==================== ir_issue_queue
### Placement view, ir_issue_queue

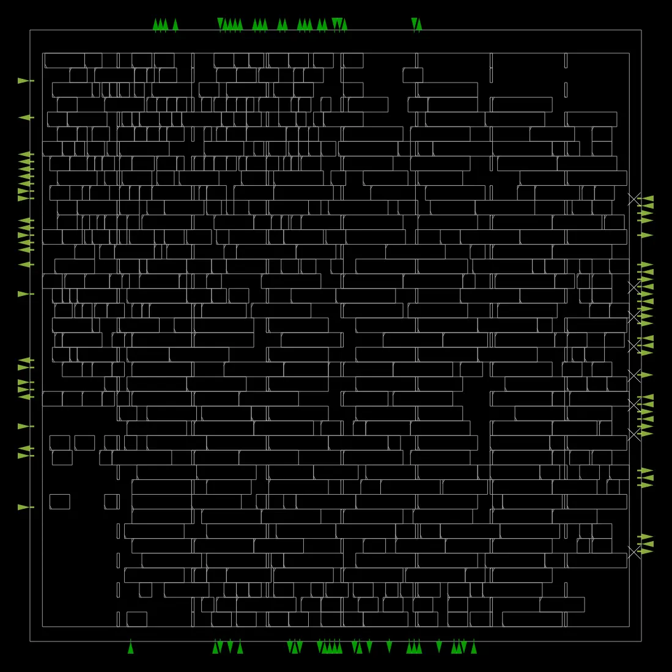

--- src/rtl/ir_issue_queue.sv ---
// Instruction encode-and-issue queue: packs decoded fields into 32-bit IR words,
// drops illegal opcodes, and buffers legal words in a FIFO for the execution core.
module ir_issue_queue #(
   parameter int unsigned DEPTH = 4,
   parameter int unsigned AW    = 2
) (
   input  logic          clk,
   input  logic          rst,
   input  logic          flush,
   input  logic          req_valid,
   output logic          req_ready,
   input  logic [4:0]    req_oper,
   input  logic [4:0]    req_rdst,
   input  logic [4:0]    req_rsrc1,
   input  logic          req_imm_mode,
   input  logic [4:0]    req_rsrc2,
   input  logic [15:0]   req_isrc,
   output logic          ir_valid,
   input  logic          ir_ready,
   output logic [31:0]   ir_out,
   output logic          illegal,
   output logic [AW:0]   count,
   output logic [15:0]   issued_cnt,
   output logic [7:0]    err_cnt
);

   localparam logic [AW:0] FullCount = (AW+1)'(DEPTH);
   localparam logic [4:0]  NumLegal  = 5'd12;

   logic [31:0]   mem_q [DEPTH];
   logic [AW-1:0] wr_ptr_q, wr_ptr_d;
   logic [AW-1:0] rd_ptr_q, rd_ptr_d;
   logic [AW:0]   count_q, count_d;
   logic [15:0]   issued_q, issued_d;
   logic [7:0]    err_q, err_d;
   logic          illegal_q, illegal_d;

   logic          legal;
   logic          push;
   logic          pop;
   logic          wr_en;
   logic [31:0]   enc_word;

   assign enc_word = {req_oper, req_rdst, req_rsrc1, req_imm_mode,
                      req_imm_mode ? req_isrc : {req_rsrc2, 11'd0}};
   assign legal    = req_oper < NumLegal;

   assign req_ready  = (count_q < FullCount) && !rst;
   assign ir_valid   = (count_q != '0);
   assign ir_out     = ir_valid ? mem_q[rd_ptr_q] : 32'h0;
   assign illegal    = illegal_q;
   assign count      = count_q;
   assign issued_cnt = issued_q;
   assign err_cnt    = err_q;

   // Flush suppresses both handshakes so no counter moves in that cycle.
   assign push  = req_valid && req_ready && !flush;
   assign pop   = ir_valid && ir_ready && !flush;
   assign wr_en = push && legal;

   always_comb begin
      wr_ptr_d  = wr_ptr_q;
      rd_ptr_d  = rd_ptr_q;
      count_d   = count_q;
      issued_d  = issued_q;
      err_d     = err_q;
      illegal_d = 1'b0;
      if (flush) begin
         wr_ptr_d = '0;
         rd_ptr_d = '0;
         count_d  = '0;
      end else begin
         if (wr_en) begin
            wr_ptr_d = wr_ptr_q + AW'(1);
         end
         if (push && !legal) begin
            illegal_d = 1'b1;
            err_d     = (err_q == 8'hFF) ? err_q : err_q + 8'd1;
         end
         if (pop) begin
            rd_ptr_d = rd_ptr_q + AW'(1);
            issued_d = issued_q + 16'd1;
         end
         unique case ({wr_en, pop})
            2'b10:   count_d = count_q + (AW+1)'(1);
            2'b01:   count_d = count_q - (AW+1)'(1);
            default: count_d = count_q;
         endcase
      end
   end

   always_ff @(posedge clk) begin
      if (rst) begin
         wr_ptr_q  <= '0;
         rd_ptr_q  <= '0;
         count_q   <= '0;
         issued_q  <= '0;
         err_q     <= '0;
         illegal_q <= 1'b0;
      end else begin
         wr_ptr_q  <= wr_ptr_d;
         rd_ptr_q  <= rd_ptr_d;
         count_q   <= count_d;
         issued_q  <= issued_d;
         err_q     <= err_d;
         illegal_q <= illegal_d;
      end
   end

   // Storage needs no reset: ir_out is masked whenever the queue is empty.
   always_ff @(posedge clk) begin
      if (wr_en) begin
         mem_q[wr_ptr_q] <= enc_word;
      end
   end

endmodule
--- config.mk ---
export PLATFORM = sky130hd
export DESIGN_NAME = ir_issue_queue
export DESIGN_NICKNAME = d
export VERILOG_FILES = /design/src/rtl/ir_issue_queue.sv
export SDC_FILE = /design/constraint.sdc
export NUM_CORES = 1
export LEC_CHECK = 0
export CAP_MARGIN = 0
export CORE_MARGIN = 2
export CORE_UTILIZATION = 55
export DETAILED_ROUTE_END_ITERATION = 7
export PLACE_DENSITY = 0.84
export SLEW_MARGIN = 20
export SYNTH_ARGS = -nofsm -noshare
export SYNTH_HDL_FRONTEND = slang
export SYNTH_SLANG_ARGS = --single-unit
--- constraint.sdc ---
create_clock -name clk -period 4.4 [get_ports clk]
set_input_delay 0.44 -clock clk [delete_from_list [all_inputs] [get_ports clk]]
set_output_delay 0.44 -clock clk [all_outputs]
set_load 0.02 [all_outputs]
==================== lcd_status_reader
==> config.mk <==
export PLATFORM = sky130hd
export DESIGN_NAME = lcd_status_reader
export DESIGN_NICKNAME = d
export VERILOG_FILES = /design/src/rtl/lcd_pkg.sv /design/src/rtl/lcd_phase_timer.sv /design/src/rtl/lcd_status_reader.sv
export SDC_FILE = /design/constraint.sdc
export NUM_CORES = 1
export LEC_CHECK = 0
export ABC_CLOCK_PERIOD_IN_PS = 2400
export CORE_MARGIN = 3
export CORE_UTILIZATION = 50
export DETAILED_ROUTE_END_ITERATION = 16
export PLACE_DENSITY = 0.74
export SETUP_SLACK_MARGIN = 0.02
export SYNTH_ARGS = -nofsm -noshare
export SYNTH_HDL_FRONTEND = slang
export SYNTH_SLANG_ARGS = --single-unit
==> constraint.sdc <==
create_clock -name iCLK -period 2.4 [get_ports iCLK]
set_input_delay 0.6 -clock iCLK [delete_from_list [all_inputs] [get_ports iCLK]]
set_output_delay 0.6 -clock iCLK [all_outputs]
set_load 0.005 [all_outputs]
==> src/rtl/lcd_pkg.sv <==
// Shared LCD controller package: sequencer state encoding, default bus timing
// and the phase-timer load helper. Used by both the status reader and the
// LCD write controller, so timing defaults stay consistent between them.
package lcd_pkg;

  typedef enum logic [2:0] {
    ST_IDLE  = 3'd0,
    ST_SETUP = 3'd1,
    ST_EN_HI = 3'd2,
    ST_HOLD  = 3'd3,
    ST_DONE  = 3'd4
  } lcd_state_e;

  // Default bus timing in clock cycles at 50 MHz.
  localparam int unsigned LCD_SETUP_CYC_DEF   = 3;
  localparam int unsigned LCD_EN_HIGH_CYC_DEF = 24;
  localparam int unsigned LCD_HOLD_CYC_DEF    = 2;
  localparam int unsigned LCD_MAX_POLLS_DEF   = 4095;

  localparam int unsigned LCD_TMR_W = 16;
  typedef logic [LCD_TMR_W-1:0] lcd_tmr_t;

  // A phase of N cycles loads N-1 into the down-counter; N=0 behaves as N=1.
  function automatic lcd_tmr_t lcd_phase_load(input int unsigned cyc);
    if (cyc == 0) return '0;
    return lcd_tmr_t'(cyc - 1);
  endfunction

endpackage

==> src/rtl/lcd_phase_timer.sv <==
// Loadable down-counter used to time the LCD bus phases. The zero flag
// marks the last cycle of the current phase.
module lcd_phase_timer
  import lcd_pkg::*;
(
  input  logic     clk_i,
  input  logic     rst_ni,
  input  logic     load_i,
  input  lcd_tmr_t load_val_i,
  output logic     zero_o
);

  lcd_tmr_t cnt_q;

  // Load on phase entry, otherwise count down and park at zero.
  always_ff @(posedge clk_i or negedge rst_ni) begin
    if (!rst_ni) begin
      cnt_q <= '0;
    end else if (load_i) begin
      cnt_q <= load_val_i;
    end else if (cnt_q != '0) begin
      cnt_q <= cnt_q - lcd_tmr_t'(1);
    end
  end

  assign zero_o = (cnt_q == '0);

endmodule

==> src/rtl/lcd_status_reader.sv <==
// LCD status/data reader. Runs one or more HD44780-style read cycles and
// returns the sampled byte; in poll mode it repeats busy-flag reads until
// BF clears or the poll limit is hit.
//
// state    | meaning
// ---------+--------------------------------------------------------------
// ST_IDLE  | bus released, waiting for iREQ
// ST_SETUP | RW=1, RS valid, EN low (address setup)
// ST_EN_HI | EN high; bus sampled on the last cycle
// ST_HOLD  | EN low, RS/RW held; decide re-poll or finish
// ST_DONE  | one-cycle oDONE pulse, bus released
module lcd_status_reader
  import lcd_pkg::*;
#(
  parameter int unsigned SETUP_CYC   = LCD_SETUP_CYC_DEF,
  parameter int unsigned EN_HIGH_CYC = LCD_EN_HIGH_CYC_DEF,
  parameter int unsigned HOLD_CYC    = LCD_HOLD_CYC_DEF,
  parameter int unsigned MAX_POLLS   = LCD_MAX_POLLS_DEF
) (
  input  logic       iCLK,
  input  logic       iRST_N,
  input  logic       iREQ,
  input  logic       iRS,
  input  logic       iPOLL,
  input  logic [7:0] LCD_DATA_IN,
  output logic       LCD_EN,
  output logic       LCD_RW,
  output logic       LCD_RS,
  output logic       oBUS_OWN,
  output logic       oBUSY,
  output logic       oDONE,
  output logic [7:0] oDATA,
  output logic       oBF,
  output logic [6:0] oADDR,
  output logic       oTIMEOUT
);

  localparam lcd_tmr_t SETUP_LD = lcd_phase_load(SETUP_CYC);
  localparam lcd_tmr_t EN_LD    = lcd_phase_load(EN_HIGH_CYC);
  localparam lcd_tmr_t HOLD_LD  = lcd_phase_load(HOLD_CYC);

  // Poll counter is one bit wider than needed so MAX_POLLS itself fits.
  localparam int unsigned PCW = $clog2(MAX_POLLS + 1) + 1;
  localparam logic [PCW-1:0] MAX_POLLS_L = PCW'(MAX_POLLS);

  lcd_state_e     state_q;
  logic           run_q;
  logic           rs_q;
  logic           poll_q;
  logic [PCW-1:0] poll_cnt_q;
  logic           en_q;
  logic           rw_q;
  logic           rs_out_q;
  logic           own_q;
  logic           busy_q;
  logic           done_q;
  logic           timeout_q;
  logic [7:0]     data_q;
  logic           bf_q;
  logic [6:0]     addr_q;

  logic     start;
  logic     repoll;
  logic     tmr_zero;
  logic     tmr_load;
  lcd_tmr_t tmr_load_val;

  // Reset release qualifier: the block leaves reset on the first edge after
  // iRST_N rises, so the earliest accepted iREQ is on the second edge.
  always_ff @(posedge iCLK or negedge iRST_N) begin
    if (!iRST_N) begin
      run_q <= 1'b0;
    end else begin
      run_q <= 1'b1;
    end
  end

  assign start  = (state_q == ST_IDLE) && run_q && iREQ;
  assign repoll = poll_q && data_q[7] && (poll_cnt_q < MAX_POLLS_L);

  // Timer reload on every phase entry, mirroring the FSM transitions below.
  always_comb begin
    tmr_load     = 1'b0;
    tmr_load_val = '0;
    case (state_q)
      ST_IDLE: begin
        if (start) begin
          tmr_load     = 1'b1;
          tmr_load_val = SETUP_LD;
        end
      end
      ST_SETUP: begin
        if (tmr_zero) begin
          tmr_load     = 1'b1;
          tmr_load_val = EN_LD;
        end
      end
      ST_EN_HI: begin
        if (tmr_zero) begin
          tmr_load     = 1'b1;
          tmr_load_val = HOLD_LD;
        end
      end
      ST_HOLD: begin
        if (tmr_zero && repoll) begin
          tmr_load     = 1'b1;
          tmr_load_val = SETUP_LD;
        end
      end
      default: begin
        tmr_load     = 1'b0;
        tmr_load_val = '0;
      end
    endcase
  end

  lcd_phase_timer u_phase_timer (
    .clk_i      (iCLK),
    .rst_ni     (iRST_N),
    .load_i     (tmr_load),
    .load_val_i (tmr_load_val),
    .zero_o     (tmr_zero)
  );

  // Read sequencer with registered bus and status outputs.
  always_ff @(posedge iCLK or negedge iRST_N) begin
    if (!iRST_N) begin
      state_q    <= ST_IDLE;
      rs_q       <= 1'b0;
      poll_q     <= 1'b0;
      poll_cnt_q <= '0;
      en_q       <= 1'b0;
      rw_q       <= 1'b0;
      rs_out_q   <= 1'b0;
      own_q      <= 1'b0;
      busy_q     <= 1'b0;
      done_q     <= 1'b0;
      timeout_q  <= 1'b0;
      data_q     <= 8'h00;
      bf_q       <= 1'b0;
      addr_q     <= 7'h00;
    end else begin
      done_q <= 1'b0;
      case (state_q)
        ST_IDLE: begin
          if (start) begin
            // Data RAM reads never poll; only the busy flag is meaningful.
            rs_q       <= iRS;
            poll_q     <= iPOLL & ~iRS;
            poll_cnt_q <= '0;
            timeout_q  <= 1'b0;
            rw_q       <= 1'b1;
            rs_out_q   <= iRS;
            own_q      <= 1'b1;
            busy_q     <= 1'b1;
            en_q       <= 1'b0;
            state_q    <= ST_SETUP;
          end
        end
        ST_SETUP: begin
          if (tmr_zero) begin
            en_q    <= 1'b1;
            state_q <= ST_EN_HI;
          end
        end
        ST_EN_HI: begin
          if (tmr_zero) begin
            en_q    <= 1'b0;
            data_q  <= LCD_DATA_IN;
            if (!rs_q) begin
              bf_q   <= LCD_DATA_IN[7];
              addr_q <= LCD_DATA_IN[6:0];
            end
            state_q <= ST_HOLD;
          end
        end
        ST_HOLD: begin
          if (tmr_zero) begin
            if (repoll) begin
              poll_cnt_q <= poll_cnt_q + PCW'(1);
              state_q    <= ST_SETUP;
            end else begin
              // Still busy while polling here means the limit was reached.
              timeout_q <= poll_q & data_q[7];
              rw_q      <= 1'b0;
              rs_out_q  <= 1'b0;
              own_q     <= 1'b0;
              done_q    <= 1'b1;
              state_q   <= ST_DONE;
            end
          end
        end
        ST_DONE: begin
          busy_q  <= 1'b0;
          state_q <= ST_IDLE;
        end
        default: begin
          en_q     <= 1'b0;
          rw_q     <= 1'b0;
          rs_out_q <= 1'b0;
          own_q    <= 1'b0;
          busy_q   <= 1'b0;
          state_q  <= ST_IDLE;
        end
      endcase
    end
  end

  assign LCD_EN   = en_q;
  assign LCD_RW   = rw_q;
  assign LCD_RS   = rs_out_q;
  assign oBUS_OWN = own_q;
  assign oBUSY    = busy_q;
  assign oDONE    = done_q;
  assign oDATA    = data_q;
  assign oBF      = bf_q;
  assign oADDR    = addr_q;
  assign oTIMEOUT = timeout_q;

endmodule


==> screenshots <==
Floorplan with the power grid.
Scale bar: 20 um. Pins as bars on the die edge. Tap cells in gray.
picture 1
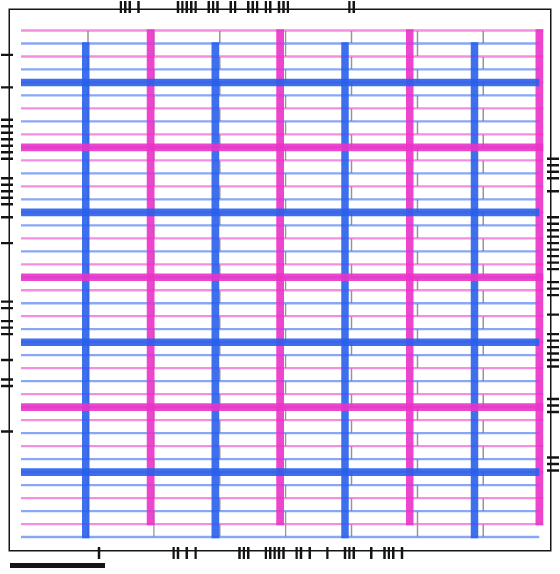
picture 2
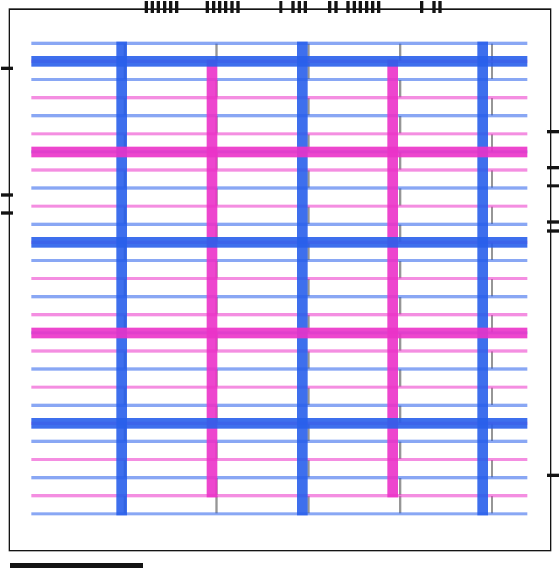
The one with the largest die is picture 1.
The one with the most pins is picture 1.
For lcd_status_reader, see picture 2.
For ir_issue_queue, see picture 1.

### Nets reached from selected ports, lcd_status_reader

Scale bar: 20 um.
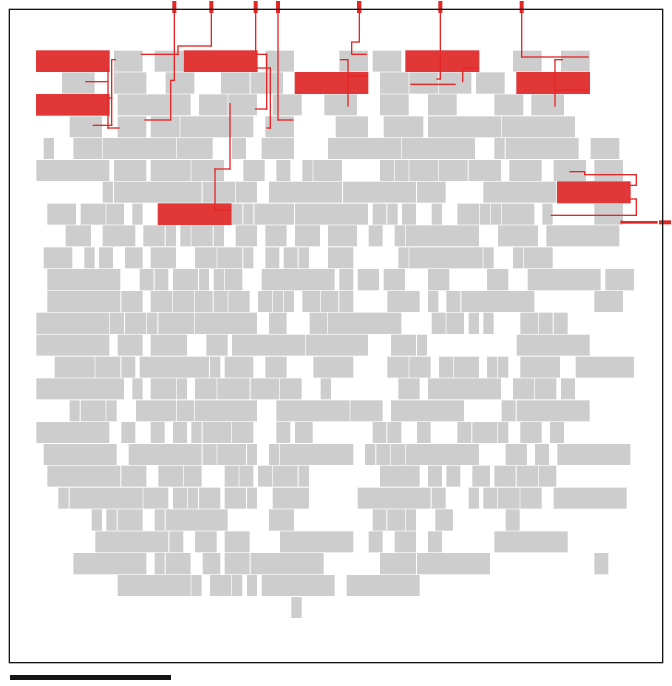
legend:
  red:
    port: `oDATA`
    direction: output
    end_cells: 8
    buffers: 8
    wire: 200 um

==> run summary, lcd_status_reader <==
Main metrics from the flow reports.

The global-route total usage across every layer is 21.36%. The final count of pins violating max slew came out at 0. The internal portion of total power is 2342 uW.

Ranked by total cell area, the synthesized netlist is headed by sky130_fd_sc_hd__dfrtp_1 50%, sky130_fd_sc_hd__mux2_2 6.0%, sky130_fd_sc_hd__nor2_1 3.6%, sky130_fd_sc_hd__nand2_1 2.9%, sky130_fd_sc_hd__xnor2_1 2.8%. In this run the core area contains 26 standard-cell rows. The via count of the first global-routing pass is 2,235.

The required time at the worst-slack endpoint came out at 2670 ps. Wire segments on met3 add up to 306 um in the final route. Per the synthesis report, the simple-gate share of the synthesized area is 24.31%. Summing internal, switching and leakage power gives 3620 uW. The synthesized instance count came out at 269. The die width is 81.17 um. The count of hold buffers inserted by post-cts repair came out at 0. The root cell of the clock tree is sky130_fd_sc_hd__clkbuf_8. The die area is 6589 um2. The remaining global-route overflow came out at 0. TritonCTS built the clock tree. Per the skew report, the later register of the worst-skew pair sees a clock latency of 340 ps. The final-report setup violation count came out at 0.

The clock network consumes a total of 967 uW. For this run, design rule violations remaining after detail routing come to 0. The final setup slack of the worst path is 54.30 ps. The flow ran to the end, and the final reports show no timing, DRC or antenna violations. The clock slew seen by the registers of the worst setup and hold paths came out at 70 ps. According to the CTS report, the clock sink count is 57.

After detailed routing, the average wire length per cell comes to 16.10 um. The library cells used most frequently in the layout, excluding fill and tap cells, are 57 x sky130_fd_sc_hd__dfrtp_1, 34 x sky130_fd_sc_hd__clkdlybuf4s50_1, 27 x sky130_fd_sc_hd__nor2_1. The worst-path maximum fanout is 5.

Based on the critical path, the design can be clocked at up to 426.3 MHz. No sink is reached through more buffers than the 2 on the longest clock path. The path class of the tightest hold or removal check is input pin to asynchronous set/reset pin. The number of detailed-route iterations in the first pass came out at 4. The utilization after layout is 67.97%. The switching power came out at 1278 uW. The share of power burned in registers came out at 43.2%. Per the timing report, the most critical flop-to-flop path originates at u_phase_timer.cnt_q[1]. The post-detailed-route count of antenna-violating nets came out at 0.
## lcd_status_reader: state kept, by name, indices dropped and copies added, names as in the netlist, 3 cells and up
| register | count |
|---|---|
| state_q | 3 |
| u_phase_timer.cnt_q | 16 |
| oDATA | 8 |
| oADDR | 7 |
| poll_cnt_q | 13 |
## lcd_status_reader: layout make-up
type / instances / area (um2)
multi-input combinational: 195 / 1346
clock inverter: 6 / 82.58
timing repair buffer: 52 / 485.5
sequential: 57 / 1426
inverter: 7 / 26.28
tap: 70 / 87.58
fill: 436 / 1688
clock buffer: 10 / 127.6
### Nets reached from selected ports, ir_issue_queue

Scale bar: 20 um.
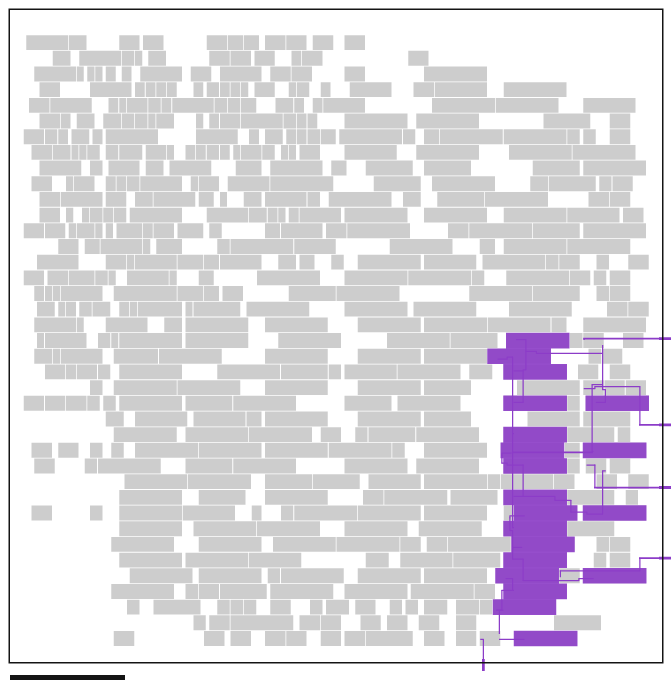
legend:
  purple:
    port: `req_rsrc1`
    direction: input
    end_cells: 20
    buffers: 5
    wire: 265 um
IO Count: 104
tally of buffers added on design ports: 103

### Wire density map, ir_issue_queue

23 x 23 tiles, from dark blue (low) to red (high), scaled to the fullest tile. Values are wire area over tile area, all layers added.
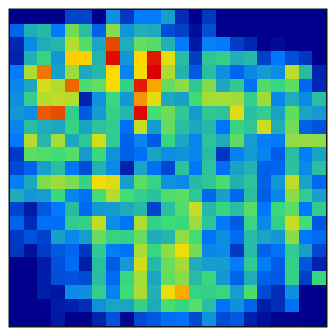
mean over tiles: 0.16
emptiest ninth of the die: lower left
nearly empty tiles: 9.5%
tiles over half the peak: 21%

Notes on 'Placement view' of ir_issue_queue above:
Layout Utilization: 72.21%
fill count: 716
Seq Cell Count: 162

==> run summary, ir_issue_queue <==
Main metrics from the flow reports.

The die area came out at 12,790 um2. The post-detailed-route count of antenna-violating nets is 0. Looking at the reg2reg group, the worst path ends at issued_cnt[12]. The required time at the worst-slack endpoint came out at 3960 ps. Per the run report, area growth between synthesis and finish was 27.03%. The flow ran to the end, but the final reports show violations.

The proportion of power drawn by the clock network came out at 46.3%. The most common cell in the synthesized netlist is sky130_fd_sc_hd__edfxtp_1. The via count of the first global-routing pass came out at 3,947.

The cell area after technology mapping came out at 6546 um2. The deepest level of the CTS H-tree came out at 4. The number of antenna violations at the first check in global routing came out at 0. The transition time recorded at the tightest slew-check pin is 1128 ps. The DRC violations left came out at 8.

The wire length recorded after detailed routing is 12,790 um. The cell count listed in synth_stat.txt came out at 402. The global-route total usage across every layer came out at 21.35%. Looking at the reg2reg group, the worst path starts from count[2].

The first-pass GRT wire length came out at 20,270 um. The reported clock group power came out at 1520 uW. The number of vias after detailed routing came out at 3,747. Ranked by flip-flop count, first place goes to mem_q. The detailed router reports a met2 wire length of 6661 um. For reference, the top cells by count after synthesis are 128 x sky130_fd_sc_hd__edfxtp_1, 49 x sky130_fd_sc_hd__and2_1, 34 x sky130_fd_sc_hd__dfxtp_1. The clock slew seen by the registers of the worst setup and hold paths came out at 60 ps. Of the cells placed in the final design, the portion with a size suffix greater than 1 is 15.38%.

The count of hold buffers inserted by post-cts repair is 0. The summed negative setup slack over all endpoints is 0 ps. The global routing met3 resource utilization is 6.106%. The final reports fail on DRC. The async set-reset flop share out of synthesis is 0%. The post-layout minimum cycle time is 3716 ps. The routability-driven placement congestion ratio is 0.7781.
-- ir_issue_queue: layout make-up --
class,count,area [um2]
sequential,162,4527
fill,716,3201
multi-input combinational,213,1914
timing repair buffer,105,1046
clock buffer,17,425.4
clock inverter,14,190.2
tap,143,178.9
inverter,9,33.78
-- ir_issue_queue: worst max-delay path, delay by kind of cell (launching register included) --
family	cells	cell delay (ps)
buffers and inverters	2	1540
and+or+nand+nor	2	920
DFF	1	370

==================== bec_proj2aff_flat
$ cat src/rtl/bec_pkg.sv
// Shared constants, FSM encoding and the GF(2^163) squarer for the projective-to-affine stage.
package bec_pkg;

  localparam int unsigned M            = 163;
  localparam logic [M-1:0] POLY        = 163'hC9;
  localparam int unsigned BEC_AFF_LAT  = 26569;
  localparam int unsigned LADDER_ITERS = 161;

  typedef enum logic [2:0] {
    StIdle,
    StSqr,
    StMul,
    StFsqr,
    StFmul,
    StDone
  } bec_state_e;

  // Squaring in characteristic 2 only spreads the bits; the rest is folding x^163 back down.
  function automatic logic [M-1:0] gf163_sqr(input logic [M-1:0] a);
    logic [2*M-2:0] s;
    s = '0;
    for (int i = 0; i < int'(M); i++) begin
      s[2*i] = a[i];
    end
    for (int i = 2 * int'(M) - 2; i >= int'(M); i--) begin
      if (s[i]) begin
        s[i-int'(M) +: 8] = s[i-int'(M) +: 8] ^ POLY[7:0];
      end
    end
    return s[M-1:0];
  endfunction

endpackage

$ cat src/rtl/bec_proj2aff_if.sv
// Handshake between the ladder/host side (master) and the affine-conversion stage (slave).
interface bec_proj2aff_if;
  import bec_pkg::*;

  logic         start;
  logic [M-1:0] w_in;
  logic [M-1:0] z_in;
  logic         busy;
  logic         valid;
  logic [M-1:0] w_aff;
  logic         err;

  modport master (
    output start, w_in, z_in,
    input  busy, valid, w_aff, err
  );

  modport slave (
    input  start, w_in, z_in,
    output busy, valid, w_aff, err
  );

endinterface

$ cat src/rtl/gf163_mul_serial.sv
// Bit-serial MSB-first GF(2^163) multiplier; p is the finished product while rdy is high.
module gf163_mul_serial
  import bec_pkg::*;
(
  input  logic         clk,
  input  logic         rst,
  input  logic         go,
  input  logic [M-1:0] a,
  input  logic [M-1:0] b,
  output logic [M-1:0] p,
  output logic         rdy
);

  logic         run_q;
  logic [7:0]   cnt_q;
  logic [M-1:0] acc_q;
  logic [M-1:0] acc_d;
  logic [M-1:0] a_q;
  logic [M-1:0] b_q;

  always_comb begin
    acc_d = {acc_q[M-2:0], 1'b0} ^ (acc_q[M-1] ? POLY : '0) ^ (b_q[M-1] ? a_q : '0);
  end

  // The last step's result is exposed combinationally so the caller sees it on the 163rd cycle.
  assign p   = acc_d;
  assign rdy = run_q && (cnt_q == 8'(M - 1));

  always_ff @(posedge clk) begin
    if (rst) begin
      run_q <= 1'b0;
      cnt_q <= '0;
      acc_q <= '0;
      a_q   <= '0;
      b_q   <= '0;
    end else if (go) begin
      run_q <= 1'b1;
      cnt_q <= '0;
      acc_q <= '0;
      a_q   <= a;
      b_q   <= b;
    end else if (run_q) begin
      acc_q <= acc_d;
      b_q   <= {b_q[M-2:0], 1'b0};
      cnt_q <= cnt_q + 8'd1;
      if (rdy) begin
        run_q <= 1'b0;
      end
    end
  end

endmodule

$ cat src/rtl/bec_proj2aff.sv
// Projective (W, Z) to affine W/Z over GF(2^163) via Fermat inversion Z^(2^163-2).
// Optional macro BEC_AFF_ZERO_CHECK_EN: short-circuits Z==0 to a one-cycle err result.
module bec_proj2aff
  import bec_pkg::*;
(
  input  logic           clk,
  input  logic           rst,
  bec_proj2aff_if.slave  bus
);

  bec_state_e   state_q, state_d;
  logic [M-1:0] reg_w_q, reg_w_d;
  logic [M-1:0] reg_z_q, reg_z_d;
  logic [M-1:0] r_q, r_d;
  logic [7:0]   iter_q, iter_d;
  logic [M-1:0] w_aff_q, w_aff_d;

  logic         mul_go;
  logic [M-1:0] mul_a;
  logic [M-1:0] mul_b;
  logic [M-1:0] mul_p;
  logic         mul_rdy;

`ifdef BEC_AFF_ZERO_CHECK_EN
  logic err_q, err_d;
`endif

  // The squarer output goes straight into the multiplier's latched b operand, so SQR/FSQR
  // need no separate t register.
  gf163_mul_serial u_mul (
    .clk (clk),
    .rst (rst),
    .go  (mul_go),
    .a   (mul_a),
    .b   (mul_b),
    .p   (mul_p),
    .rdy (mul_rdy)
  );

  always_comb begin
    state_d = state_q;
    reg_w_d = reg_w_q;
    reg_z_d = reg_z_q;
    r_d     = r_q;
    iter_d  = iter_q;
    w_aff_d = w_aff_q;
`ifdef BEC_AFF_ZERO_CHECK_EN
    err_d   = err_q;
`endif
    mul_go  = 1'b0;
    mul_a   = reg_z_q;
    mul_b   = gf163_sqr(r_q);

    unique case (state_q)
      StIdle: begin
        if (bus.start) begin
          reg_w_d = bus.w_in;
          reg_z_d = bus.z_in;
          r_d     = bus.z_in;
          iter_d  = 8'd1;
          state_d = StSqr;
`ifdef BEC_AFF_ZERO_CHECK_EN
          if (bus.z_in == '0) begin
            w_aff_d = '0;
            err_d   = 1'b1;
            state_d = StDone;
          end
`endif
        end
      end
      StSqr: begin
        mul_go  = 1'b1;
        state_d = StMul;
      end
      StMul: begin
        if (mul_rdy) begin
          r_d = mul_p;
          if (iter_q == 8'(LADDER_ITERS)) begin
            state_d = StFsqr;
          end else begin
            iter_d  = iter_q + 8'd1;
            state_d = StSqr;
          end
        end
      end
      StFsqr: begin
        // r = Z^(2^162-1) here, so its square is Z^-1.
        mul_go  = 1'b1;
        mul_a   = reg_w_q;
        state_d = StFmul;
      end
      StFmul: begin
        if (mul_rdy) begin
          r_d     = mul_p;
          w_aff_d = mul_p;
`ifdef BEC_AFF_ZERO_CHECK_EN
          err_d   = 1'b0;
`endif
          state_d = StDone;
        end
      end
      StDone: begin
        state_d = StIdle;
      end
      default: begin
        state_d = StIdle;
      end
    endcase
  end

  always_ff @(posedge clk) begin
    if (rst) begin
      state_q <= StIdle;
      reg_w_q <= '0;
      reg_z_q <= '0;
      r_q     <= '0;
      iter_q  <= '0;
      w_aff_q <= '0;
`ifdef BEC_AFF_ZERO_CHECK_EN
      err_q   <= 1'b0;
`endif
    end else begin
      state_q <= state_d;
      reg_w_q <= reg_w_d;
      reg_z_q <= reg_z_d;
      r_q     <= r_d;
      iter_q  <= iter_d;
      w_aff_q <= w_aff_d;
`ifdef BEC_AFF_ZERO_CHECK_EN
      err_q   <= err_d;
`endif
    end
  end

  assign bus.busy  = (state_q != StIdle) && (state_q != StDone);
  assign bus.valid = (state_q == StDone);
  assign bus.w_aff = w_aff_q;
`ifdef BEC_AFF_ZERO_CHECK_EN
  assign bus.err   = err_q;
`else
  assign bus.err   = 1'b0;
`endif

endmodule

$ cat src/flat_wrapper.sv
// flat-port wrapper written by rule: the top's interface ports become plain ports
module bec_proj2aff_flat import bec_pkg::*;
  (clk, rst, bus_start, bus_w_in, bus_z_in, bus_busy, bus_valid, bus_w_aff, bus_err);
  bec_proj2aff_if bus_i ();
  input  logic clk;
  input  logic rst;
  input wire logic [$bits(bus_i.start)-1:0] bus_start;
  input wire logic [$bits(bus_i.w_in)-1:0] bus_w_in;
  input wire logic [$bits(bus_i.z_in)-1:0] bus_z_in;
  output wire logic [$bits(bus_i.busy)-1:0] bus_busy;
  output wire logic [$bits(bus_i.valid)-1:0] bus_valid;
  output wire logic [$bits(bus_i.w_aff)-1:0] bus_w_aff;
  output wire logic [$bits(bus_i.err)-1:0] bus_err;
  assign bus_i.start = bus_start;
  assign bus_i.w_in = bus_w_in;
  assign bus_i.z_in = bus_z_in;
  assign bus_busy = bus_i.busy;
  assign bus_valid = bus_i.valid;
  assign bus_w_aff = bus_i.w_aff;
  assign bus_err = bus_i.err;
  bec_proj2aff u_core (.clk(clk), .rst(rst), .bus(bus_i));
endmodule
$ cat config.mk
export PLATFORM = sky130hd
export DESIGN_NAME = bec_proj2aff_flat
export DESIGN_NICKNAME = d
export VERILOG_FILES = /design/src/rtl/bec_pkg.sv /design/src/rtl/bec_proj2aff_if.sv /design/src/rtl/gf163_mul_serial.sv /design/src/rtl/bec_proj2aff.sv /design/src/flat_wrapper.sv
export SDC_FILE = /design/constraint.sdc
export NUM_CORES = 2
export LEC_CHECK = 0
export ABC_AREA = 1
export CORE_UTILIZATION = 37
export DETAILED_ROUTE_END_ITERATION = 7
export PLACE_DENSITY = 0.53
export SLEW_MARGIN = 25
export SYNTH_ARGS = -nofsm -noshare
export SYNTH_HDL_FRONTEND = slang
export SYNTH_HIERARCHICAL = 1
export SYNTH_SLANG_ARGS = --single-unit
$ cat constraint.sdc
create_clock -name clk -period 4.65 [get_ports clk]
set_clock_uncertainty 0.1 [all_clocks]
set_input_delay 1.395 -clock clk [delete_from_list [all_inputs] [get_ports clk]]
set_output_delay 1.395 -clock clk [all_outputs]
set_load 0.01 [all_outputs]
==================== seven_seg_scan_flat
===== src/rtl/seven_seg_scan_if.sv =====
// ============================================================================
// Module   : seven_seg_scan_if
// Brief    : Digit-value and display-drive bundle for the 7-segment scanner.
//            The blink_mask field exists only when BLINK_EN is defined.
// Revision : 1.0 - initial release
// ============================================================================
`default_nettype none

interface seven_seg_scan_if;
  logic [3:0] digit0;
  logic [3:0] digit1;
  logic [3:0] digit2;
  logic [3:0] digit3;
  logic [3:0] dp_mask;
  logic       lz_blank;
`ifdef BLINK_EN
  logic [3:0] blink_mask;
`endif
  logic [3:0] an;
  logic [6:0] seg;
  logic       dp;

`ifdef BLINK_EN
  modport master (output digit0, digit1, digit2, digit3, dp_mask, lz_blank, blink_mask,
                  input  an, seg, dp);
  modport slave  (input  digit0, digit1, digit2, digit3, dp_mask, lz_blank, blink_mask,
                  output an, seg, dp);
`else
  modport master (output digit0, digit1, digit2, digit3, dp_mask, lz_blank,
                  input  an, seg, dp);
  modport slave  (input  digit0, digit1, digit2, digit3, dp_mask, lz_blank,
                  output an, seg, dp);
`endif
endinterface

`default_nettype wire


===== src/rtl/seven_seg_scan.sv =====
// ============================================================================
// Module   : seven_seg_scan
// Brief    : Time-multiplexed 4-digit common-anode 7-segment driver with
//            refresh prescaler, BCD decode, leading-zero blanking and DP.
//            Optional digit blinking is compiled in with `define BLINK_EN.
// Revision : 1.0 - initial release
// ============================================================================
`default_nettype none

module seven_seg_scan #(
  parameter int REFRESH_DIV  = 100000,
  parameter int DIV_W        = 17,
  parameter int BLINK_FRAMES = 125
) (
  input  logic             clk,
  input  logic             reset,
  seven_seg_scan_if.slave  bus
);

  localparam logic [DIV_W-1:0] c_pre_last = DIV_W'(REFRESH_DIV - 1);

  logic [DIV_W-1:0] r_pre;
  logic [1:0]       r_sel;
  logic [3:0]       r_an;
  logic [6:0]       r_seg;
  logic             r_dp;

  logic             w_tick;
  logic [3:0]       w_digit;
  logic [6:0]       w_dec;
  logic             w_blank;
  logic [3:0]       w_an_next;
  logic [6:0]       w_seg_next;
  logic             w_dp_next;

  assign w_tick = (r_pre == c_pre_last);

  always_ff @(posedge clk or posedge reset) begin
    if (reset) begin
      r_pre <= '0;
      r_sel <= 2'd0;
    end else begin
      r_pre <= w_tick ? '0 : r_pre + 1'b1;
      if (w_tick) r_sel <= r_sel + 2'd1;
    end
  end

`ifdef BLINK_EN
  localparam int c_fc_w = (BLINK_FRAMES > 1) ? $clog2(BLINK_FRAMES) : 1;
  localparam logic [c_fc_w-1:0] c_fc_last = c_fc_w'(BLINK_FRAMES - 1);

  logic [c_fc_w-1:0] r_fc;
  logic              r_phase;

  // A frame ends on the tick that leaves the leftmost digit slot.
  always_ff @(posedge clk or posedge reset) begin
    if (reset) begin
      r_fc    <= '0;
      r_phase <= 1'b0;
    end else if (w_tick && r_sel == 2'd3) begin
      if (r_fc == c_fc_last) begin
        r_fc    <= '0;
        r_phase <= ~r_phase;
      end else begin
        r_fc <= r_fc + 1'b1;
      end
    end
  end
`endif

  always_comb begin
    w_digit = bus.digit0;
    case (r_sel)
      2'd0:    w_digit = bus.digit0;
      2'd1:    w_digit = bus.digit1;
      2'd2:    w_digit = bus.digit2;
      default: w_digit = bus.digit3;
    endcase

    case (w_digit)
      4'd0:    w_dec = 7'b1000000;
      4'd1:    w_dec = 7'b1111001;
      4'd2:    w_dec = 7'b0100100;
      4'd3:    w_dec = 7'b0110000;
      4'd4:    w_dec = 7'b0011001;
      4'd5:    w_dec = 7'b0010010;
      4'd6:    w_dec = 7'b0000010;
      4'd7:    w_dec = 7'b1111000;
      4'd8:    w_dec = 7'b0000000;
      4'd9:    w_dec = 7'b0010000;
      default: w_dec = 7'b0111111;
    endcase

    w_blank = bus.lz_blank && (r_sel == 2'd3) && (bus.digit3 == 4'd0);
`ifdef BLINK_EN
    if (r_phase && bus.blink_mask[r_sel]) w_blank = 1'b1;
`endif

    w_an_next  = ~(4'b0001 << r_sel);
    w_seg_next = w_dec;
    w_dp_next  = ~bus.dp_mask[r_sel];
    if (w_blank) begin
      w_an_next  = 4'b1111;
      w_seg_next = 7'b1111111;
      w_dp_next  = 1'b1;
    end
  end

  // All three drive registers share one edge so a digit is never mixed.
  always_ff @(posedge clk or posedge reset) begin
    if (reset) begin
      r_an  <= 4'b1111;
      r_seg <= 7'b1111111;
      r_dp  <= 1'b1;
    end else begin
      r_an  <= w_an_next;
      r_seg <= w_seg_next;
      r_dp  <= w_dp_next;
    end
  end

  assign bus.an  = r_an;
  assign bus.seg = r_seg;
  assign bus.dp  = r_dp;

endmodule

`default_nettype wire


===== src/flat_wrapper.sv =====
// flat-port wrapper written by rule: the top's interface ports become plain ports
module seven_seg_scan_flat 
#(
  parameter int REFRESH_DIV  = 100000,
  parameter int DIV_W        = 17,
  parameter int BLINK_FRAMES = 125
)
  (clk, reset, bus_digit0, bus_digit1, bus_digit2, bus_digit3, bus_dp_mask, bus_lz_blank, bus_an, bus_seg, bus_dp);
  seven_seg_scan_if bus_i ();
  input  logic clk;
  input  logic reset;
  input wire logic [$bits(bus_i.digit0)-1:0] bus_digit0;
  input wire logic [$bits(bus_i.digit1)-1:0] bus_digit1;
  input wire logic [$bits(bus_i.digit2)-1:0] bus_digit2;
  input wire logic [$bits(bus_i.digit3)-1:0] bus_digit3;
  input wire logic [$bits(bus_i.dp_mask)-1:0] bus_dp_mask;
  input wire logic [$bits(bus_i.lz_blank)-1:0] bus_lz_blank;
  output wire logic [$bits(bus_i.an)-1:0] bus_an;
  output wire logic [$bits(bus_i.seg)-1:0] bus_seg;
  output wire logic [$bits(bus_i.dp)-1:0] bus_dp;
  assign bus_i.digit0 = bus_digit0;
  assign bus_i.digit1 = bus_digit1;
  assign bus_i.digit2 = bus_digit2;
  assign bus_i.digit3 = bus_digit3;
  assign bus_i.dp_mask = bus_dp_mask;
  assign bus_i.lz_blank = bus_lz_blank;
  assign bus_an = bus_i.an;
  assign bus_seg = bus_i.seg;
  assign bus_dp = bus_i.dp;
  seven_seg_scan #(.REFRESH_DIV(REFRESH_DIV), .DIV_W(DIV_W), .BLINK_FRAMES(BLINK_FRAMES)) u_core (.clk(clk), .reset(reset), .bus(bus_i));
endmodule

===== config.mk =====
export PLATFORM = sky130hd
export DESIGN_NAME = seven_seg_scan_flat
export DESIGN_NICKNAME = d
export VERILOG_FILES = /design/src/rtl/seven_seg_scan_if.sv /design/src/rtl/seven_seg_scan.sv /design/src/flat_wrapper.sv
export SDC_FILE = /design/constraint.sdc
export NUM_CORES = 1
export LEC_CHECK = 0
export CAP_MARGIN = 40
export CORE_UTILIZATION = 45
export CTS_BUF_LIST = sky130_fd_sc_hd__clkbuf_16
export CTS_CLUSTER_SIZE = 14
export DETAILED_ROUTE_END_ITERATION = 8
export PLACE_DENSITY_LB_ADDON = 0.2
export SLEW_MARGIN = 20
export SYNTH_ARGS = -nofsm -noshare
export SYNTH_HDL_FRONTEND = slang
export SYNTH_SLANG_ARGS = --single-unit

===== constraint.sdc =====
create_clock -name clk -period 3.9 [get_ports clk]
set_input_delay 0.78 -clock clk [delete_from_list [all_inputs] [get_ports clk]]
set_output_delay 0.78 -clock clk [all_outputs]
set_load 0.01 [all_outputs]

==================== rs_encoder_15_11
**src/rtl/rs_encoder_15_11.sv**
```systemverilog
// Systematic RS(15,11) encoder over GF(16), p(x) = x^4 + x + 1.
// Eleven serial data symbols are forwarded unchanged while a remainder LFSR
// divides by g(x) = x^4 + D x^3 + C x^2 + 8 x + 7; the four remainder symbols
// (highest order first) then follow back to back as parity.
//
// Handshake: a data symbol is accepted on a rising edge where
// IN_VALID && IN_READY. IN_READY depends only on the state (high in DATA).
// The output side has no backpressure. Each emitted symbol shows up on OUT_*
// for exactly one cycle with OUT_VALID=1, and OUT_VALID is 0 in idle cycles.
module rs_encoder_15_11 (
  input  logic       CLK,
  input  logic       RESET_GLOBAL,
  input  logic [3:0] IN_SERIAL,
  input  logic       IN_VALID,
  output logic       IN_READY,
  output logic [3:0] OUT_SERIAL,
  output logic       OUT_VALID,
  output logic       OUT_PARITY,
  output logic       OUT_LAST
);

  typedef enum logic {ST_DATA = 1'b0, ST_PARITY = 1'b1} state_t;

  state_t     state, state_n;
  logic [3:0] cnt, cnt_n;
  logic [3:0] r0, r1, r2, r3;
  logic [3:0] r0_n, r1_n, r2_n, r3_n;
  logic [3:0] out_serial_n;
  logic       out_valid_n, out_parity_n, out_last_n;
  logic [3:0] fb;

  // GF(16) multiply mod x^4+x+1; with a constant operand it folds to XORs.
  function automatic logic [3:0] gf_mul(input logic [3:0] a, input logic [3:0] b);
    logic [3:0] acc;
    logic [3:0] sh;
    acc = 4'h0;
    sh  = a;
    for (int i = 0; i < 4; i++) begin
      if (b[i]) acc = acc ^ sh;
      sh = {sh[2:0], 1'b0} ^ (sh[3] ? 4'h3 : 4'h0);
    end
    return acc;
  endfunction

  assign IN_READY = (state == ST_DATA);
  assign fb       = IN_SERIAL ^ r3;

  // Next-state, LFSR and output computation; idle cycles emit nothing.
  always_comb begin
    state_n      = state;
    cnt_n        = cnt;
    r0_n         = r0;
    r1_n         = r1;
    r2_n         = r2;
    r3_n         = r3;
    out_serial_n = 4'h0;
    out_valid_n  = 1'b0;
    out_parity_n = 1'b0;
    out_last_n   = 1'b0;
    case (state)
      ST_DATA: begin
        if (IN_VALID) begin
          r3_n         = r2 ^ gf_mul(fb, 4'hD);
          r2_n         = r1 ^ gf_mul(fb, 4'hC);
          r1_n         = r0 ^ gf_mul(fb, 4'h8);
          r0_n         = gf_mul(fb, 4'h7);
          out_serial_n = IN_SERIAL;
          out_valid_n  = 1'b1;
          if (cnt == 4'd10) begin
            cnt_n   = 4'd0;
            state_n = ST_PARITY;
          end else begin
            cnt_n = cnt + 4'd1;
          end
        end
      end
      ST_PARITY: begin
        out_serial_n = r3;
        out_valid_n  = 1'b1;
        out_parity_n = 1'b1;
        r3_n         = r2;
        r2_n         = r1;
        r1_n         = r0;
        r0_n         = 4'h0;
        if (cnt == 4'd3) begin
          out_last_n = 1'b1;
          r3_n       = 4'h0;
          r2_n       = 4'h0;
          r1_n       = 4'h0;
          cnt_n      = 4'd0;
          state_n    = ST_DATA;
        end else begin
          cnt_n = cnt + 4'd1;
        end
      end
      default: begin
        state_n = ST_DATA;
        cnt_n   = 4'd0;
      end
    endcase
  end

  // State, remainder and registered outputs; reset aborts any codeword.
  always_ff @(posedge CLK) begin
    if (RESET_GLOBAL) begin
      state      <= ST_DATA;
      cnt        <= 4'd0;
      r0         <= 4'h0;
      r1         <= 4'h0;
      r2         <= 4'h0;
      r3         <= 4'h0;
      OUT_SERIAL <= 4'h0;
      OUT_VALID  <= 1'b0;
      OUT_PARITY <= 1'b0;
      OUT_LAST   <= 1'b0;
    end else begin
      state      <= state_n;
      cnt        <= cnt_n;
      r0         <= r0_n;
      r1         <= r1_n;
      r2         <= r2_n;
      r3         <= r3_n;
      OUT_SERIAL <= out_serial_n;
      OUT_VALID  <= out_valid_n;
      OUT_PARITY <= out_parity_n;
      OUT_LAST   <= out_last_n;
    end
  end

endmodule

```
**config.mk**
```make
export PLATFORM = sky130hd
export DESIGN_NAME = rs_encoder_15_11
export DESIGN_NICKNAME = d
export VERILOG_FILES = /design/src/rtl/rs_encoder_15_11.sv
export SDC_FILE = /design/constraint.sdc
export NUM_CORES = 1
export LEC_CHECK = 0
export ABC_AREA = 1
export ABC_CLOCK_PERIOD_IN_PS = 1650
export CORE_AREA = 2 2 50 62
export CTS_BUF_LIST = sky130_fd_sc_hd__clkbuf_4 sky130_fd_sc_hd__clkbuf_8 sky130_fd_sc_hd__clkbuf_16
export CTS_CLUSTER_SIZE = 30
export DETAILED_ROUTE_END_ITERATION = 7
export DIE_AREA = 0 0 52 64
export PLACE_DENSITY = 0.83
export RECOVER_POWER = 100
export REMOVE_ABC_BUFFERS = 1
export SETUP_SLACK_MARGIN = 0.02
export SLEW_MARGIN = 20
export SYNTH_ARGS = -nofsm -noshare
export SYNTH_HDL_FRONTEND = slang
export SYNTH_SLANG_ARGS = --single-unit
```
**constraint.sdc**
```tcl
create_clock -name CLK -period 1.65 [get_ports CLK]
set_clock_uncertainty 0.2 [all_clocks]
set_input_delay 0.33 -clock CLK [delete_from_list [all_inputs] [get_ports CLK]]
set_output_delay 0.33 -clock CLK [all_outputs]
set_load 0.01 [all_outputs]
```
==================== usb_tx_pkt_flat
### src/rtl/usb_tx_pkt_if.sv
`default_nettype none
// +----------------------------------------------------------------------------+
// | Module   : usb_tx_pkt_if                                                   |
// | Purpose  : Bundles the request, payload-buffer and PHY byte-stream signals  |
// |            of the USB packet transmitter.                                   |
// | Ports    : start/send_data/handshake/toggle/data_len - packet request       |
// |            rd_addr/rd_data  - asynchronous payload buffer read              |
// |            tx_data/tx_valid/tx_ready/tx_last - byte stream to the PHY       |
// |            busy/done        - packet status                                 |
// | Modports : slave = transmitter, master = packet source / PHY side           |
// | Revision : 1.0 - initial release                                           |
// +----------------------------------------------------------------------------+
interface usb_tx_pkt_if;
   logic       start;
   logic       send_data;
   logic [1:0] handshake;
   logic       toggle;
   logic [6:0] data_len;
   logic [5:0] rd_addr;
   logic [7:0] rd_data;
   logic [7:0] tx_data;
   logic       tx_valid;
   logic       tx_ready;
   logic       tx_last;
   logic       busy;
   logic       done;

   modport slave (
      input  start, send_data, handshake, toggle, data_len, rd_data, tx_ready,
      output rd_addr, tx_data, tx_valid, tx_last, busy, done
   );

   modport master (
      output start, send_data, handshake, toggle, data_len, rd_data, tx_ready,
      input  rd_addr, tx_data, tx_valid, tx_last, busy, done
   );
endinterface
`default_nettype wire

### src/rtl/usb_tx_pkt.sv
`default_nettype none
// +----------------------------------------------------------------------------+
// | Module   : usb_tx_pkt                                                      |
// | Purpose  : Serialises a USB handshake or DATA0/DATA1 packet into bytes for  |
// |            the PHY: PID, payload (read from an external buffer), CRC16.     |
// | Ports    : clk_i-less naming kept as clk / rst_n (async, active low)        |
// |            bus - usb_tx_pkt_if.slave (request, buffer read, byte stream)    |
// | Revision : 1.0 - initial release                                           |
// +----------------------------------------------------------------------------+
module usb_tx_pkt (
   input  logic          clk,
   input  logic          rst_n,
   usb_tx_pkt_if.slave   bus
);

   typedef enum logic [2:0] {
      S_IDLE   = 3'd0,
      S_PID    = 3'd1,
      S_DATA   = 3'd2,
      S_CRC_LO = 3'd3,
      S_CRC_HI = 3'd4,
      S_FIN    = 3'd5
   } state_e;

   localparam logic [1:0]  HS_NONE   = 2'b01;
   localparam logic [6:0]  MAX_LEN   = 7'd64;
   localparam logic [15:0] CRC_INIT  = 16'hFFFF;

   state_e      state_q, state_d;
   logic        send_data_q, send_data_d;
   logic [1:0]  hs_q, hs_d;
   logic        toggle_q, toggle_d;
   logic [6:0]  len_q, len_d;
   logic [5:0]  idx_q, idx_d;
   logic [15:0] crc_q, crc_d;

   logic [3:0]  pid;
   logic [6:0]  last_idx;
   logic        accept;
   logic        tx_valid, tx_last, done;
   logic [7:0]  tx_data;
   logic [5:0]  rd_addr;

   // Reflected CRC16 (poly A001h), one byte consumed LSB first.
   function automatic logic [15:0] crc16_byte(input logic [15:0] c, input logic [7:0] d);
      logic [15:0] r;
      r = c;
      for (int i = 0; i < 8; i++) begin
         if (r[0] ^ d[i]) r = (r >> 1) ^ 16'hA001;
         else             r = r >> 1;
      end
      return r;
   endfunction

   // Handshake code 01 never reaches PID, so it shares the default arm.
   always_comb begin
      pid = 4'b0010;
      if (send_data_q) begin
         pid = toggle_q ? 4'b1011 : 4'b0011;
      end else begin
         case (hs_q)
            2'b00:   pid = 4'b0010;
            2'b10:   pid = 4'b1010;
            default: pid = 4'b1110;
         endcase
      end
   end

   // len_q is at least 1 whenever DATA is entered.
   assign last_idx = len_q - 7'd1;
   assign accept   = tx_valid & bus.tx_ready;

   always_comb begin
      state_d     = state_q;
      send_data_d = send_data_q;
      hs_d        = hs_q;
      toggle_d    = toggle_q;
      len_d       = len_q;
      idx_d       = idx_q;
      crc_d       = crc_q;
      tx_valid    = 1'b0;
      tx_last     = 1'b0;
      tx_data     = 8'h00;
      rd_addr     = 6'd0;
      done        = 1'b0;

      case (state_q)
         S_IDLE: begin
            if (bus.start) begin
               send_data_d = bus.send_data;
               hs_d        = bus.handshake;
               toggle_d    = bus.toggle;
               len_d       = (bus.data_len > MAX_LEN) ? MAX_LEN : bus.data_len;
               idx_d       = 6'd0;
               crc_d       = CRC_INIT;
               state_d     = (!bus.send_data && bus.handshake == HS_NONE) ? S_FIN : S_PID;
            end
         end
         S_PID: begin
            tx_valid = 1'b1;
            tx_data  = {~pid, pid};
            tx_last  = ~send_data_q;
            if (accept) begin
               if (!send_data_q)        state_d = S_FIN;
               else if (len_q == 7'd0)  state_d = S_CRC_LO;
               else                     state_d = S_DATA;
            end
         end
         S_DATA: begin
            tx_valid = 1'b1;
            tx_data  = bus.rd_data;
            rd_addr  = idx_q;
            if (accept) begin
               crc_d = crc16_byte(crc_q, bus.rd_data);
               // Leave on the last index so a 64-byte payload never wraps to 0.
               if ({1'b0, idx_q} == last_idx) begin
                  idx_d   = 6'd0;
                  state_d = S_CRC_LO;
               end else begin
                  idx_d = idx_q + 6'd1;
               end
            end
         end
         S_CRC_LO: begin
            tx_valid = 1'b1;
            tx_data  = ~crc_q[7:0];
            if (accept) state_d = S_CRC_HI;
         end
         S_CRC_HI: begin
            tx_valid = 1'b1;
            tx_data  = ~crc_q[15:8];
            tx_last  = 1'b1;
            if (accept) state_d = S_FIN;
         end
         S_FIN: begin
            done    = 1'b1;
            state_d = S_IDLE;
         end
         default: state_d = S_IDLE;
      endcase
   end

   always_ff @(posedge clk or negedge rst_n) begin
      if (!rst_n) begin
         state_q     <= S_IDLE;
         send_data_q <= 1'b0;
         hs_q        <= 2'b00;
         toggle_q    <= 1'b0;
         len_q       <= 7'd0;
         idx_q       <= 6'd0;
         crc_q       <= CRC_INIT;
      end else begin
         state_q     <= state_d;
         send_data_q <= send_data_d;
         hs_q        <= hs_d;
         toggle_q    <= toggle_d;
         len_q       <= len_d;
         idx_q       <= idx_d;
         crc_q       <= crc_d;
      end
   end

   assign bus.tx_valid = tx_valid;
   assign bus.tx_last  = tx_last;
   assign bus.tx_data  = tx_data;
   assign bus.rd_addr  = rd_addr;
   assign bus.done     = done;
   assign bus.busy     = (state_q != S_IDLE);

endmodule
`default_nettype wire

### src/flat_wrapper.sv
// flat-port wrapper written by rule: the top's interface ports become plain ports
module usb_tx_pkt_flat 
  (clk, rst_n, bus_start, bus_send_data, bus_handshake, bus_toggle, bus_data_len, bus_rd_data, bus_tx_ready, bus_rd_addr, bus_tx_data, bus_tx_valid, bus_tx_last, bus_busy, bus_done);
  usb_tx_pkt_if bus_i ();
  input  logic clk;
  input  logic rst_n;
  input wire logic [$bits(bus_i.start)-1:0] bus_start;
  input wire logic [$bits(bus_i.send_data)-1:0] bus_send_data;
  input wire logic [$bits(bus_i.handshake)-1:0] bus_handshake;
  input wire logic [$bits(bus_i.toggle)-1:0] bus_toggle;
  input wire logic [$bits(bus_i.data_len)-1:0] bus_data_len;
  input wire logic [$bits(bus_i.rd_data)-1:0] bus_rd_data;
  input wire logic [$bits(bus_i.tx_ready)-1:0] bus_tx_ready;
  output wire logic [$bits(bus_i.rd_addr)-1:0] bus_rd_addr;
  output wire logic [$bits(bus_i.tx_data)-1:0] bus_tx_data;
  output wire logic [$bits(bus_i.tx_valid)-1:0] bus_tx_valid;
  output wire logic [$bits(bus_i.tx_last)-1:0] bus_tx_last;
  output wire logic [$bits(bus_i.busy)-1:0] bus_busy;
  output wire logic [$bits(bus_i.done)-1:0] bus_done;
  assign bus_i.start = bus_start;
  assign bus_i.send_data = bus_send_data;
  assign bus_i.handshake = bus_handshake;
  assign bus_i.toggle = bus_toggle;
  assign bus_i.data_len = bus_data_len;
  assign bus_i.rd_data = bus_rd_data;
  assign bus_i.tx_ready = bus_tx_ready;
  assign bus_rd_addr = bus_i.rd_addr;
  assign bus_tx_data = bus_i.tx_data;
  assign bus_tx_valid = bus_i.tx_valid;
  assign bus_tx_last = bus_i.tx_last;
  assign bus_busy = bus_i.busy;
  assign bus_done = bus_i.done;
  usb_tx_pkt u_core (.clk(clk), .rst_n(rst_n), .bus(bus_i));
endmodule
### config.mk
export PLATFORM = sky130hd
export DESIGN_NAME = usb_tx_pkt_flat
export DESIGN_NICKNAME = d
export VERILOG_FILES = /design/src/rtl/usb_tx_pkt_if.sv /design/src/rtl/usb_tx_pkt.sv /design/src/flat_wrapper.sv
export SDC_FILE = /design/constraint.sdc
export NUM_CORES = 1
export LEC_CHECK = 0
export ABC_AREA = 1
export CORE_MARGIN = 2
export CORE_UTILIZATION = 57
export CTS_CLUSTER_SIZE = 8
export DETAILED_ROUTE_END_ITERATION = 10
export PLACE_DENSITY = 0.85
export SYNTH_ARGS = -nofsm -noshare
export SYNTH_HDL_FRONTEND = slang
export SYNTH_SLANG_ARGS = --single-unit
### constraint.sdc
create_clock -name clk -period 4 [get_ports clk]
set_input_delay 0.8 -clock clk [delete_from_list [all_inputs] [get_ports clk]]
set_output_delay 0.8 -clock clk [all_outputs]
set_load 0.01 [all_outputs]
### Placement view, usb_tx_pkt_flat

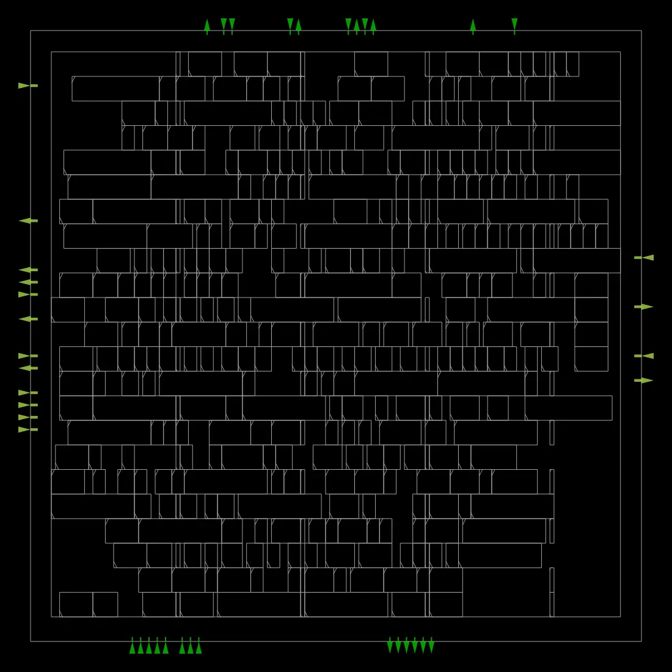
final std cells w/o fill: 404
Cell Rows: 23
Layout Utilization: 72.45%

==> run summary, usb_tx_pkt_flat <==
Main metrics from the flow reports.

The run finished with clean final reports. The post-placement worst setup slack is 937.0 ps. The count of buffers inserted at the top-level ports came out at 40. The worst-path maximum fanout is 11. Per report_power, the Sequential row totals 569 uW. Once synthesis finished, the tally of register bits stood at 36. The proportion of power drawn by the clock network is 14.7%.

The commonest cells after synthesis are 75 x sky130_fd_sc_hd__nand2_1, 54 x sky130_fd_sc_hd__inv_1, 20 x sky130_fd_sc_hd__dfrtp_1. The clock slew seen by the registers of the worst setup and hold paths is 70 ps. The beginning of the critical path is u_core.state_q[1]. The required time at the worst-slack endpoint came out at 3200 ps. The first-pass GRT wire length came out at 9577 um. The adder and majority gate portion of the synthesized area came out at 1.626%. The summed negative setup slack over all endpoints is 0 ps.

The area used by multi-input combinational logic came out at 1139 um2. The analysis attributes to cell leakage a power of 0.001395 uW. The share of the clock period used by the worst path after layout is 79.54%. The first detailed-routing pass ran for 5 iterations. The post-detailed-route count of antenna-violating nets came out at 0. The remaining global-route overflow is 0. According to the timing report, the arrival time at the worst endpoint equals 2380 ps. Dividing total power by cell area gives a power density of 639.7 nW/um2. The average wire per cell in the routed design came out at 14.14 um. The internal portion of total power came out at 1028 uW. The count of hold buffers inserted by post-cts repair is 0.

The worst hold path terminates at u_core.crc_q[10]. After detailed routing, no signal wire sits above met4. The number of antenna violations at the first check in global routing is 0. The total chip power is 1827 uW. The proportion of netlist area held by the largest area contributor is 21.68%.
-- usb_tx_pkt_flat: worst max-delay path, cell delays in order, from the launching register on --
cell	delay, ps
sky130_fd_sc_hd__dfrtp_1	470
sky130_fd_sc_hd__nor3_1	410
sky130_fd_sc_hd__inv_1	320
sky130_fd_sc_hd__o22ai_1	240
sky130_fd_sc_hd__a21oi_1	60
sky130_fd_sc_hd__nand2_1	70
sky130_fd_sc_hd__clkdlybuf4s50_1	530
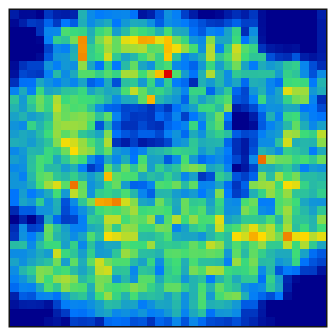
*Wire density map, bec_proj2aff_flat*
37 x 37 tiles, from dark blue (low) to red (high), scaled to the fullest tile. Values are wire area over tile area, all layers added.
nearly empty tiles: 6.9%
fullest tile: 0.54
emptiest ninth of the die: upper right
mean over tiles: 0.19
tiles over half the peak: 23%
Routed WL: 168,800 um
overall track demand over capacity in global routing: 23.50%

==> run summary, bec_proj2aff_flat <==
Main metrics from the flow reports.

The flow ran to the end, and the final reports show no timing, DRC or antenna violations. The count of plain and timing-repair buffers came out at 563. The critical path's most frequent cell is sky130_fd_sc_hd__nor2_1. Summed over all nets, the half-perimeter wirelength after detailed placement is 109,700 um. For the worst reg-to-reg path, the endpoint reported by OpenROAD is u_core/bus.w_aff[30].

The endpoint of the worst setup timing path is bus_busy. The biggest slice of the area belongs to flip-flops and latches. The buffer levels on the longest clock path came out at 3. The total number of warnings across the stage logs came out at 47. The final net count came out at 7,532. The worst max-slew margin expressed relative to the limit is 29.47%. The combinational share of cell area is 36.96%. The number of detailed-route iterations in the first pass came out at 6. The floorplan has 135 rows. The script computed a power per unit cell area of 461.4 nW/um2.

Looking at the gate-level netlist, the highest instance count belongs to sky130_fd_sc_hd__dfxtp_1. The post-synth register bit count is 1,161. The startpoint identified for the worst hold timing path is u_core/bus.w_aff[100].

The synthesized design contains 0 enable-type register cells. After synthesis, the cell types taking the most area are sky130_fd_sc_hd__dfxtp_1 46%, sky130_fd_sc_hd__o21ai_0 9.4%, sky130_fd_sc_hd__nand2_1 7.8%, sky130_fd_sc_hd__a21oi_1 6.5%, sky130_fd_sc_hd__nor2_1 6.2%. The timing report notes that buffer and inverter cells on the critical path total 2. The area share of and-or/or-and cells after synthesis is 17.81%.
bec_proj2aff_flat: sequential cells by signal, summed over array words and instances, names as in the netlist, 3 cells and up:
signal / cells
u_core/reg_z_q: 163
u_core/bus.w_aff: 163
u_core/u_mul/a_q: 163
u_core/iter_q: 8
u_core/reg_w_q: 163
u_core/r_q: 163
u_core/state_q: 3
u_core/u_mul/acc_q: 163
u_core/u_mul/cnt_q: 8
u_core/u_mul/b_q: 163
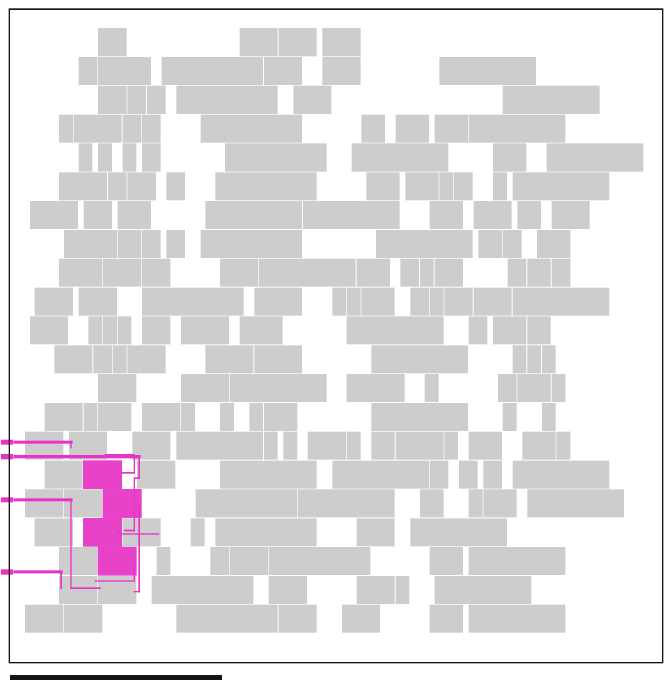
*Nets reached from selected ports, seven_seg_scan_flat*
Scale bar: 20 um.
legend:
  magenta:
    port: `bus_digit1`
    direction: input
    end_cells: 4
    buffers: 4
    wire: 72.5 um
IO Count: 35
tally of buffers added on design ports: 34

==> run summary, seven_seg_scan_flat <==
Main metrics from the flow reports.

The number of synthesized register bits is 31. The finished cells cover 2133 um2. The placement stage leaves a total instance area of 1996 um2. Leaving out fill and tap cells, the most frequent cells in the layout are 34 x sky130_fd_sc_hd__clkdlybuf4s50_1, 19 x sky130_fd_sc_hd__dfrtp_1, 16 x sky130_fd_sc_hd__inv_1. The flow ran to the end, and the final reports show no timing, DRC or antenna violations.

The worst hold path stage count is 1. The first-pass GRT wire length is 5285 um. Sorting the synthesized cells by how often they occur yields 19 x sky130_fd_sc_hd__dfrtp_1, 15 x sky130_fd_sc_hd__inv_1, 12 x sky130_fd_sc_hd__dfstp_2. The internal portion of total power came out at 603.5 uW. Once detail routing completed, the nets flagged for antenna violations numbered 0.

The endpoint of the worst setup timing path is u_core.bus.seg[0]. The final count of pins violating max slew is 0. Summed over all instances, the cell type with the most area after synthesis is sky130_fd_sc_hd__dfrtp_1. The transition time at the pin with the least slew margin came out at 748.2 ps. According to the timing report, the data required time at the worst endpoint equals 4100 ps. TritonCTS reports the number of clock sinks as 31. The worst reg2reg path startpoint is u_core.r_sel[0]. The critical path is of the input pin to flip-flop type.

In the placement report, post-DP HPWL is listed as 2421 um. The filler cell count in the final layout came out at 303. The script extracted a total leakage power of 0.0009148 uW.

The startpoint of the tightest hold check path is u_core.r_pre[0]. The detailed router finished its first iteration with 55 violations. The number of buffers inserted by post-CTS setup repair came out at 0. The switching power came out at 155.1 uW.

The deepest level of the CTS H-tree is 2. The main area contributors are sky130_fd_sc_hd__dfrtp_1 30%, sky130_fd_sc_hd__dfstp_2 20%, sky130_fd_sc_hd__ha_1 7.1%, sky130_fd_sc_hd__xnor2_1 4.9%, sky130_fd_sc_hd__inv_1 3.5%. From synthesis to final layout, the design area changed by 33.83%.

The count of cells in the finished layout, fillers not included, comes to 233. The post-placement worst setup slack came out at 1171 ps. The worst stage delay on the critical path is 590 ps. The family of cells with the greatest summed delay on the critical path is simple AND/OR/NAND/NOR gates. The share of the clock period used by the worst path after layout is 62.98%.

The total of max-cap violations came out at 0. For this design, Yosys synthesis ends with a cell count of 147. STA puts the critical path data arrival time at 2660 ps. met2 track demand over resource after global routing is 33.79%. Of the synthesized area, sequential elements account for 49.61%. The clock slew seen by the registers of the worst setup and hold paths came out at 50 ps. When the netlist entered floorplanning its net count stood at 179. The number of detailed-route iterations in the first pass is 6.
==> seven_seg_scan_flat: layout make-up <==
type | count | area share (%)
clock buffer | 5 | 5.865
clock inverter | 3 | 0.5865
inverter | 15 | 2.639
multi-input combinational | 98 | 34.49
sequential | 31 | 37.07
tap | 46 | 2.698
timing repair buffer | 35 | 16.66
==> seven_seg_scan_flat: registers in the layout (all words and copies together) (netlist names) <==
signal,count
u_core.bus.an,4
u_core.bus.dp,1
u_core.bus.seg,7
u_core.r_pre,17
u_core.r_sel,2
### Wire density map, rs_encoder_15_11

10 x 13 tiles, from dark blue (low) to red (high), scaled to the fullest tile. Values are wire area over tile area, all layers added.
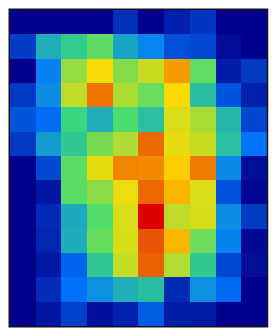
densest ninth of the die: center
fullest tile: 0.50
tiles over half the peak: 35%
mean over tiles: 0.17

==> run summary, rs_encoder_15_11 <==
Main metrics from the flow reports.

The flow ran to the end, and the final reports show no timing, DRC or antenna violations. The startpoint identified for the worst register-to-register timing path is cnt[0]. During synthesis, Yosys emitted a total of 0 warnings. The critical path start-end classification is flip-flop to primary output. TritonCTS built the clock tree. The final timing report counts setup violations totalling 0. Setup repair after global routing could not meet its margin everywhere. The half-perimeter wire length of the detailed placement result came out at 2751 um. Logged for this run, the post-placement worst setup slack is -400.7 ps. The total area inside the core boundary comes to 2706 um2. On the critical path the data arrives at 1050 ps. The final timing report lists a max-slew violation count of 0. The count of final hold-check violations is 0. Summed over all failing endpoints, the final setup total negative slack is 0 ps. After routing the design area is 1823 um2.

In the global route stage, met3 resource usage came out at 3.271%. The die is 52 um wide. Dividing total power by cell area gives a power density of 884.5 nW/um2. The register share after synthesis is 38.65%. The timing-limited maximum frequency is 632.5 MHz. Hold analysis lists the worst path endpoint as r2[3]. The total number of placement rows is 21. The count of non-CTS inverters in the layout is 28.

Note that the worst hold path type here is flip-flop to flip-flop. The cell count listed in synth_stat.txt is 212. Summed over all instances, the cell type with the most area after synthesis is sky130_fd_sc_hd__dfxtp_1. In this run the tools logged warnings totalling 27. The die span in y is 64 um. The maximum number of pins on one net before global-route repair came out at 16.

Sorting the synthesized cells by how often they occur yields 71 x sky130_fd_sc_hd__nand2_1, 28 x sky130_fd_sc_hd__dfxtp_1, 18 x sky130_fd_sc_hd__nand3_1. The antenna diode count came out at 0. The deepest level of the CTS H-tree came out at 1.

The number of flip-flops and latches came out at 28. The number of vias after detailed routing came out at 1,509. The synthesized instance count came out at 212.

The relative area of non-clock buffer cells in the final design is 15.03%.
-- rs_encoder_15_11: critical path: stages (launching register included) --
cell and delay (ps):
sky130_fd_sc_hd__dfxtp_4 400, sky130_fd_sc_hd__inv_2 50, sky130_fd_sc_hd__dlygate4sd2_1 270
-- rs_encoder_15_11: flip-flops by register name, indices dropped and copies added, names as in the netlist --
register	flops
OUT_LAST	1
OUT_PARITY	1
OUT_SERIAL	4
OUT_VALID	1
cnt	4
r0	4
r1	4
r2	4
r3	4
state	1

==> layout pictures side by side <==
Floorplan with the power grid.
shot_01.png
Scale bar: 20 um. Pins as bars on the die edge. Tap cells in gray.
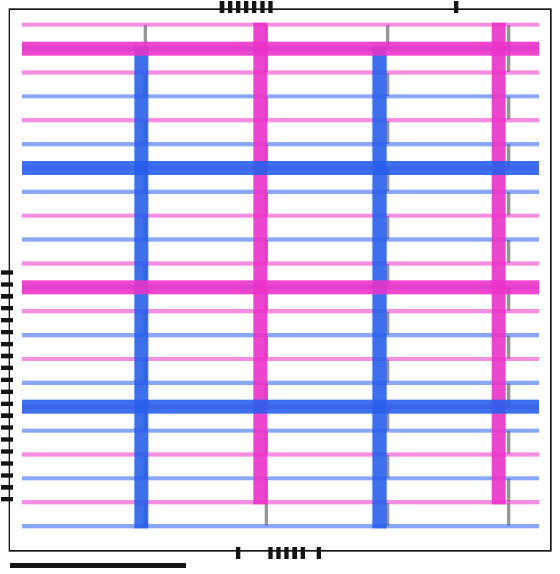
shot_02.png
Scale bar: 20 um. Pins as bars on the die edge. Tap cells in gray.
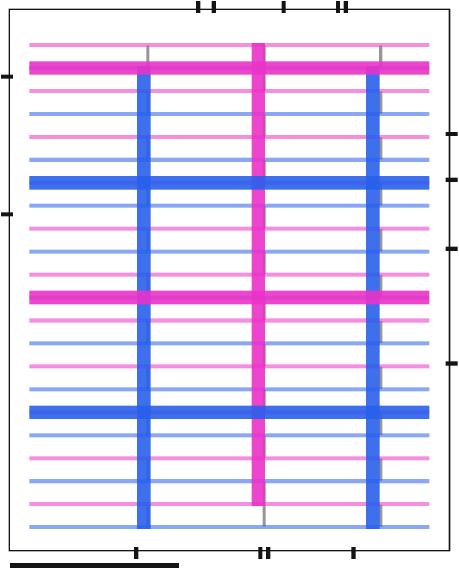
shot_03.png
Scale bar: 100 um. Pins as bars on the die edge. Tap cells in gray.
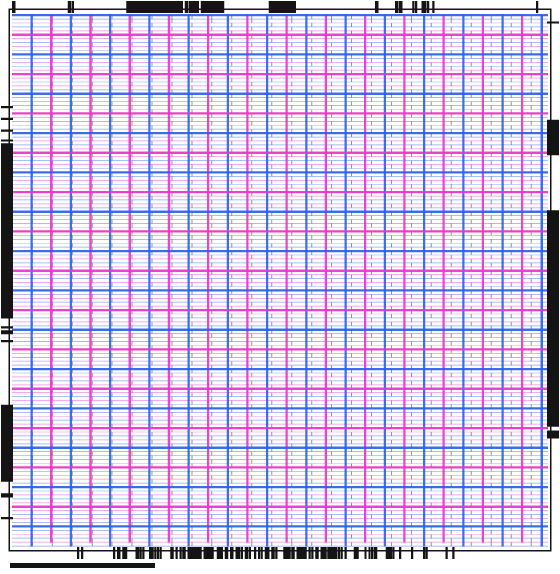
shot_04.png
Scale bar: 20 um. Pins as bars on the die edge. Tap cells in gray.
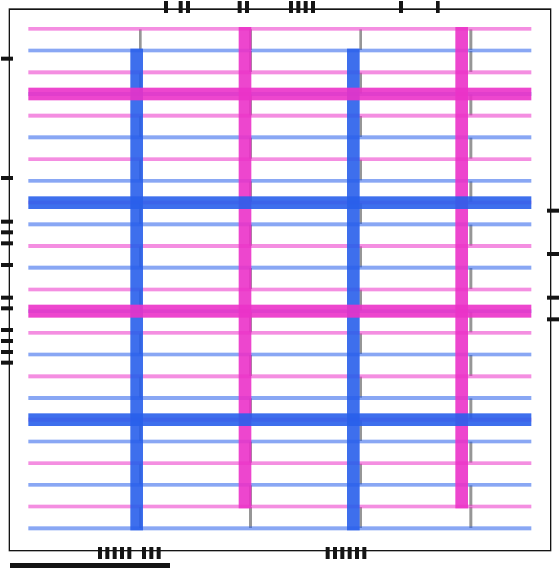
Of these, largest die: shot_03.png
Of these, most pins: shot_03.png
- bec_proj2aff_flat = shot_03.png
- usb_tx_pkt_flat = shot_04.png
- rs_encoder_15_11 = shot_02.png
- seven_seg_scan_flat = shot_01.png

Key to shot_03.png:
legend:
  magenta:
    net: VDD
  blue:
    net: VSS
met1 rails: 136
tap cells: 1,781
signal pins: 495


==================== serial_port_device
### Placement view, serial_port_device

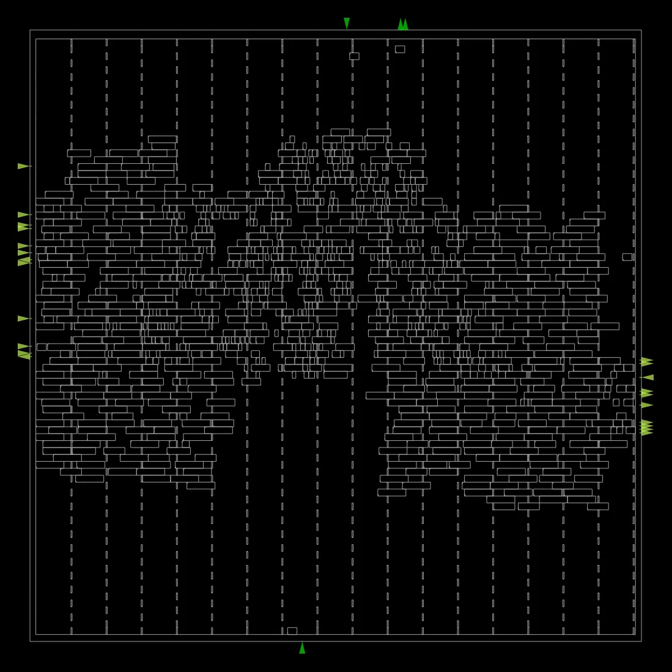

## src/rtl/serial_port_device.sv

```systemverilog
// serial_port_device: device-side endpoint of the processor serial interface.
// Processor bytes are buffered in a TX FIFO and sent as 8N1 UART frames.
// Received frames land in a first-word-fall-through RX FIFO.
// Build option: define SERIAL_PORT_LOOPBACK_EN to feed the receiver from the
// internal uart_tx instead of the uart_rx pin. The uart_tx pin stays driven.
module serial_port_device #(
  parameter int unsigned CLKS_PER_BIT = 434,
  parameter int unsigned FIFO_DEPTH   = 16
) (
  input  logic       clock,
  input  logic       reset,
  input  logic [7:0] proc_wdata,
  input  logic       proc_wren,
  output logic       proc_wready,
  output logic [7:0] proc_rdata,
  output logic       proc_rvalid,
  input  logic       proc_rden,
  input  logic       uart_rx,
  output logic       uart_tx,
  output logic       rx_overrun,
  output logic       rx_frame_err
);
  localparam int unsigned AW   = $clog2(FIFO_DEPTH);
  localparam int unsigned CNTW = AW + 1;
  localparam int unsigned CW   = $clog2(CLKS_PER_BIT);
  localparam logic [CW-1:0]   BIT_LAST  = CW'(CLKS_PER_BIT - 1);
  localparam logic [CW-1:0]   HALF_LAST = CW'(CLKS_PER_BIT / 2 - 1);
  localparam logic [CNTW-1:0] FULL_CNT  = CNTW'(FIFO_DEPTH);

  // ---------------- TX FIFO ----------------
  logic [7:0]      tx_mem_q [FIFO_DEPTH];
  logic [AW-1:0]   tx_wptr_q, tx_rptr_q;
  logic [CNTW-1:0] tx_count_q;
  logic            tx_push, tx_pop, tx_avail;

  assign proc_wready = (tx_count_q != FULL_CNT);
  assign tx_push     = proc_wren & proc_wready;
  assign tx_avail    = (tx_count_q != '0);

  // TX storage: written only on accepted processor pushes
  always_ff @(posedge clock) begin
    if (tx_push) tx_mem_q[tx_wptr_q] <= proc_wdata;
  end

  // TX pointers and occupancy
  always_ff @(posedge clock) begin
    if (reset) begin
      tx_wptr_q  <= '0;
      tx_rptr_q  <= '0;
      tx_count_q <= '0;
    end else begin
      if (tx_push) tx_wptr_q <= tx_wptr_q + 1'b1;
      if (tx_pop)  tx_rptr_q <= tx_rptr_q + 1'b1;
      if (tx_push && !tx_pop)      tx_count_q <= tx_count_q + 1'b1;
      else if (!tx_push && tx_pop) tx_count_q <= tx_count_q - 1'b1;
    end
  end

  // ---------------- TX serialiser ----------------
  typedef enum logic [1:0] {TX_IDLE, TX_START, TX_DATA, TX_STOP} tx_state_e;
  tx_state_e     tx_state_q, tx_state_d;
  logic [CW-1:0] tx_cnt_q, tx_cnt_d;
  logic [2:0]    tx_bit_q, tx_bit_d;
  logic [7:0]    tx_shift_q, tx_shift_d;
  logic          tx_line_q, tx_line_d;

  // TX state register; the line is registered so it returns high on reset
  always_ff @(posedge clock) begin
    if (reset) begin
      tx_state_q <= TX_IDLE;
      tx_cnt_q   <= '0;
      tx_bit_q   <= '0;
      tx_shift_q <= '0;
      tx_line_q  <= 1'b1;
    end else begin
      tx_state_q <= tx_state_d;
      tx_cnt_q   <= tx_cnt_d;
      tx_bit_q   <= tx_bit_d;
      tx_shift_q <= tx_shift_d;
      tx_line_q  <= tx_line_d;
    end
  end

  // TX next state; STOP pops the next byte directly so frames run back-to-back
  always_comb begin
    tx_state_d = tx_state_q;
    tx_cnt_d   = tx_cnt_q;
    tx_bit_d   = tx_bit_q;
    tx_shift_d = tx_shift_q;
    tx_line_d  = 1'b1;
    tx_pop     = 1'b0;
    case (tx_state_q)
      TX_IDLE: begin
        if (tx_avail) begin
          tx_pop     = 1'b1;
          tx_shift_d = tx_mem_q[tx_rptr_q];
          tx_cnt_d   = '0;
          tx_state_d = TX_START;
        end
      end
      TX_START: begin
        tx_line_d = 1'b0;
        if (tx_cnt_q == BIT_LAST) begin
          tx_cnt_d   = '0;
          tx_bit_d   = '0;
          tx_state_d = TX_DATA;
        end else begin
          tx_cnt_d = tx_cnt_q + 1'b1;
        end
      end
      TX_DATA: begin
        tx_line_d = tx_shift_q[0];
        if (tx_cnt_q == BIT_LAST) begin
          tx_cnt_d   = '0;
          tx_shift_d = {1'b0, tx_shift_q[7:1]};
          if (tx_bit_q == 3'd7) tx_state_d = TX_STOP;
          else                  tx_bit_d   = tx_bit_q + 1'b1;
        end else begin
          tx_cnt_d = tx_cnt_q + 1'b1;
        end
      end
      TX_STOP: begin
        tx_line_d = 1'b1;
        if (tx_cnt_q == BIT_LAST) begin
          tx_cnt_d = '0;
          if (tx_avail) begin
            tx_pop     = 1'b1;
            tx_shift_d = tx_mem_q[tx_rptr_q];
            tx_state_d = TX_START;
          end else begin
            tx_state_d = TX_IDLE;
          end
        end else begin
          tx_cnt_d = tx_cnt_q + 1'b1;
        end
      end
      default: tx_state_d = TX_IDLE;
    endcase
  end

  assign uart_tx = tx_line_q;

  // ---------------- RX input select and synchroniser ----------------
  logic rx_src;
`ifdef SERIAL_PORT_LOOPBACK_EN
  logic unused_uart_rx;
  assign unused_uart_rx = uart_rx;
  assign rx_src         = tx_line_q;
`else
  assign rx_src = uart_rx;
`endif

  logic rx_sync1_q, rx_sync2_q, rx_prev_q;

  // Two-flop synchroniser plus previous sample for falling-edge detect
  always_ff @(posedge clock) begin
    if (reset) begin
      rx_sync1_q <= 1'b1;
      rx_sync2_q <= 1'b1;
      rx_prev_q  <= 1'b1;
    end else begin
      rx_sync1_q <= rx_src;
      rx_sync2_q <= rx_sync1_q;
      rx_prev_q  <= rx_sync2_q;
    end
  end

  // ---------------- RX deserialiser ----------------
  typedef enum logic [1:0] {RX_IDLE, RX_START, RX_DATA, RX_STOP} rx_state_e;
  rx_state_e     rx_state_q, rx_state_d;
  logic [CW-1:0] rx_cnt_q, rx_cnt_d;
  logic [2:0]    rx_bit_q, rx_bit_d;
  logic [7:0]    rx_shift_q, rx_shift_d;
  logic          rx_push, rx_ferr;

  // RX state register
  always_ff @(posedge clock) begin
    if (reset) begin
      rx_state_q <= RX_IDLE;
      rx_cnt_q   <= '0;
      rx_bit_q   <= '0;
      rx_shift_q <= '0;
    end else begin
      rx_state_q <= rx_state_d;
      rx_cnt_q   <= rx_cnt_d;
      rx_bit_q   <= rx_bit_d;
      rx_shift_q <= rx_shift_d;
    end
  end

  // RX next state; edge detect needs a high sample first, so a low line after a bad stop is ignored
  always_comb begin
    rx_state_d = rx_state_q;
    rx_cnt_d   = rx_cnt_q;
    rx_bit_d   = rx_bit_q;
    rx_shift_d = rx_shift_q;
    rx_push    = 1'b0;
    rx_ferr    = 1'b0;
    case (rx_state_q)
      RX_IDLE: begin
        if (rx_prev_q && !rx_sync2_q) begin
          rx_cnt_d   = '0;
          rx_state_d = RX_START;
        end
      end
      RX_START: begin
        if (rx_cnt_q == HALF_LAST) begin
          rx_cnt_d   = '0;
          rx_bit_d   = '0;
          rx_state_d = rx_sync2_q ? RX_IDLE : RX_DATA;
        end else begin
          rx_cnt_d = rx_cnt_q + 1'b1;
        end
      end
      RX_DATA: begin
        if (rx_cnt_q == BIT_LAST) begin
          rx_cnt_d   = '0;
          rx_shift_d = {rx_sync2_q, rx_shift_q[7:1]};
          if (rx_bit_q == 3'd7) rx_state_d = RX_STOP;
          else                  rx_bit_d   = rx_bit_q + 1'b1;
        end else begin
          rx_cnt_d = rx_cnt_q + 1'b1;
        end
      end
      RX_STOP: begin
        if (rx_cnt_q == BIT_LAST) begin
          rx_cnt_d   = '0;
          rx_push    = rx_sync2_q;
          rx_ferr    = !rx_sync2_q;
          rx_state_d = RX_IDLE;
        end else begin
          rx_cnt_d = rx_cnt_q + 1'b1;
        end
      end
      default: rx_state_d = RX_IDLE;
    endcase
  end

  // ---------------- RX FIFO ----------------
  logic [7:0]      rx_mem_q [FIFO_DEPTH];
  logic [AW-1:0]   rx_wptr_q, rx_rptr_q;
  logic [CNTW-1:0] rx_count_q;
  logic            rx_pop, rx_accept;
  logic            rx_overrun_q, rx_frame_err_q;

  assign proc_rvalid = (rx_count_q != '0);
  assign proc_rdata  = proc_rvalid ? rx_mem_q[rx_rptr_q] : '0;
  assign rx_pop      = proc_rden & proc_rvalid;
  // A same-cycle pop frees the slot, so a full FIFO still accepts
  assign rx_accept   = rx_push & ((rx_count_q != FULL_CNT) | rx_pop);

  // RX storage
  always_ff @(posedge clock) begin
    if (rx_accept) rx_mem_q[rx_wptr_q] <= rx_shift_q;
  end

  // RX pointers, occupancy and sticky error flags
  always_ff @(posedge clock) begin
    if (reset) begin
      rx_wptr_q      <= '0;
      rx_rptr_q      <= '0;
      rx_count_q     <= '0;
      rx_overrun_q   <= 1'b0;
      rx_frame_err_q <= 1'b0;
    end else begin
      if (rx_accept) rx_wptr_q <= rx_wptr_q + 1'b1;
      if (rx_pop)    rx_rptr_q <= rx_rptr_q + 1'b1;
      if (rx_accept && !rx_pop)      rx_count_q <= rx_count_q + 1'b1;
      else if (!rx_accept && rx_pop) rx_count_q <= rx_count_q - 1'b1;
      if (rx_push && !rx_accept) rx_overrun_q   <= 1'b1;
      if (rx_ferr)               rx_frame_err_q <= 1'b1;
    end
  end

  assign rx_overrun   = rx_overrun_q;
  assign rx_frame_err = rx_frame_err_q;

endmodule

```

## config.mk

```make
export PLATFORM = sky130hd
export DESIGN_NAME = serial_port_device
export DESIGN_NICKNAME = d
export VERILOG_FILES = /design/src/rtl/serial_port_device.sv
export SDC_FILE = /design/constraint.sdc
export NUM_CORES = 1
export LEC_CHECK = 0
export CAP_MARGIN = 40
export CORE_MARGIN = 2
export CORE_UTILIZATION = 25
export DETAILED_ROUTE_END_ITERATION = 6
export GPL_TIMING_DRIVEN = 0
export SLEW_MARGIN = 20
export SYNTH_ARGS = -nofsm -noshare
export SYNTH_HDL_FRONTEND = slang
export SYNTH_SLANG_ARGS = --single-unit
```

## constraint.sdc

```tcl
create_clock -name clock -period 9.6 [get_ports clock]
set_input_delay 0.96 -clock clock [delete_from_list [all_inputs] [get_ports clock]]
set_output_delay 0.96 -clock clock [all_outputs]
set_load 0.05 [all_outputs]
```

==================== alien_fleet_ctrl_flat
## config.mk

```make
export PLATFORM = sky130hd
export DESIGN_NAME = alien_fleet_ctrl_flat
export DESIGN_NICKNAME = d
export VERILOG_FILES = /design/src/rtl/alien_fleet_ctrl_pkg.sv /design/src/rtl/alien_fleet_ctrl_if.sv /design/src/rtl/alien_occupancy.sv /design/src/rtl/alien_fleet_ctrl.sv /design/src/flat_wrapper.sv
export SDC_FILE = /design/constraint.sdc
export NUM_CORES = 1
export LEC_CHECK = 0
export CAP_MARGIN = 10
export CELL_PAD_IN_SITES_DETAIL_PLACEMENT = 0
export CELL_PAD_IN_SITES_GLOBAL_PLACEMENT = 1
export CORE_MARGIN = 2
export CORE_UTILIZATION = 46
export CTS_CLUSTER_DIAMETER = 40
export DETAILED_ROUTE_END_ITERATION = 12
export GPL_TIMING_DRIVEN = 0
export HOLD_SLACK_MARGIN = 0.03
export PLACE_DENSITY = 0.84
export SLEW_MARGIN = 20
export SYNTH_ARGS = -nofsm -noshare
export SYNTH_HDL_FRONTEND = slang
export SYNTH_SLANG_ARGS = --single-unit
```

## constraint.sdc

```tcl
create_clock -name clk -period 12 [get_ports clk]
set_input_delay 2.4 -clock clk [delete_from_list [all_inputs] [get_ports clk]]
set_output_delay 2.4 -clock clk [all_outputs]
set_load 0.005 [all_outputs]
```

## src/rtl/alien_fleet_ctrl_pkg.sv

```systemverilog
// Shared definitions for the alien fleet controller.
// Contents:
//   - formation geometry (sprite size, grid size, derived pitches)
//   - state_t: controller state encoding, also exported for debug
package alien_fleet_ctrl_pkg;

  localparam int ALIENS_WIDTH  = 20;
  localparam int ALIENS_HEIGHT = 10;
  localparam int NUM_ROWS      = 4;
  localparam int NUM_COLS      = 8;

  // Aliens sit on a grid twice their own size; the origin is the centre of
  // alien (0,0), so a sprite extends half its size either side of its slot.
  localparam int COL_PITCH = 2 * ALIENS_WIDTH;
  localparam int ROW_PITCH = 2 * ALIENS_HEIGHT;
  localparam int HALF_W    = ALIENS_WIDTH / 2;
  localparam int HALF_H    = ALIENS_HEIGHT / 2;

  typedef enum logic [1:0] {
    ST_IDLE    = 2'd0,
    ST_MARCH   = 2'd1,
    ST_CLEARED = 2'd2,
    ST_LANDED  = 2'd3
  } state_t;

endpackage

```

## src/rtl/alien_fleet_ctrl_if.sv

```systemverilog
// Bundle between the game logic (master) and the fleet controller (slave).
// Signals:
//   start, frame_tick, hit_valid, hit_idx : requests into the controller
//   xAlien, yAlien, alive                 : formation seen by the renderer
//   dir_right, running, cleared, landed   : status
//   dbg_state                             : current controller state
//
// Handshake: every request is a single-cycle pulse sampled on the rising clk
// edge; there is no ready/back-pressure, the controller accepts every pulse in
// the cycle it is presented (or deliberately ignores it in non-MARCH states).
interface alien_fleet_ctrl_if;
  import alien_fleet_ctrl_pkg::*;

  logic        start;
  logic        frame_tick;
  logic        hit_valid;
  logic [4:0]  hit_idx;
  logic [9:0]  xAlien;
  logic [9:0]  yAlien;
  logic [31:0] alive;
  logic        dir_right;
  logic        running;
  logic        cleared;
  logic        landed;
  state_t      dbg_state;

  modport master (
    output start, frame_tick, hit_valid, hit_idx,
    input  xAlien, yAlien, alive, dir_right, running, cleared, landed, dbg_state
  );

  modport slave (
    input  start, frame_tick, hit_valid, hit_idx,
    output xAlien, yAlien, alive, dir_right, running, cleared, landed, dbg_state
  );

endinterface

```

## src/rtl/alien_occupancy.sv

```systemverilog
// Combinational summary of the alive mask (bit 8*row+col).
// Ports:
//   alive     in  32  alive mask
//   cmin      out 3   leftmost column with a live alien (0 if none)
//   cmax      out 3   rightmost column with a live alien (0 if none)
//   rmax      out 2   lowest row with a live alien (0 if none)
//   popcount  out 6   number of live aliens
//   any_alive out 1   at least one alien alive
module alien_occupancy
  import alien_fleet_ctrl_pkg::*;
(
  input  logic [31:0] alive,
  output logic [2:0]  cmin,
  output logic [2:0]  cmax,
  output logic [1:0]  rmax,
  output logic [5:0]  popcount,
  output logic        any_alive
);

  logic [NUM_COLS-1:0] col_live;
  logic [NUM_ROWS-1:0] row_live;

  always_comb begin
    col_live = '0;
    row_live = '0;
    popcount = '0;
    for (int r = 0; r < NUM_ROWS; r++) begin
      for (int c = 0; c < NUM_COLS; c++) begin
        if (alive[r*NUM_COLS+c]) begin
          col_live[c] = 1'b1;
          row_live[r] = 1'b1;
        end
        popcount = popcount + 6'(alive[r*NUM_COLS+c]);
      end
    end

    // Scan direction picks the extreme: the last match wins.
    cmin = '0;
    cmax = '0;
    rmax = '0;
    for (int c = NUM_COLS - 1; c >= 0; c--) begin
      if (col_live[c]) cmin = 3'(c);
    end
    for (int c = 0; c < NUM_COLS; c++) begin
      if (col_live[c]) cmax = 3'(c);
    end
    for (int r = 0; r < NUM_ROWS; r++) begin
      if (row_live[r]) rmax = 2'(r);
    end
    any_alive = |alive;
  end

endmodule

```

## src/rtl/alien_fleet_ctrl.sv

```systemverilog
// Alien fleet controller: owns the formation origin and alive mask, marches
// the fleet left/right on frame ticks, drops it a row at the live edge,
// removes hit aliens and reports wave-cleared / fleet-landed.
// Ports:
//   clk    in  system clock
//   reset  in  asynchronous active-high reset
//   bus    slave side of alien_fleet_ctrl_if (requests in, formation/status out)
module alien_fleet_ctrl
  import alien_fleet_ctrl_pkg::*;
#(
  parameter logic [9:0] X_INIT     = 10'd100,
  parameter logic [9:0] Y_INIT     = 10'd40,
  parameter logic [9:0] X_MIN      = 10'd8,
  parameter logic [9:0] X_MAX      = 10'd631,
  parameter logic [9:0] STEP_X     = 10'd4,
  parameter logic [9:0] STEP_Y     = 10'd10,
  parameter logic [9:0] Y_LIMIT    = 10'd440,
  parameter logic [7:0] MIN_PERIOD = 8'd1
)(
  input  logic               clk,
  input  logic               reset,
  alien_fleet_ctrl_if.slave  bus
);

  // Period of a full formation, loaded by start without consulting the mask.
  localparam logic [7:0] FULL_PERIOD = MIN_PERIOD + 8'(NUM_ROWS * NUM_COLS / 4);

  state_t      state_q, state_n;
  logic [9:0]  x_q, x_n, y_q, y_n;
  logic [31:0] alive_q, alive_n;
  logic        dir_q, dir_n;
  logic [7:0]  cnt_q, cnt_n;

  logic [2:0]  cmin, cmax;
  logic [1:0]  rmax;
  logic [5:0]  popcount;
  logic        any_alive;
  logic [7:0]  period;

  // Edges of the live formation, computed from the registered (pre-hit) mask.
  logic signed [10:0] edge_l, edge_r, edge_b, step_l, step_r;

  alien_occupancy u_occ (
    .alive     (alive_q),
    .cmin      (cmin),
    .cmax      (cmax),
    .rmax      (rmax),
    .popcount  (popcount),
    .any_alive (any_alive)
  );

  assign period = MIN_PERIOD + 8'(popcount >> 2);
  assign edge_l = $signed(11'(x_q) + 11'(cmin) * 11'(COL_PITCH) - 11'(HALF_W));
  assign edge_r = $signed(11'(x_q) + 11'(cmax) * 11'(COL_PITCH) + 11'(HALF_W));
  assign edge_b = $signed(11'(y_q) + 11'(rmax) * 11'(ROW_PITCH) + 11'(HALF_H));
  assign step_l = edge_l - $signed(11'(STEP_X));
  assign step_r = edge_r + $signed(11'(STEP_X));

  always_ff @(posedge clk or posedge reset) begin
    if (reset) begin
      state_q <= ST_IDLE;
      x_q     <= X_INIT;
      y_q     <= Y_INIT;
      alive_q <= '1;
      dir_q   <= 1'b1;
      cnt_q   <= '0;
    end else begin
      state_q <= state_n;
      x_q     <= x_n;
      y_q     <= y_n;
      alive_q <= alive_n;
      dir_q   <= dir_n;
      cnt_q   <= cnt_n;
    end
  end

  always_comb begin
    state_n = state_q;
    x_n     = x_q;
    y_n     = y_q;
    alive_n = alive_q;
    dir_n   = dir_q;
    cnt_n   = cnt_q;

    if (bus.start) begin
      state_n = ST_MARCH;
      x_n     = X_INIT;
      y_n     = Y_INIT;
      alive_n = '1;
      dir_n   = 1'b1;
      cnt_n   = FULL_PERIOD;
    end else if (state_q == ST_MARCH) begin
      if (bus.hit_valid) alive_n[bus.hit_idx] = 1'b0;

      // An empty or landed formation leaves MARCH on this edge and does not
      // move again; a landing is only reachable through a drop, so it is
      // seen the cycle after that drop.
      if (!any_alive) begin
        state_n = ST_CLEARED;
      end else if (edge_b >= $signed(11'(Y_LIMIT))) begin
        state_n = ST_LANDED;
      end else if (bus.frame_tick) begin
        if (cnt_q <= 8'd1) begin
          cnt_n = period;
          if (dir_q) begin
            if (step_r > $signed(11'(X_MAX))) begin
              y_n   = y_q + STEP_Y;
              dir_n = 1'b0;
            end else begin
              x_n = x_q + STEP_X;
            end
          end else begin
            if (step_l < $signed(11'(X_MIN))) begin
              y_n   = y_q + STEP_Y;
              dir_n = 1'b1;
            end else begin
              x_n = x_q - STEP_X;
            end
          end
        end else begin
          cnt_n = cnt_q - 8'd1;
        end
      end
    end
  end

  assign bus.xAlien    = x_q;
  assign bus.yAlien    = y_q;
  assign bus.alive     = alive_q;
  assign bus.dir_right = dir_q;
  assign bus.running   = (state_q == ST_MARCH);
  assign bus.cleared   = (state_q == ST_CLEARED);
  assign bus.landed    = (state_q == ST_LANDED);
  assign bus.dbg_state = state_q;

endmodule

```

## src/flat_wrapper.sv

```systemverilog
// flat-port wrapper written by rule: the top's interface ports become plain ports
module alien_fleet_ctrl_flat import alien_fleet_ctrl_pkg::*;
#(
  parameter logic [9:0] X_INIT     = 10'd100,
  parameter logic [9:0] Y_INIT     = 10'd40,
  parameter logic [9:0] X_MIN      = 10'd8,
  parameter logic [9:0] X_MAX      = 10'd631,
  parameter logic [9:0] STEP_X     = 10'd4,
  parameter logic [9:0] STEP_Y     = 10'd10,
  parameter logic [9:0] Y_LIMIT    = 10'd440,
  parameter logic [7:0] MIN_PERIOD = 8'd1
)
  (clk, reset, bus_start, bus_frame_tick, bus_hit_valid, bus_hit_idx, bus_xAlien, bus_yAlien, bus_alive, bus_dir_right, bus_running, bus_cleared, bus_landed, bus_dbg_state);
  alien_fleet_ctrl_if bus_i ();
  input  logic clk;
  input  logic reset;
  input wire logic [$bits(bus_i.start)-1:0] bus_start;
  input wire logic [$bits(bus_i.frame_tick)-1:0] bus_frame_tick;
  input wire logic [$bits(bus_i.hit_valid)-1:0] bus_hit_valid;
  input wire logic [$bits(bus_i.hit_idx)-1:0] bus_hit_idx;
  output wire logic [$bits(bus_i.xAlien)-1:0] bus_xAlien;
  output wire logic [$bits(bus_i.yAlien)-1:0] bus_yAlien;
  output wire logic [$bits(bus_i.alive)-1:0] bus_alive;
  output wire logic [$bits(bus_i.dir_right)-1:0] bus_dir_right;
  output wire logic [$bits(bus_i.running)-1:0] bus_running;
  output wire logic [$bits(bus_i.cleared)-1:0] bus_cleared;
  output wire logic [$bits(bus_i.landed)-1:0] bus_landed;
  output wire logic [$bits(bus_i.dbg_state)-1:0] bus_dbg_state;
  assign bus_i.start = bus_start;
  assign bus_i.frame_tick = bus_frame_tick;
  assign bus_i.hit_valid = bus_hit_valid;
  assign bus_i.hit_idx = bus_hit_idx;
  assign bus_xAlien = bus_i.xAlien;
  assign bus_yAlien = bus_i.yAlien;
  assign bus_alive = bus_i.alive;
  assign bus_dir_right = bus_i.dir_right;
  assign bus_running = bus_i.running;
  assign bus_cleared = bus_i.cleared;
  assign bus_landed = bus_i.landed;
  assign bus_dbg_state = bus_i.dbg_state;
  alien_fleet_ctrl #(.X_INIT(X_INIT), .Y_INIT(Y_INIT), .X_MIN(X_MIN), .X_MAX(X_MAX), .STEP_X(STEP_X), .STEP_Y(STEP_Y), .Y_LIMIT(Y_LIMIT), .MIN_PERIOD(MIN_PERIOD)) u_core (.clk(clk), .reset(reset), .bus(bus_i));
endmodule
```

==================== int_divider
<file path="src/rtl/int_divider_pkg.sv">
// Shared types for the RV32M multi-cycle divider.
// Op encodings, FSM states and counter sizing.
package int_divider_pkg;

  typedef enum logic [1:0] {
    OP_DIV  = 2'b00,
    OP_DIVU = 2'b01,
    OP_REM  = 2'b10,
    OP_REMU = 2'b11
  } div_op_e;

  typedef enum logic [1:0] {
    S_IDLE = 2'b00,
    S_RUN  = 2'b01,
    S_FIX  = 2'b10,
    S_DONE = 2'b11
  } div_state_e;

  function automatic int cnt_w(input int w);
    return $clog2(w) + 1;
  endfunction

  function automatic logic op_signed(input div_op_e op);
    return (op == OP_DIV) || (op == OP_REM);
  endfunction

  function automatic logic op_rem(input div_op_e op);
    return (op == OP_REM) || (op == OP_REMU);
  endfunction

endpackage

</file>
<file path="src/rtl/div_step.sv">
// One restoring-division iteration: shift, trial subtract, restore.
// The quotient bit is shifted into the dividend's vacated LSB.
module div_step #(
  parameter int WIDTH = 32
) (
  input  logic [WIDTH-1:0] rem_i,
  input  logic [WIDTH-1:0] dvd_i,
  input  logic [WIDTH-1:0] dvs_i,
  output logic [WIDTH-1:0] rem_o,
  output logic [WIDTH-1:0] dvd_o,
  output logic             qbit_o
);

  logic [WIDTH:0] shifted;
  logic [WIDTH:0] trial;

  // Remainder stays below the divisor, so WIDTH+1 bits hold the trial.
  assign shifted = {rem_i, dvd_i[WIDTH-1]};
  assign trial   = shifted - {1'b0, dvs_i};
  assign qbit_o  = ~trial[WIDTH];
  assign rem_o   = qbit_o ? trial[WIDTH-1:0] : shifted[WIDTH-1:0];
  assign dvd_o   = {dvd_i[WIDTH-2:0], qbit_o};

endmodule

</file>
<file path="src/rtl/int_divider.sv">
// Multi-cycle restoring divider for DIV/DIVU/REM/REMU.
// start/busy/done handshake; flush aborts an in-flight divide.
module int_divider
  import int_divider_pkg::*;
#(
  parameter int WIDTH = 32
) (
  input  logic             clk,
  input  logic             reset,
  input  logic             start,
  input  logic             flush,
  input  logic [WIDTH-1:0] a,
  input  logic [WIDTH-1:0] b,
  input  logic [1:0]       div_ctrl,
  output logic             busy,
  output logic             done,
  output logic [WIDTH-1:0] result
);

  localparam int CW = cnt_w(WIDTH);
  localparam logic [CW-1:0] LAST = CW'(WIDTH - 1);
  localparam logic [WIDTH-1:0] MIN = {1'b1, {(WIDTH-1){1'b0}}};
  localparam logic [WIDTH-1:0] ONES = '1;

  div_state_e       state_q, state_d;
  logic [CW-1:0]    cnt_q, cnt_d;
  logic [WIDTH-1:0] rem_q, rem_d;
  logic [WIDTH-1:0] dvd_q, dvd_d;
  logic [WIDTH-1:0] dvs_q, dvs_d;
  logic [WIDTH-1:0] res_q, res_d;
  logic             sel_q, sel_d;
  logic             qneg_q, qneg_d;
  logic             rneg_q, rneg_d;

  div_op_e          op_in;
  logic             sgn_in;
  logic [WIDTH-1:0] a_mag;
  logic [WIDTH-1:0] b_mag;
  logic             b_zero;
  logic             ovf;
  logic [WIDTH-1:0] spec_res;

  logic [WIDTH-1:0] step_rem;
  logic [WIDTH-1:0] step_dvd;
  logic             step_qbit;
  logic [WIDTH-1:0] q_fix;
  logic [WIDTH-1:0] r_fix;

  assign op_in  = div_op_e'(div_ctrl);
  assign sgn_in = op_signed(op_in);
  assign a_mag  = (sgn_in && a[WIDTH-1]) ? -a : a;
  assign b_mag  = (sgn_in && b[WIDTH-1]) ? -b : b;
  assign b_zero = (b == '0);
  assign ovf    = sgn_in && (a == MIN) && (b == ONES);

  // Divide-by-zero and signed overflow bypass the iterative datapath.
  always_comb begin
    spec_res = '0;
    if (b_zero) begin
      spec_res = op_rem(op_in) ? a : ONES;
    end else if (ovf) begin
      spec_res = op_rem(op_in) ? '0 : a;
    end
  end

  div_step #(
    .WIDTH (WIDTH)
  ) u_step (
    .rem_i  (rem_q),
    .dvd_i  (dvd_q),
    .dvs_i  (dvs_q),
    .rem_o  (step_rem),
    .dvd_o  (step_dvd),
    .qbit_o (step_qbit)
  );

  assign q_fix = qneg_q ? -dvd_q : dvd_q;
  assign r_fix = rneg_q ? -rem_q : rem_q;

  always_comb begin
    state_d = state_q;
    cnt_d   = cnt_q;
    rem_d   = rem_q;
    dvd_d   = dvd_q;
    dvs_d   = dvs_q;
    res_d   = res_q;
    sel_d   = sel_q;
    qneg_d  = qneg_q;
    rneg_d  = rneg_q;
    unique case (state_q)
      S_IDLE: begin
        if (start && !flush) begin
          sel_d  = op_rem(op_in);
          qneg_d = sgn_in & (a[WIDTH-1] ^ b[WIDTH-1]);
          rneg_d = sgn_in & a[WIDTH-1];
          rem_d  = '0;
          cnt_d  = '0;
          dvd_d  = a_mag;
          dvs_d  = b_mag;
          if (b_zero || ovf) begin
            res_d   = spec_res;
            state_d = S_DONE;
          end else begin
            state_d = S_RUN;
          end
        end
      end
      S_RUN: begin
        rem_d = step_rem;
        dvd_d = step_dvd;
        cnt_d = cnt_q + CW'(1);
        if (cnt_q == LAST) begin
          state_d = S_FIX;
        end
      end
      S_FIX: begin
        res_d   = sel_q ? r_fix : q_fix;
        state_d = S_DONE;
      end
      S_DONE: begin
        state_d = S_IDLE;
      end
      default: state_d = S_IDLE;
    endcase
    if (flush && state_q != S_IDLE) begin
      state_d = S_IDLE;
      res_d   = res_q;
    end
  end

  always_ff @(posedge clk) begin
    if (reset) begin
      state_q <= S_IDLE;
      cnt_q   <= '0;
      rem_q   <= '0;
      dvd_q   <= '0;
      dvs_q   <= '0;
      res_q   <= '0;
      sel_q   <= 1'b0;
      qneg_q  <= 1'b0;
      rneg_q  <= 1'b0;
    end else begin
      state_q <= state_d;
      cnt_q   <= cnt_d;
      rem_q   <= rem_d;
      dvd_q   <= dvd_d;
      dvs_q   <= dvs_d;
      res_q   <= res_d;
      sel_q   <= sel_d;
      qneg_q  <= qneg_d;
      rneg_q  <= rneg_d;
    end
  end

  assign busy   = (state_q != S_IDLE);
  assign done   = (state_q == S_DONE);
  assign result = res_q;

  // step_qbit is folded into step_dvd; kept as a port for visibility.
  logic unused_ok;
  assign unused_ok = step_qbit;

endmodule
</file>
<file path="config.mk">
export PLATFORM = sky130hd
export DESIGN_NAME = int_divider
export DESIGN_NICKNAME = d
export VERILOG_FILES = /design/src/rtl/int_divider_pkg.sv /design/src/rtl/div_step.sv /design/src/rtl/int_divider.sv
export SDC_FILE = /design/constraint.sdc
export NUM_CORES = 1
export LEC_CHECK = 0
export CORE_ASPECT_RATIO = 0.5
export CORE_MARGIN = 1
export CORE_UTILIZATION = 57
export CTS_CLUSTER_DIAMETER = 200
export DETAILED_ROUTE_END_ITERATION = 6
export PLACE_DENSITY = 0.75
export SLEW_MARGIN = 20
export SYNTH_ARGS = -nofsm -noshare
export SYNTH_HDL_FRONTEND = slang
export SYNTH_HIERARCHICAL = 1
export SYNTH_SLANG_ARGS = --single-unit
export TNS_END_PERCENT = 5
</file>
<file path="constraint.sdc">
create_clock -name clk -period 5.2 [get_ports clk]
set_input_delay 1.04 -clock clk [delete_from_list [all_inputs] [get_ports clk]]
set_output_delay 1.04 -clock clk [all_outputs]
set_load 0.01 [all_outputs]
</file>
### Wire density map, int_divider

20 x 10 tiles, from dark blue (low) to red (high), scaled to the fullest tile. Values are wire area over tile area, all layers added.
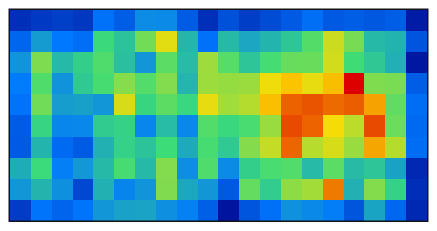
densest ninth of the die: middle right
tiles over half the peak: 37%
mean over tiles: 0.29
fullest tile: 0.67
average wire length per cell after detail routing: 20.02 um
overall track demand over capacity in global routing: 34.31%
number of vias after detailed routing: 11,210

### Cell classes on the final placement, int_divider

Fill, decap, tap and diode cells in gray.
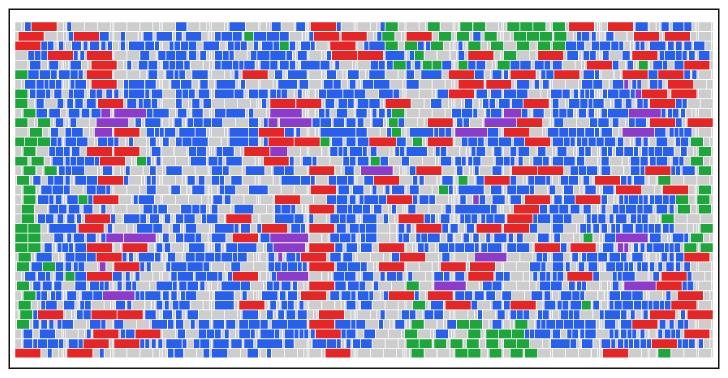
legend:
  blue:
    class: all other logic
    cells: 1,207
    share_of_their_area: 63%
  red:
    class: flip-flops
    cells: 139
    share_of_their_area: 23%
  green:
    class: other buffers and delay cells
    cells: 122
    share_of_their_area: 9.5%
  purple:
    class: clock drivers and dummy loads
    cells: 31
    share_of_their_area: 4.5%

==> run summary, int_divider <==
Main metrics from the flow reports.

Non-clock inverters in the final layout number 63. The flow ran to the end, and the final reports show no timing, DRC or antenna violations. Sorting the synthesized cells by area gives the leading types as sky130_fd_sc_hd__dfxtp_1 25%, sky130_fd_sc_hd__xnor2_1 5.6%, sky130_fd_sc_hd__xor2_1 5.4%, sky130_fd_sc_hd__nand2_1 4.9%, sky130_fd_sc_hd__ha_1 4.7%. The post-route worst hold slack came out at 447.9 ps.

After global routing, the most crowded layer is met1. The register share of the cell area came out at 21.98%. The endpoint of the most critical register-to-register path is rem_q[4].

The via count of the first global-routing pass came to 9,771. The area added between synthesis and finish came out at 12.71%. The average vias per placed instance came out at 6.374. Measured along the x axis, the die boundary spans 200.6 um. The detailed router put a total of 16,580 um of wire on met1.

The total of max-cap violations came out at 0. The number of nets handed over by synthesis was 1,584. The timing-limited maximum frequency came out at 234.0 MHz. The clock network area share came out at 4.395%. The finished layout reports a core utilization of 67.28%. The beginning of the critical path is dvd_q[31].

The relative area of non-clock buffer cells in the final design is 9.244%. For this run, the post-layout net count is 1,600. The last timing report of the flow puts the setup violation total at 0. Of the post-synthesis cell area, the dominant cell type holds 24.76%. The startpoint of the tightest hold check path is result[29]. The clock slew seen by the registers of the worst setup and hold paths is 60 ps.

The worst setup path is launched from a flip-flop. In this run the top signal layer used is met4. The final power report lists total power as 5101 uW. The multi-input gate count came out at 1,144. The post-layout instance area is 12,670 um2.

The layout report lists the multi-input gate area as 7596 um2. The count of unique library cells instantiated by Yosys is 90. The kind of capture point of the worst setup path is a flip-flop. After synthesis, the mean cell area works out to 7.641 um2. The post-route non-filler standard cell count came out at 1,758. The DRC violations left is 0. The number of hold buffers added after CTS was 0.

The proportion of power drawn by the clock network is 23.0%. The number of detailed-route iterations in the first pass came out at 6.
[int_divider: kinds of logic (layout without fill, tap and decap cells)]
kind of cell / Yosys count / in the layout / share of synthesized area [%]
adder cells (fa/ha/maj): 43 / 43 / 4.854
multiplexers: 33 / 33 / 3.818
AND-OR/OR-AND: 461 / 461 / 27.53
flip-flops: 139 / 139 / 24.76
AND/OR/NAND/NOR: 466 / 466 / 20.18
XOR/XNOR: 141 / 141 / 10.99
buffers and inverters: 188 / 216 / 7.870
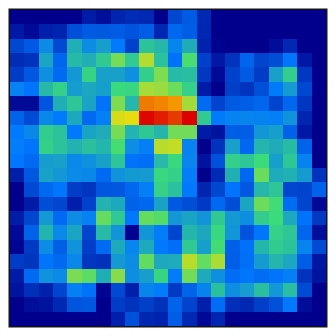
*Wire density map, alien_fleet_ctrl_flat*
22 x 22 tiles, from dark blue (low) to red (high), scaled to the fullest tile. Values are wire area over tile area, all layers added.
fullest tile: 0.72
nearly empty tiles: 13%
tiles over half the peak: 8.1%
mean over tiles: 0.18
emptiest ninth of the die: upper right
Routed WL: 13,680 um
overall track demand over capacity in global routing: 24.11%
number of vias after detailed routing: 4,600
average wire length per cell after detail routing: 16.67 um

==> run summary, alien_fleet_ctrl_flat <==
Main metrics from the flow reports.

The area added between synthesis and finish is 21.71%. The power per unit of standard cell area is 88.73 nW/um2. The post-route worst hold slack came out at 495.3 ps. The global routing met3 resource utilization is 4.586%. The flow ran to the end, and the final reports show no timing, DRC or antenna violations. Setup repair after global routing left no endpoint under its margin. The die area came out at 12,180 um2. The number of gates resized after CTS is 0. The timing-limited maximum frequency is 177.9 MHz. The final count of pins violating max slew is 0. The global-route track usage on met2 came out at 39.40%. Cell internal power was estimated by the tool at 411.0 uW. The clock slew seen by the registers of the worst setup and hold paths came out at 50 ps. Measured against the total synthesized area, the mux share comes to 1.202%. The share of the clock period used by the worst path after layout is 46.84%. The final timing report lists clock skew as 8.841 ps.

The half-perimeter wire length of the detailed placement result is 10,630 um. The share of final-layout standard cells stronger than drive strength 1 is 10.57%. The routed length on met1 is 6116 um. The total of max-cap violations is 0.

The area used by sequential logic in the layout is 1549 um2.
-- alien_fleet_ctrl_flat: worst min path at each step --
stage	end	slack [ps]	cells after the start
4_1_cts	u_core.bus.alive[21]	500	2
6_report	u_core.bus.alive[21]	500	2
3_3_place_gp	u_core.bus.alive[25]	490	2
5_1_grt	u_core.bus.alive[21]	500	2
3_5_place_dp	u_core.bus.alive[21]	490	2
2_1_floorplan	u_core.bus.alive[7]	470	2
### Cell classes on the final placement, serial_port_device

Fill, decap, tap and diode cells in gray.
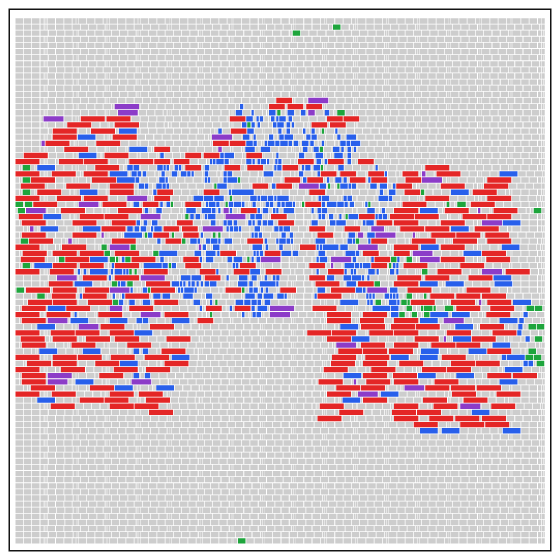
legend:
  green:
    class: other buffers and delay cells
    cells: 86
    share_of_their_area: 3.8%
  blue:
    class: all other logic
    cells: 499
    share_of_their_area: 28%
  purple:
    class: clock drivers and dummy loads
    cells: 57
    share_of_their_area: 7.2%
  red:
    class: flip-flops
    cells: 340
    share_of_their_area: 61%

About 'Placement view' of serial_port_device:
register fraction of the total cell area: 57.15%
standard cell core area: 55,090 um2
fill count: 5,517
Layout Utilization: 29.76%

==> run summary, serial_port_device <==
Main metrics from the flow reports.

The flow ran to the end, and the final reports show no timing, DRC or antenna violations. The deepest level of the CTS H-tree is 2. The synthesized instance count is 884. The cell count listed in synth_stat.txt came out at 884. The first global-routing pass estimated 45,220 um of wire.

The clock latency reported for the late side of the worst-skew pair came out at 530 ps. The global-route total usage across every layer came out at 10.23%. The total chip power came out at 4167 uW. The path type of the worst min-delay path is flip-flop to flip-flop. The count of unique library cells instantiated by Yosys came out at 59. Traced cell by cell, the critical path runs through buf_1, mux4_2, mux4_2, and2_1, clkdlybuf4s50_1. Warnings raised by the tools during the run amount to 40.

The post-placement worst setup slack came out at 5589 ps. The net switching fraction of the power came out at 30.31%. The clock network accounts for 31.9% of the total power.

STA classifies the critical path startpoint as a flip-flop. The wire length on met3 came out at 1402 um. Per the detail_route report, routed wire per instance is 16.93 um.

The proportion of netlist area held by the largest area contributor is 55.13%. For this design, the sink count on the clock tree is 340. The top cell type by instance count after synthesis is sky130_fd_sc_hd__edfxtp_1. The number of detailed-route iterations in the first pass came out at 5. The total detailed-routing wirelength came out at 29,290 um.

The count of hold buffers inserted by post-cts repair is 0. The count of final hold-check violations is 0. The routed wire length on met2 is 14,210 um. The cell family contributing the most delay on the critical path is buffers and inverters.
serial_port_device: kinds of logic after synthesis:
group           after synthesis
mux                          91
fa+ha+maj                    35
compound gates              108
xor+xnor                     17
flops                       340
simple gates                229
buf+inv                      64
serial_port_device: cell type report:
class,count,share of cell area [%]
Sequential cell,340,57.15
Multi-Input combinational cell,480,26.40
Tap cell,748,5.709
Clock buffer,39,5.434
Timing Repair Buffer,41,2.244
Clock inverter,18,1.320
Buffer,45,1.313
Inverter,19,0.4350

==> gallery <==
Floorplan with the power grid.
panel A
Scale bar: 20 um. Pins as bars on the die edge. Tap cells in gray.
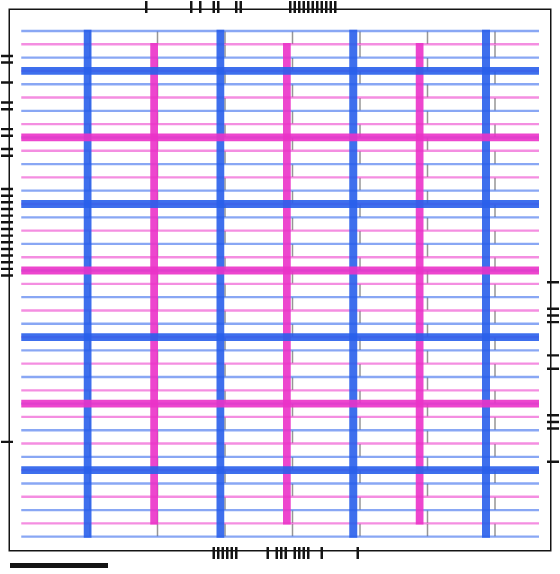
panel B
Scale bar: 50 um. Pins as bars on the die edge. Tap cells in gray.
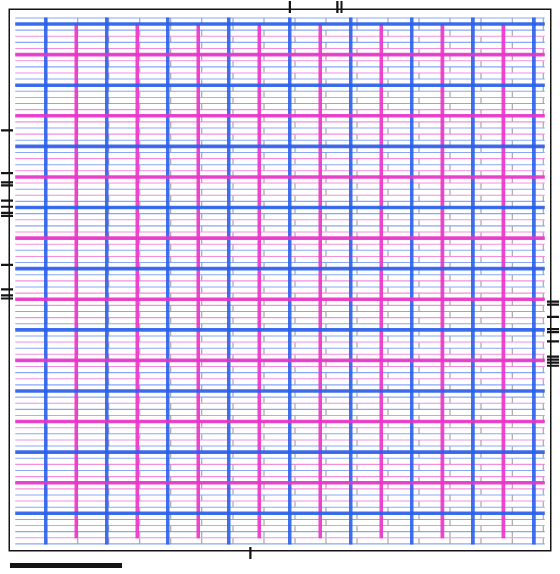
panel C
Scale bar: 50 um. Pins as bars on the die edge. Tap cells in gray.
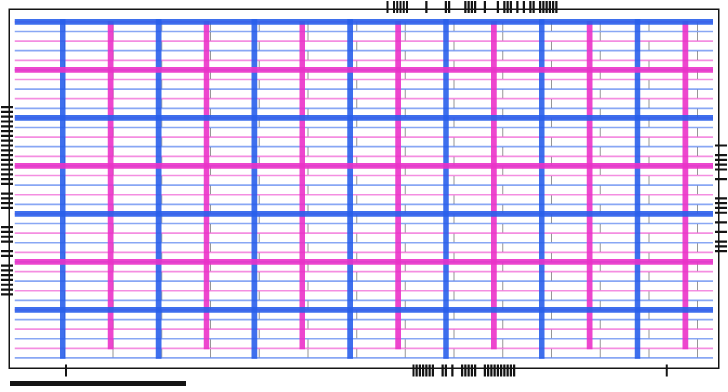
The one with the most pins is panel C.
Panel A comes from alien_fleet_ctrl_flat.
Panel C comes from int_divider.
Panel B comes from serial_port_device.



==> notes/layouts.md <==
Pictures saved along the way, in no particular order.

Nets reached from selected ports.
Plate I
Scale bar: 20 um.
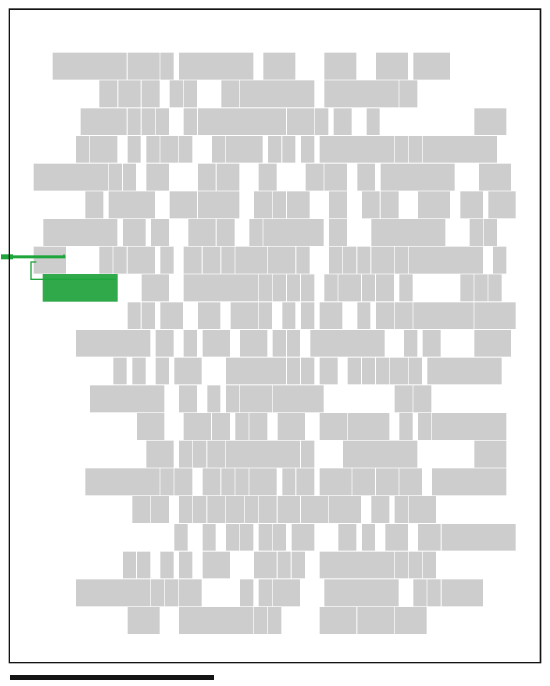
Plate II
Scale bar: 50 um.
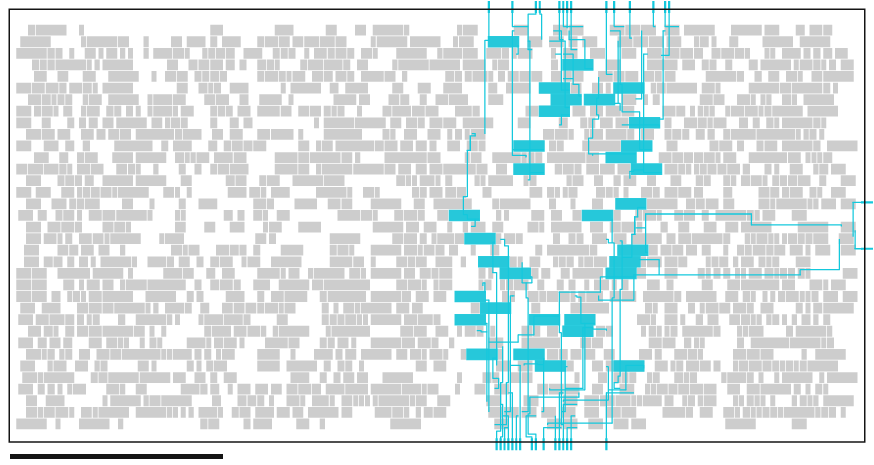
Plate III
Scale bar: 50 um.
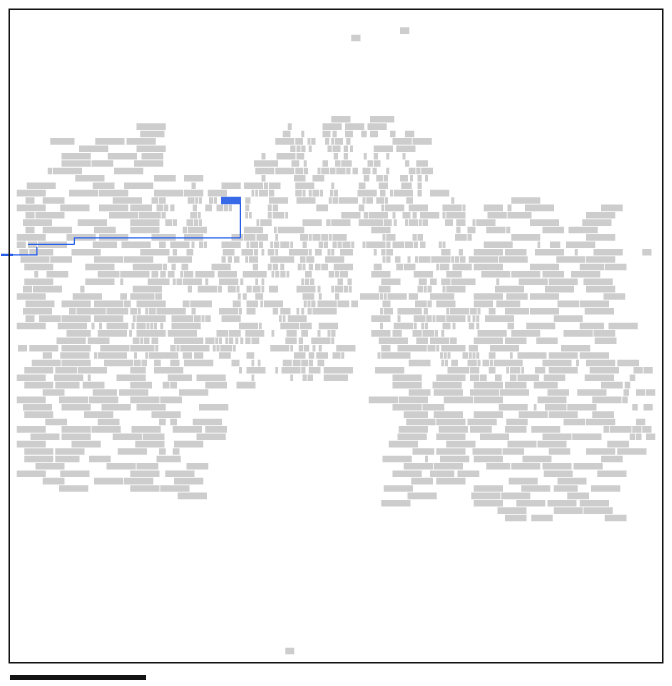
Plate IV
Scale bar: 20 um.
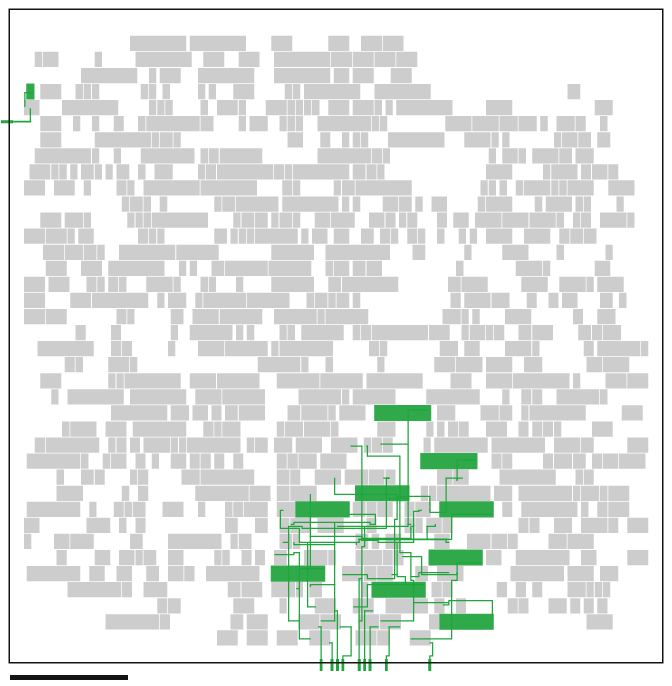
Plate V
Scale bar: 100 um.
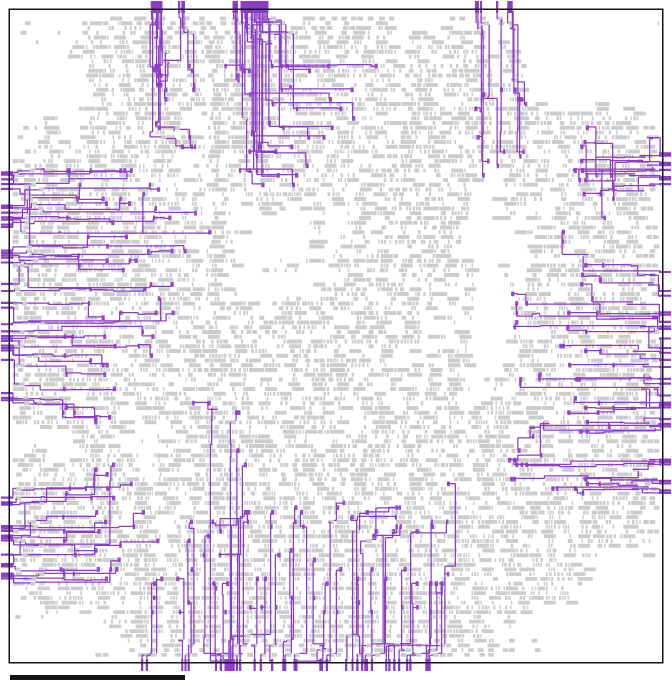
Plate VI
Scale bar: 20 um.
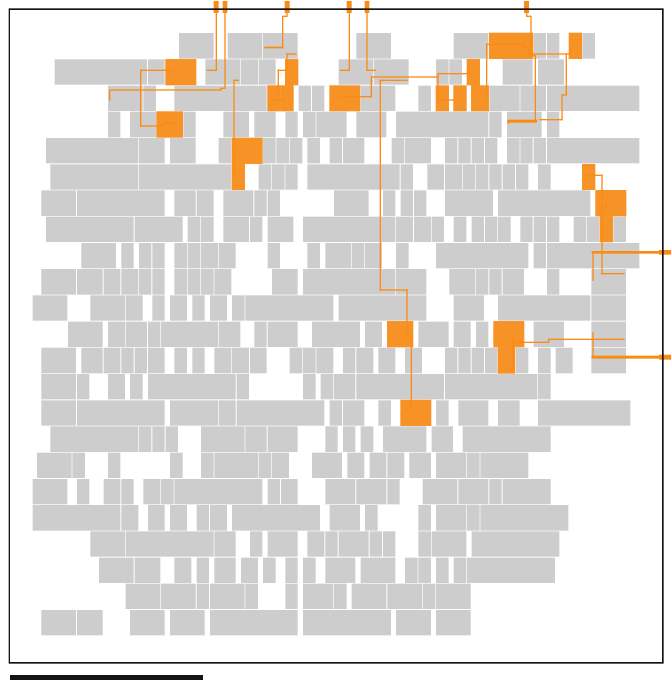
Plate III: serial_port_device
Plate VI: usb_tx_pkt_flat
Plate II: int_divider
Plate IV: alien_fleet_ctrl_flat
Plate I: rs_encoder_15_11
Plate V: bec_proj2aff_flat

Key to Plate II:
legend:
  cyan:
    port: `result`
    direction: output
    end_cells: 32
    buffers: 32
    wire: 1,370 um


## Gallery

Placement view.
image #1
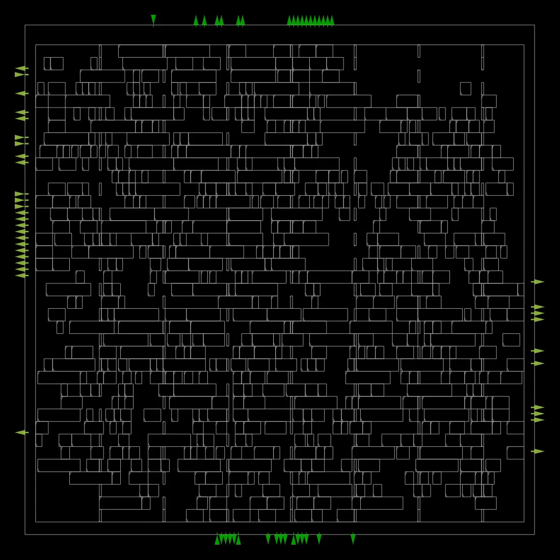
image #2
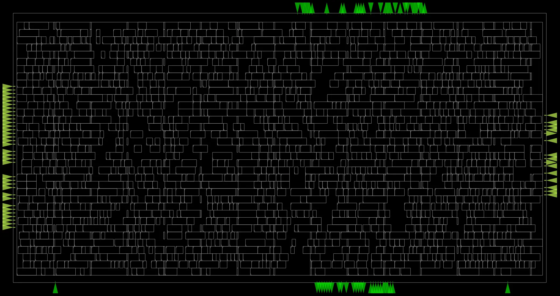
image #3
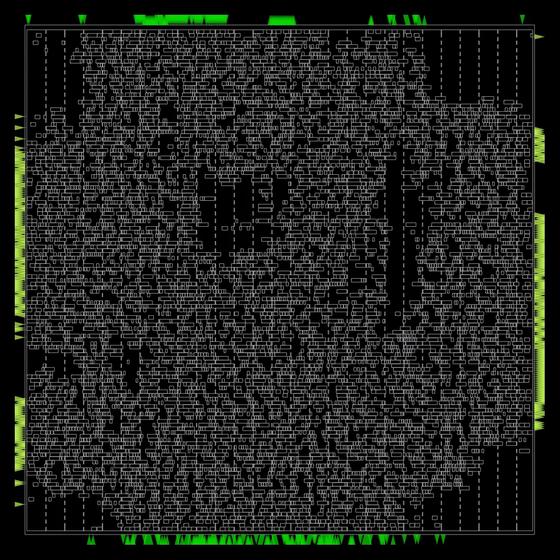
image #4
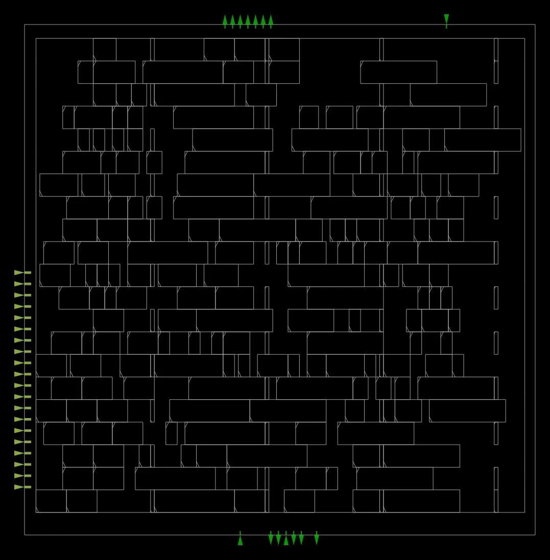
image #5
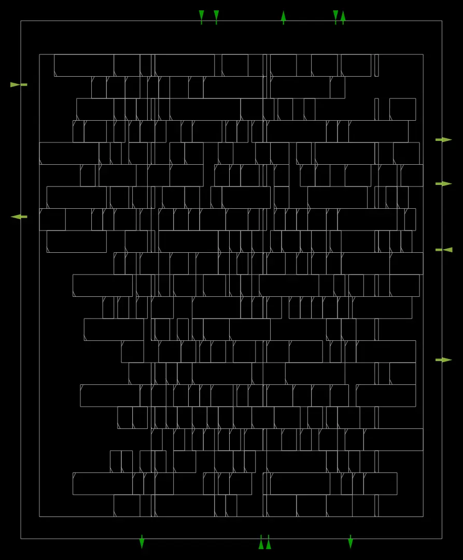
image #4: seven_seg_scan_flat
image #1: alien_fleet_ctrl_flat
image #2: int_divider
image #3: bec_proj2aff_flat
image #5: rs_encoder_15_11

Power and IR drop assume default switching activity.
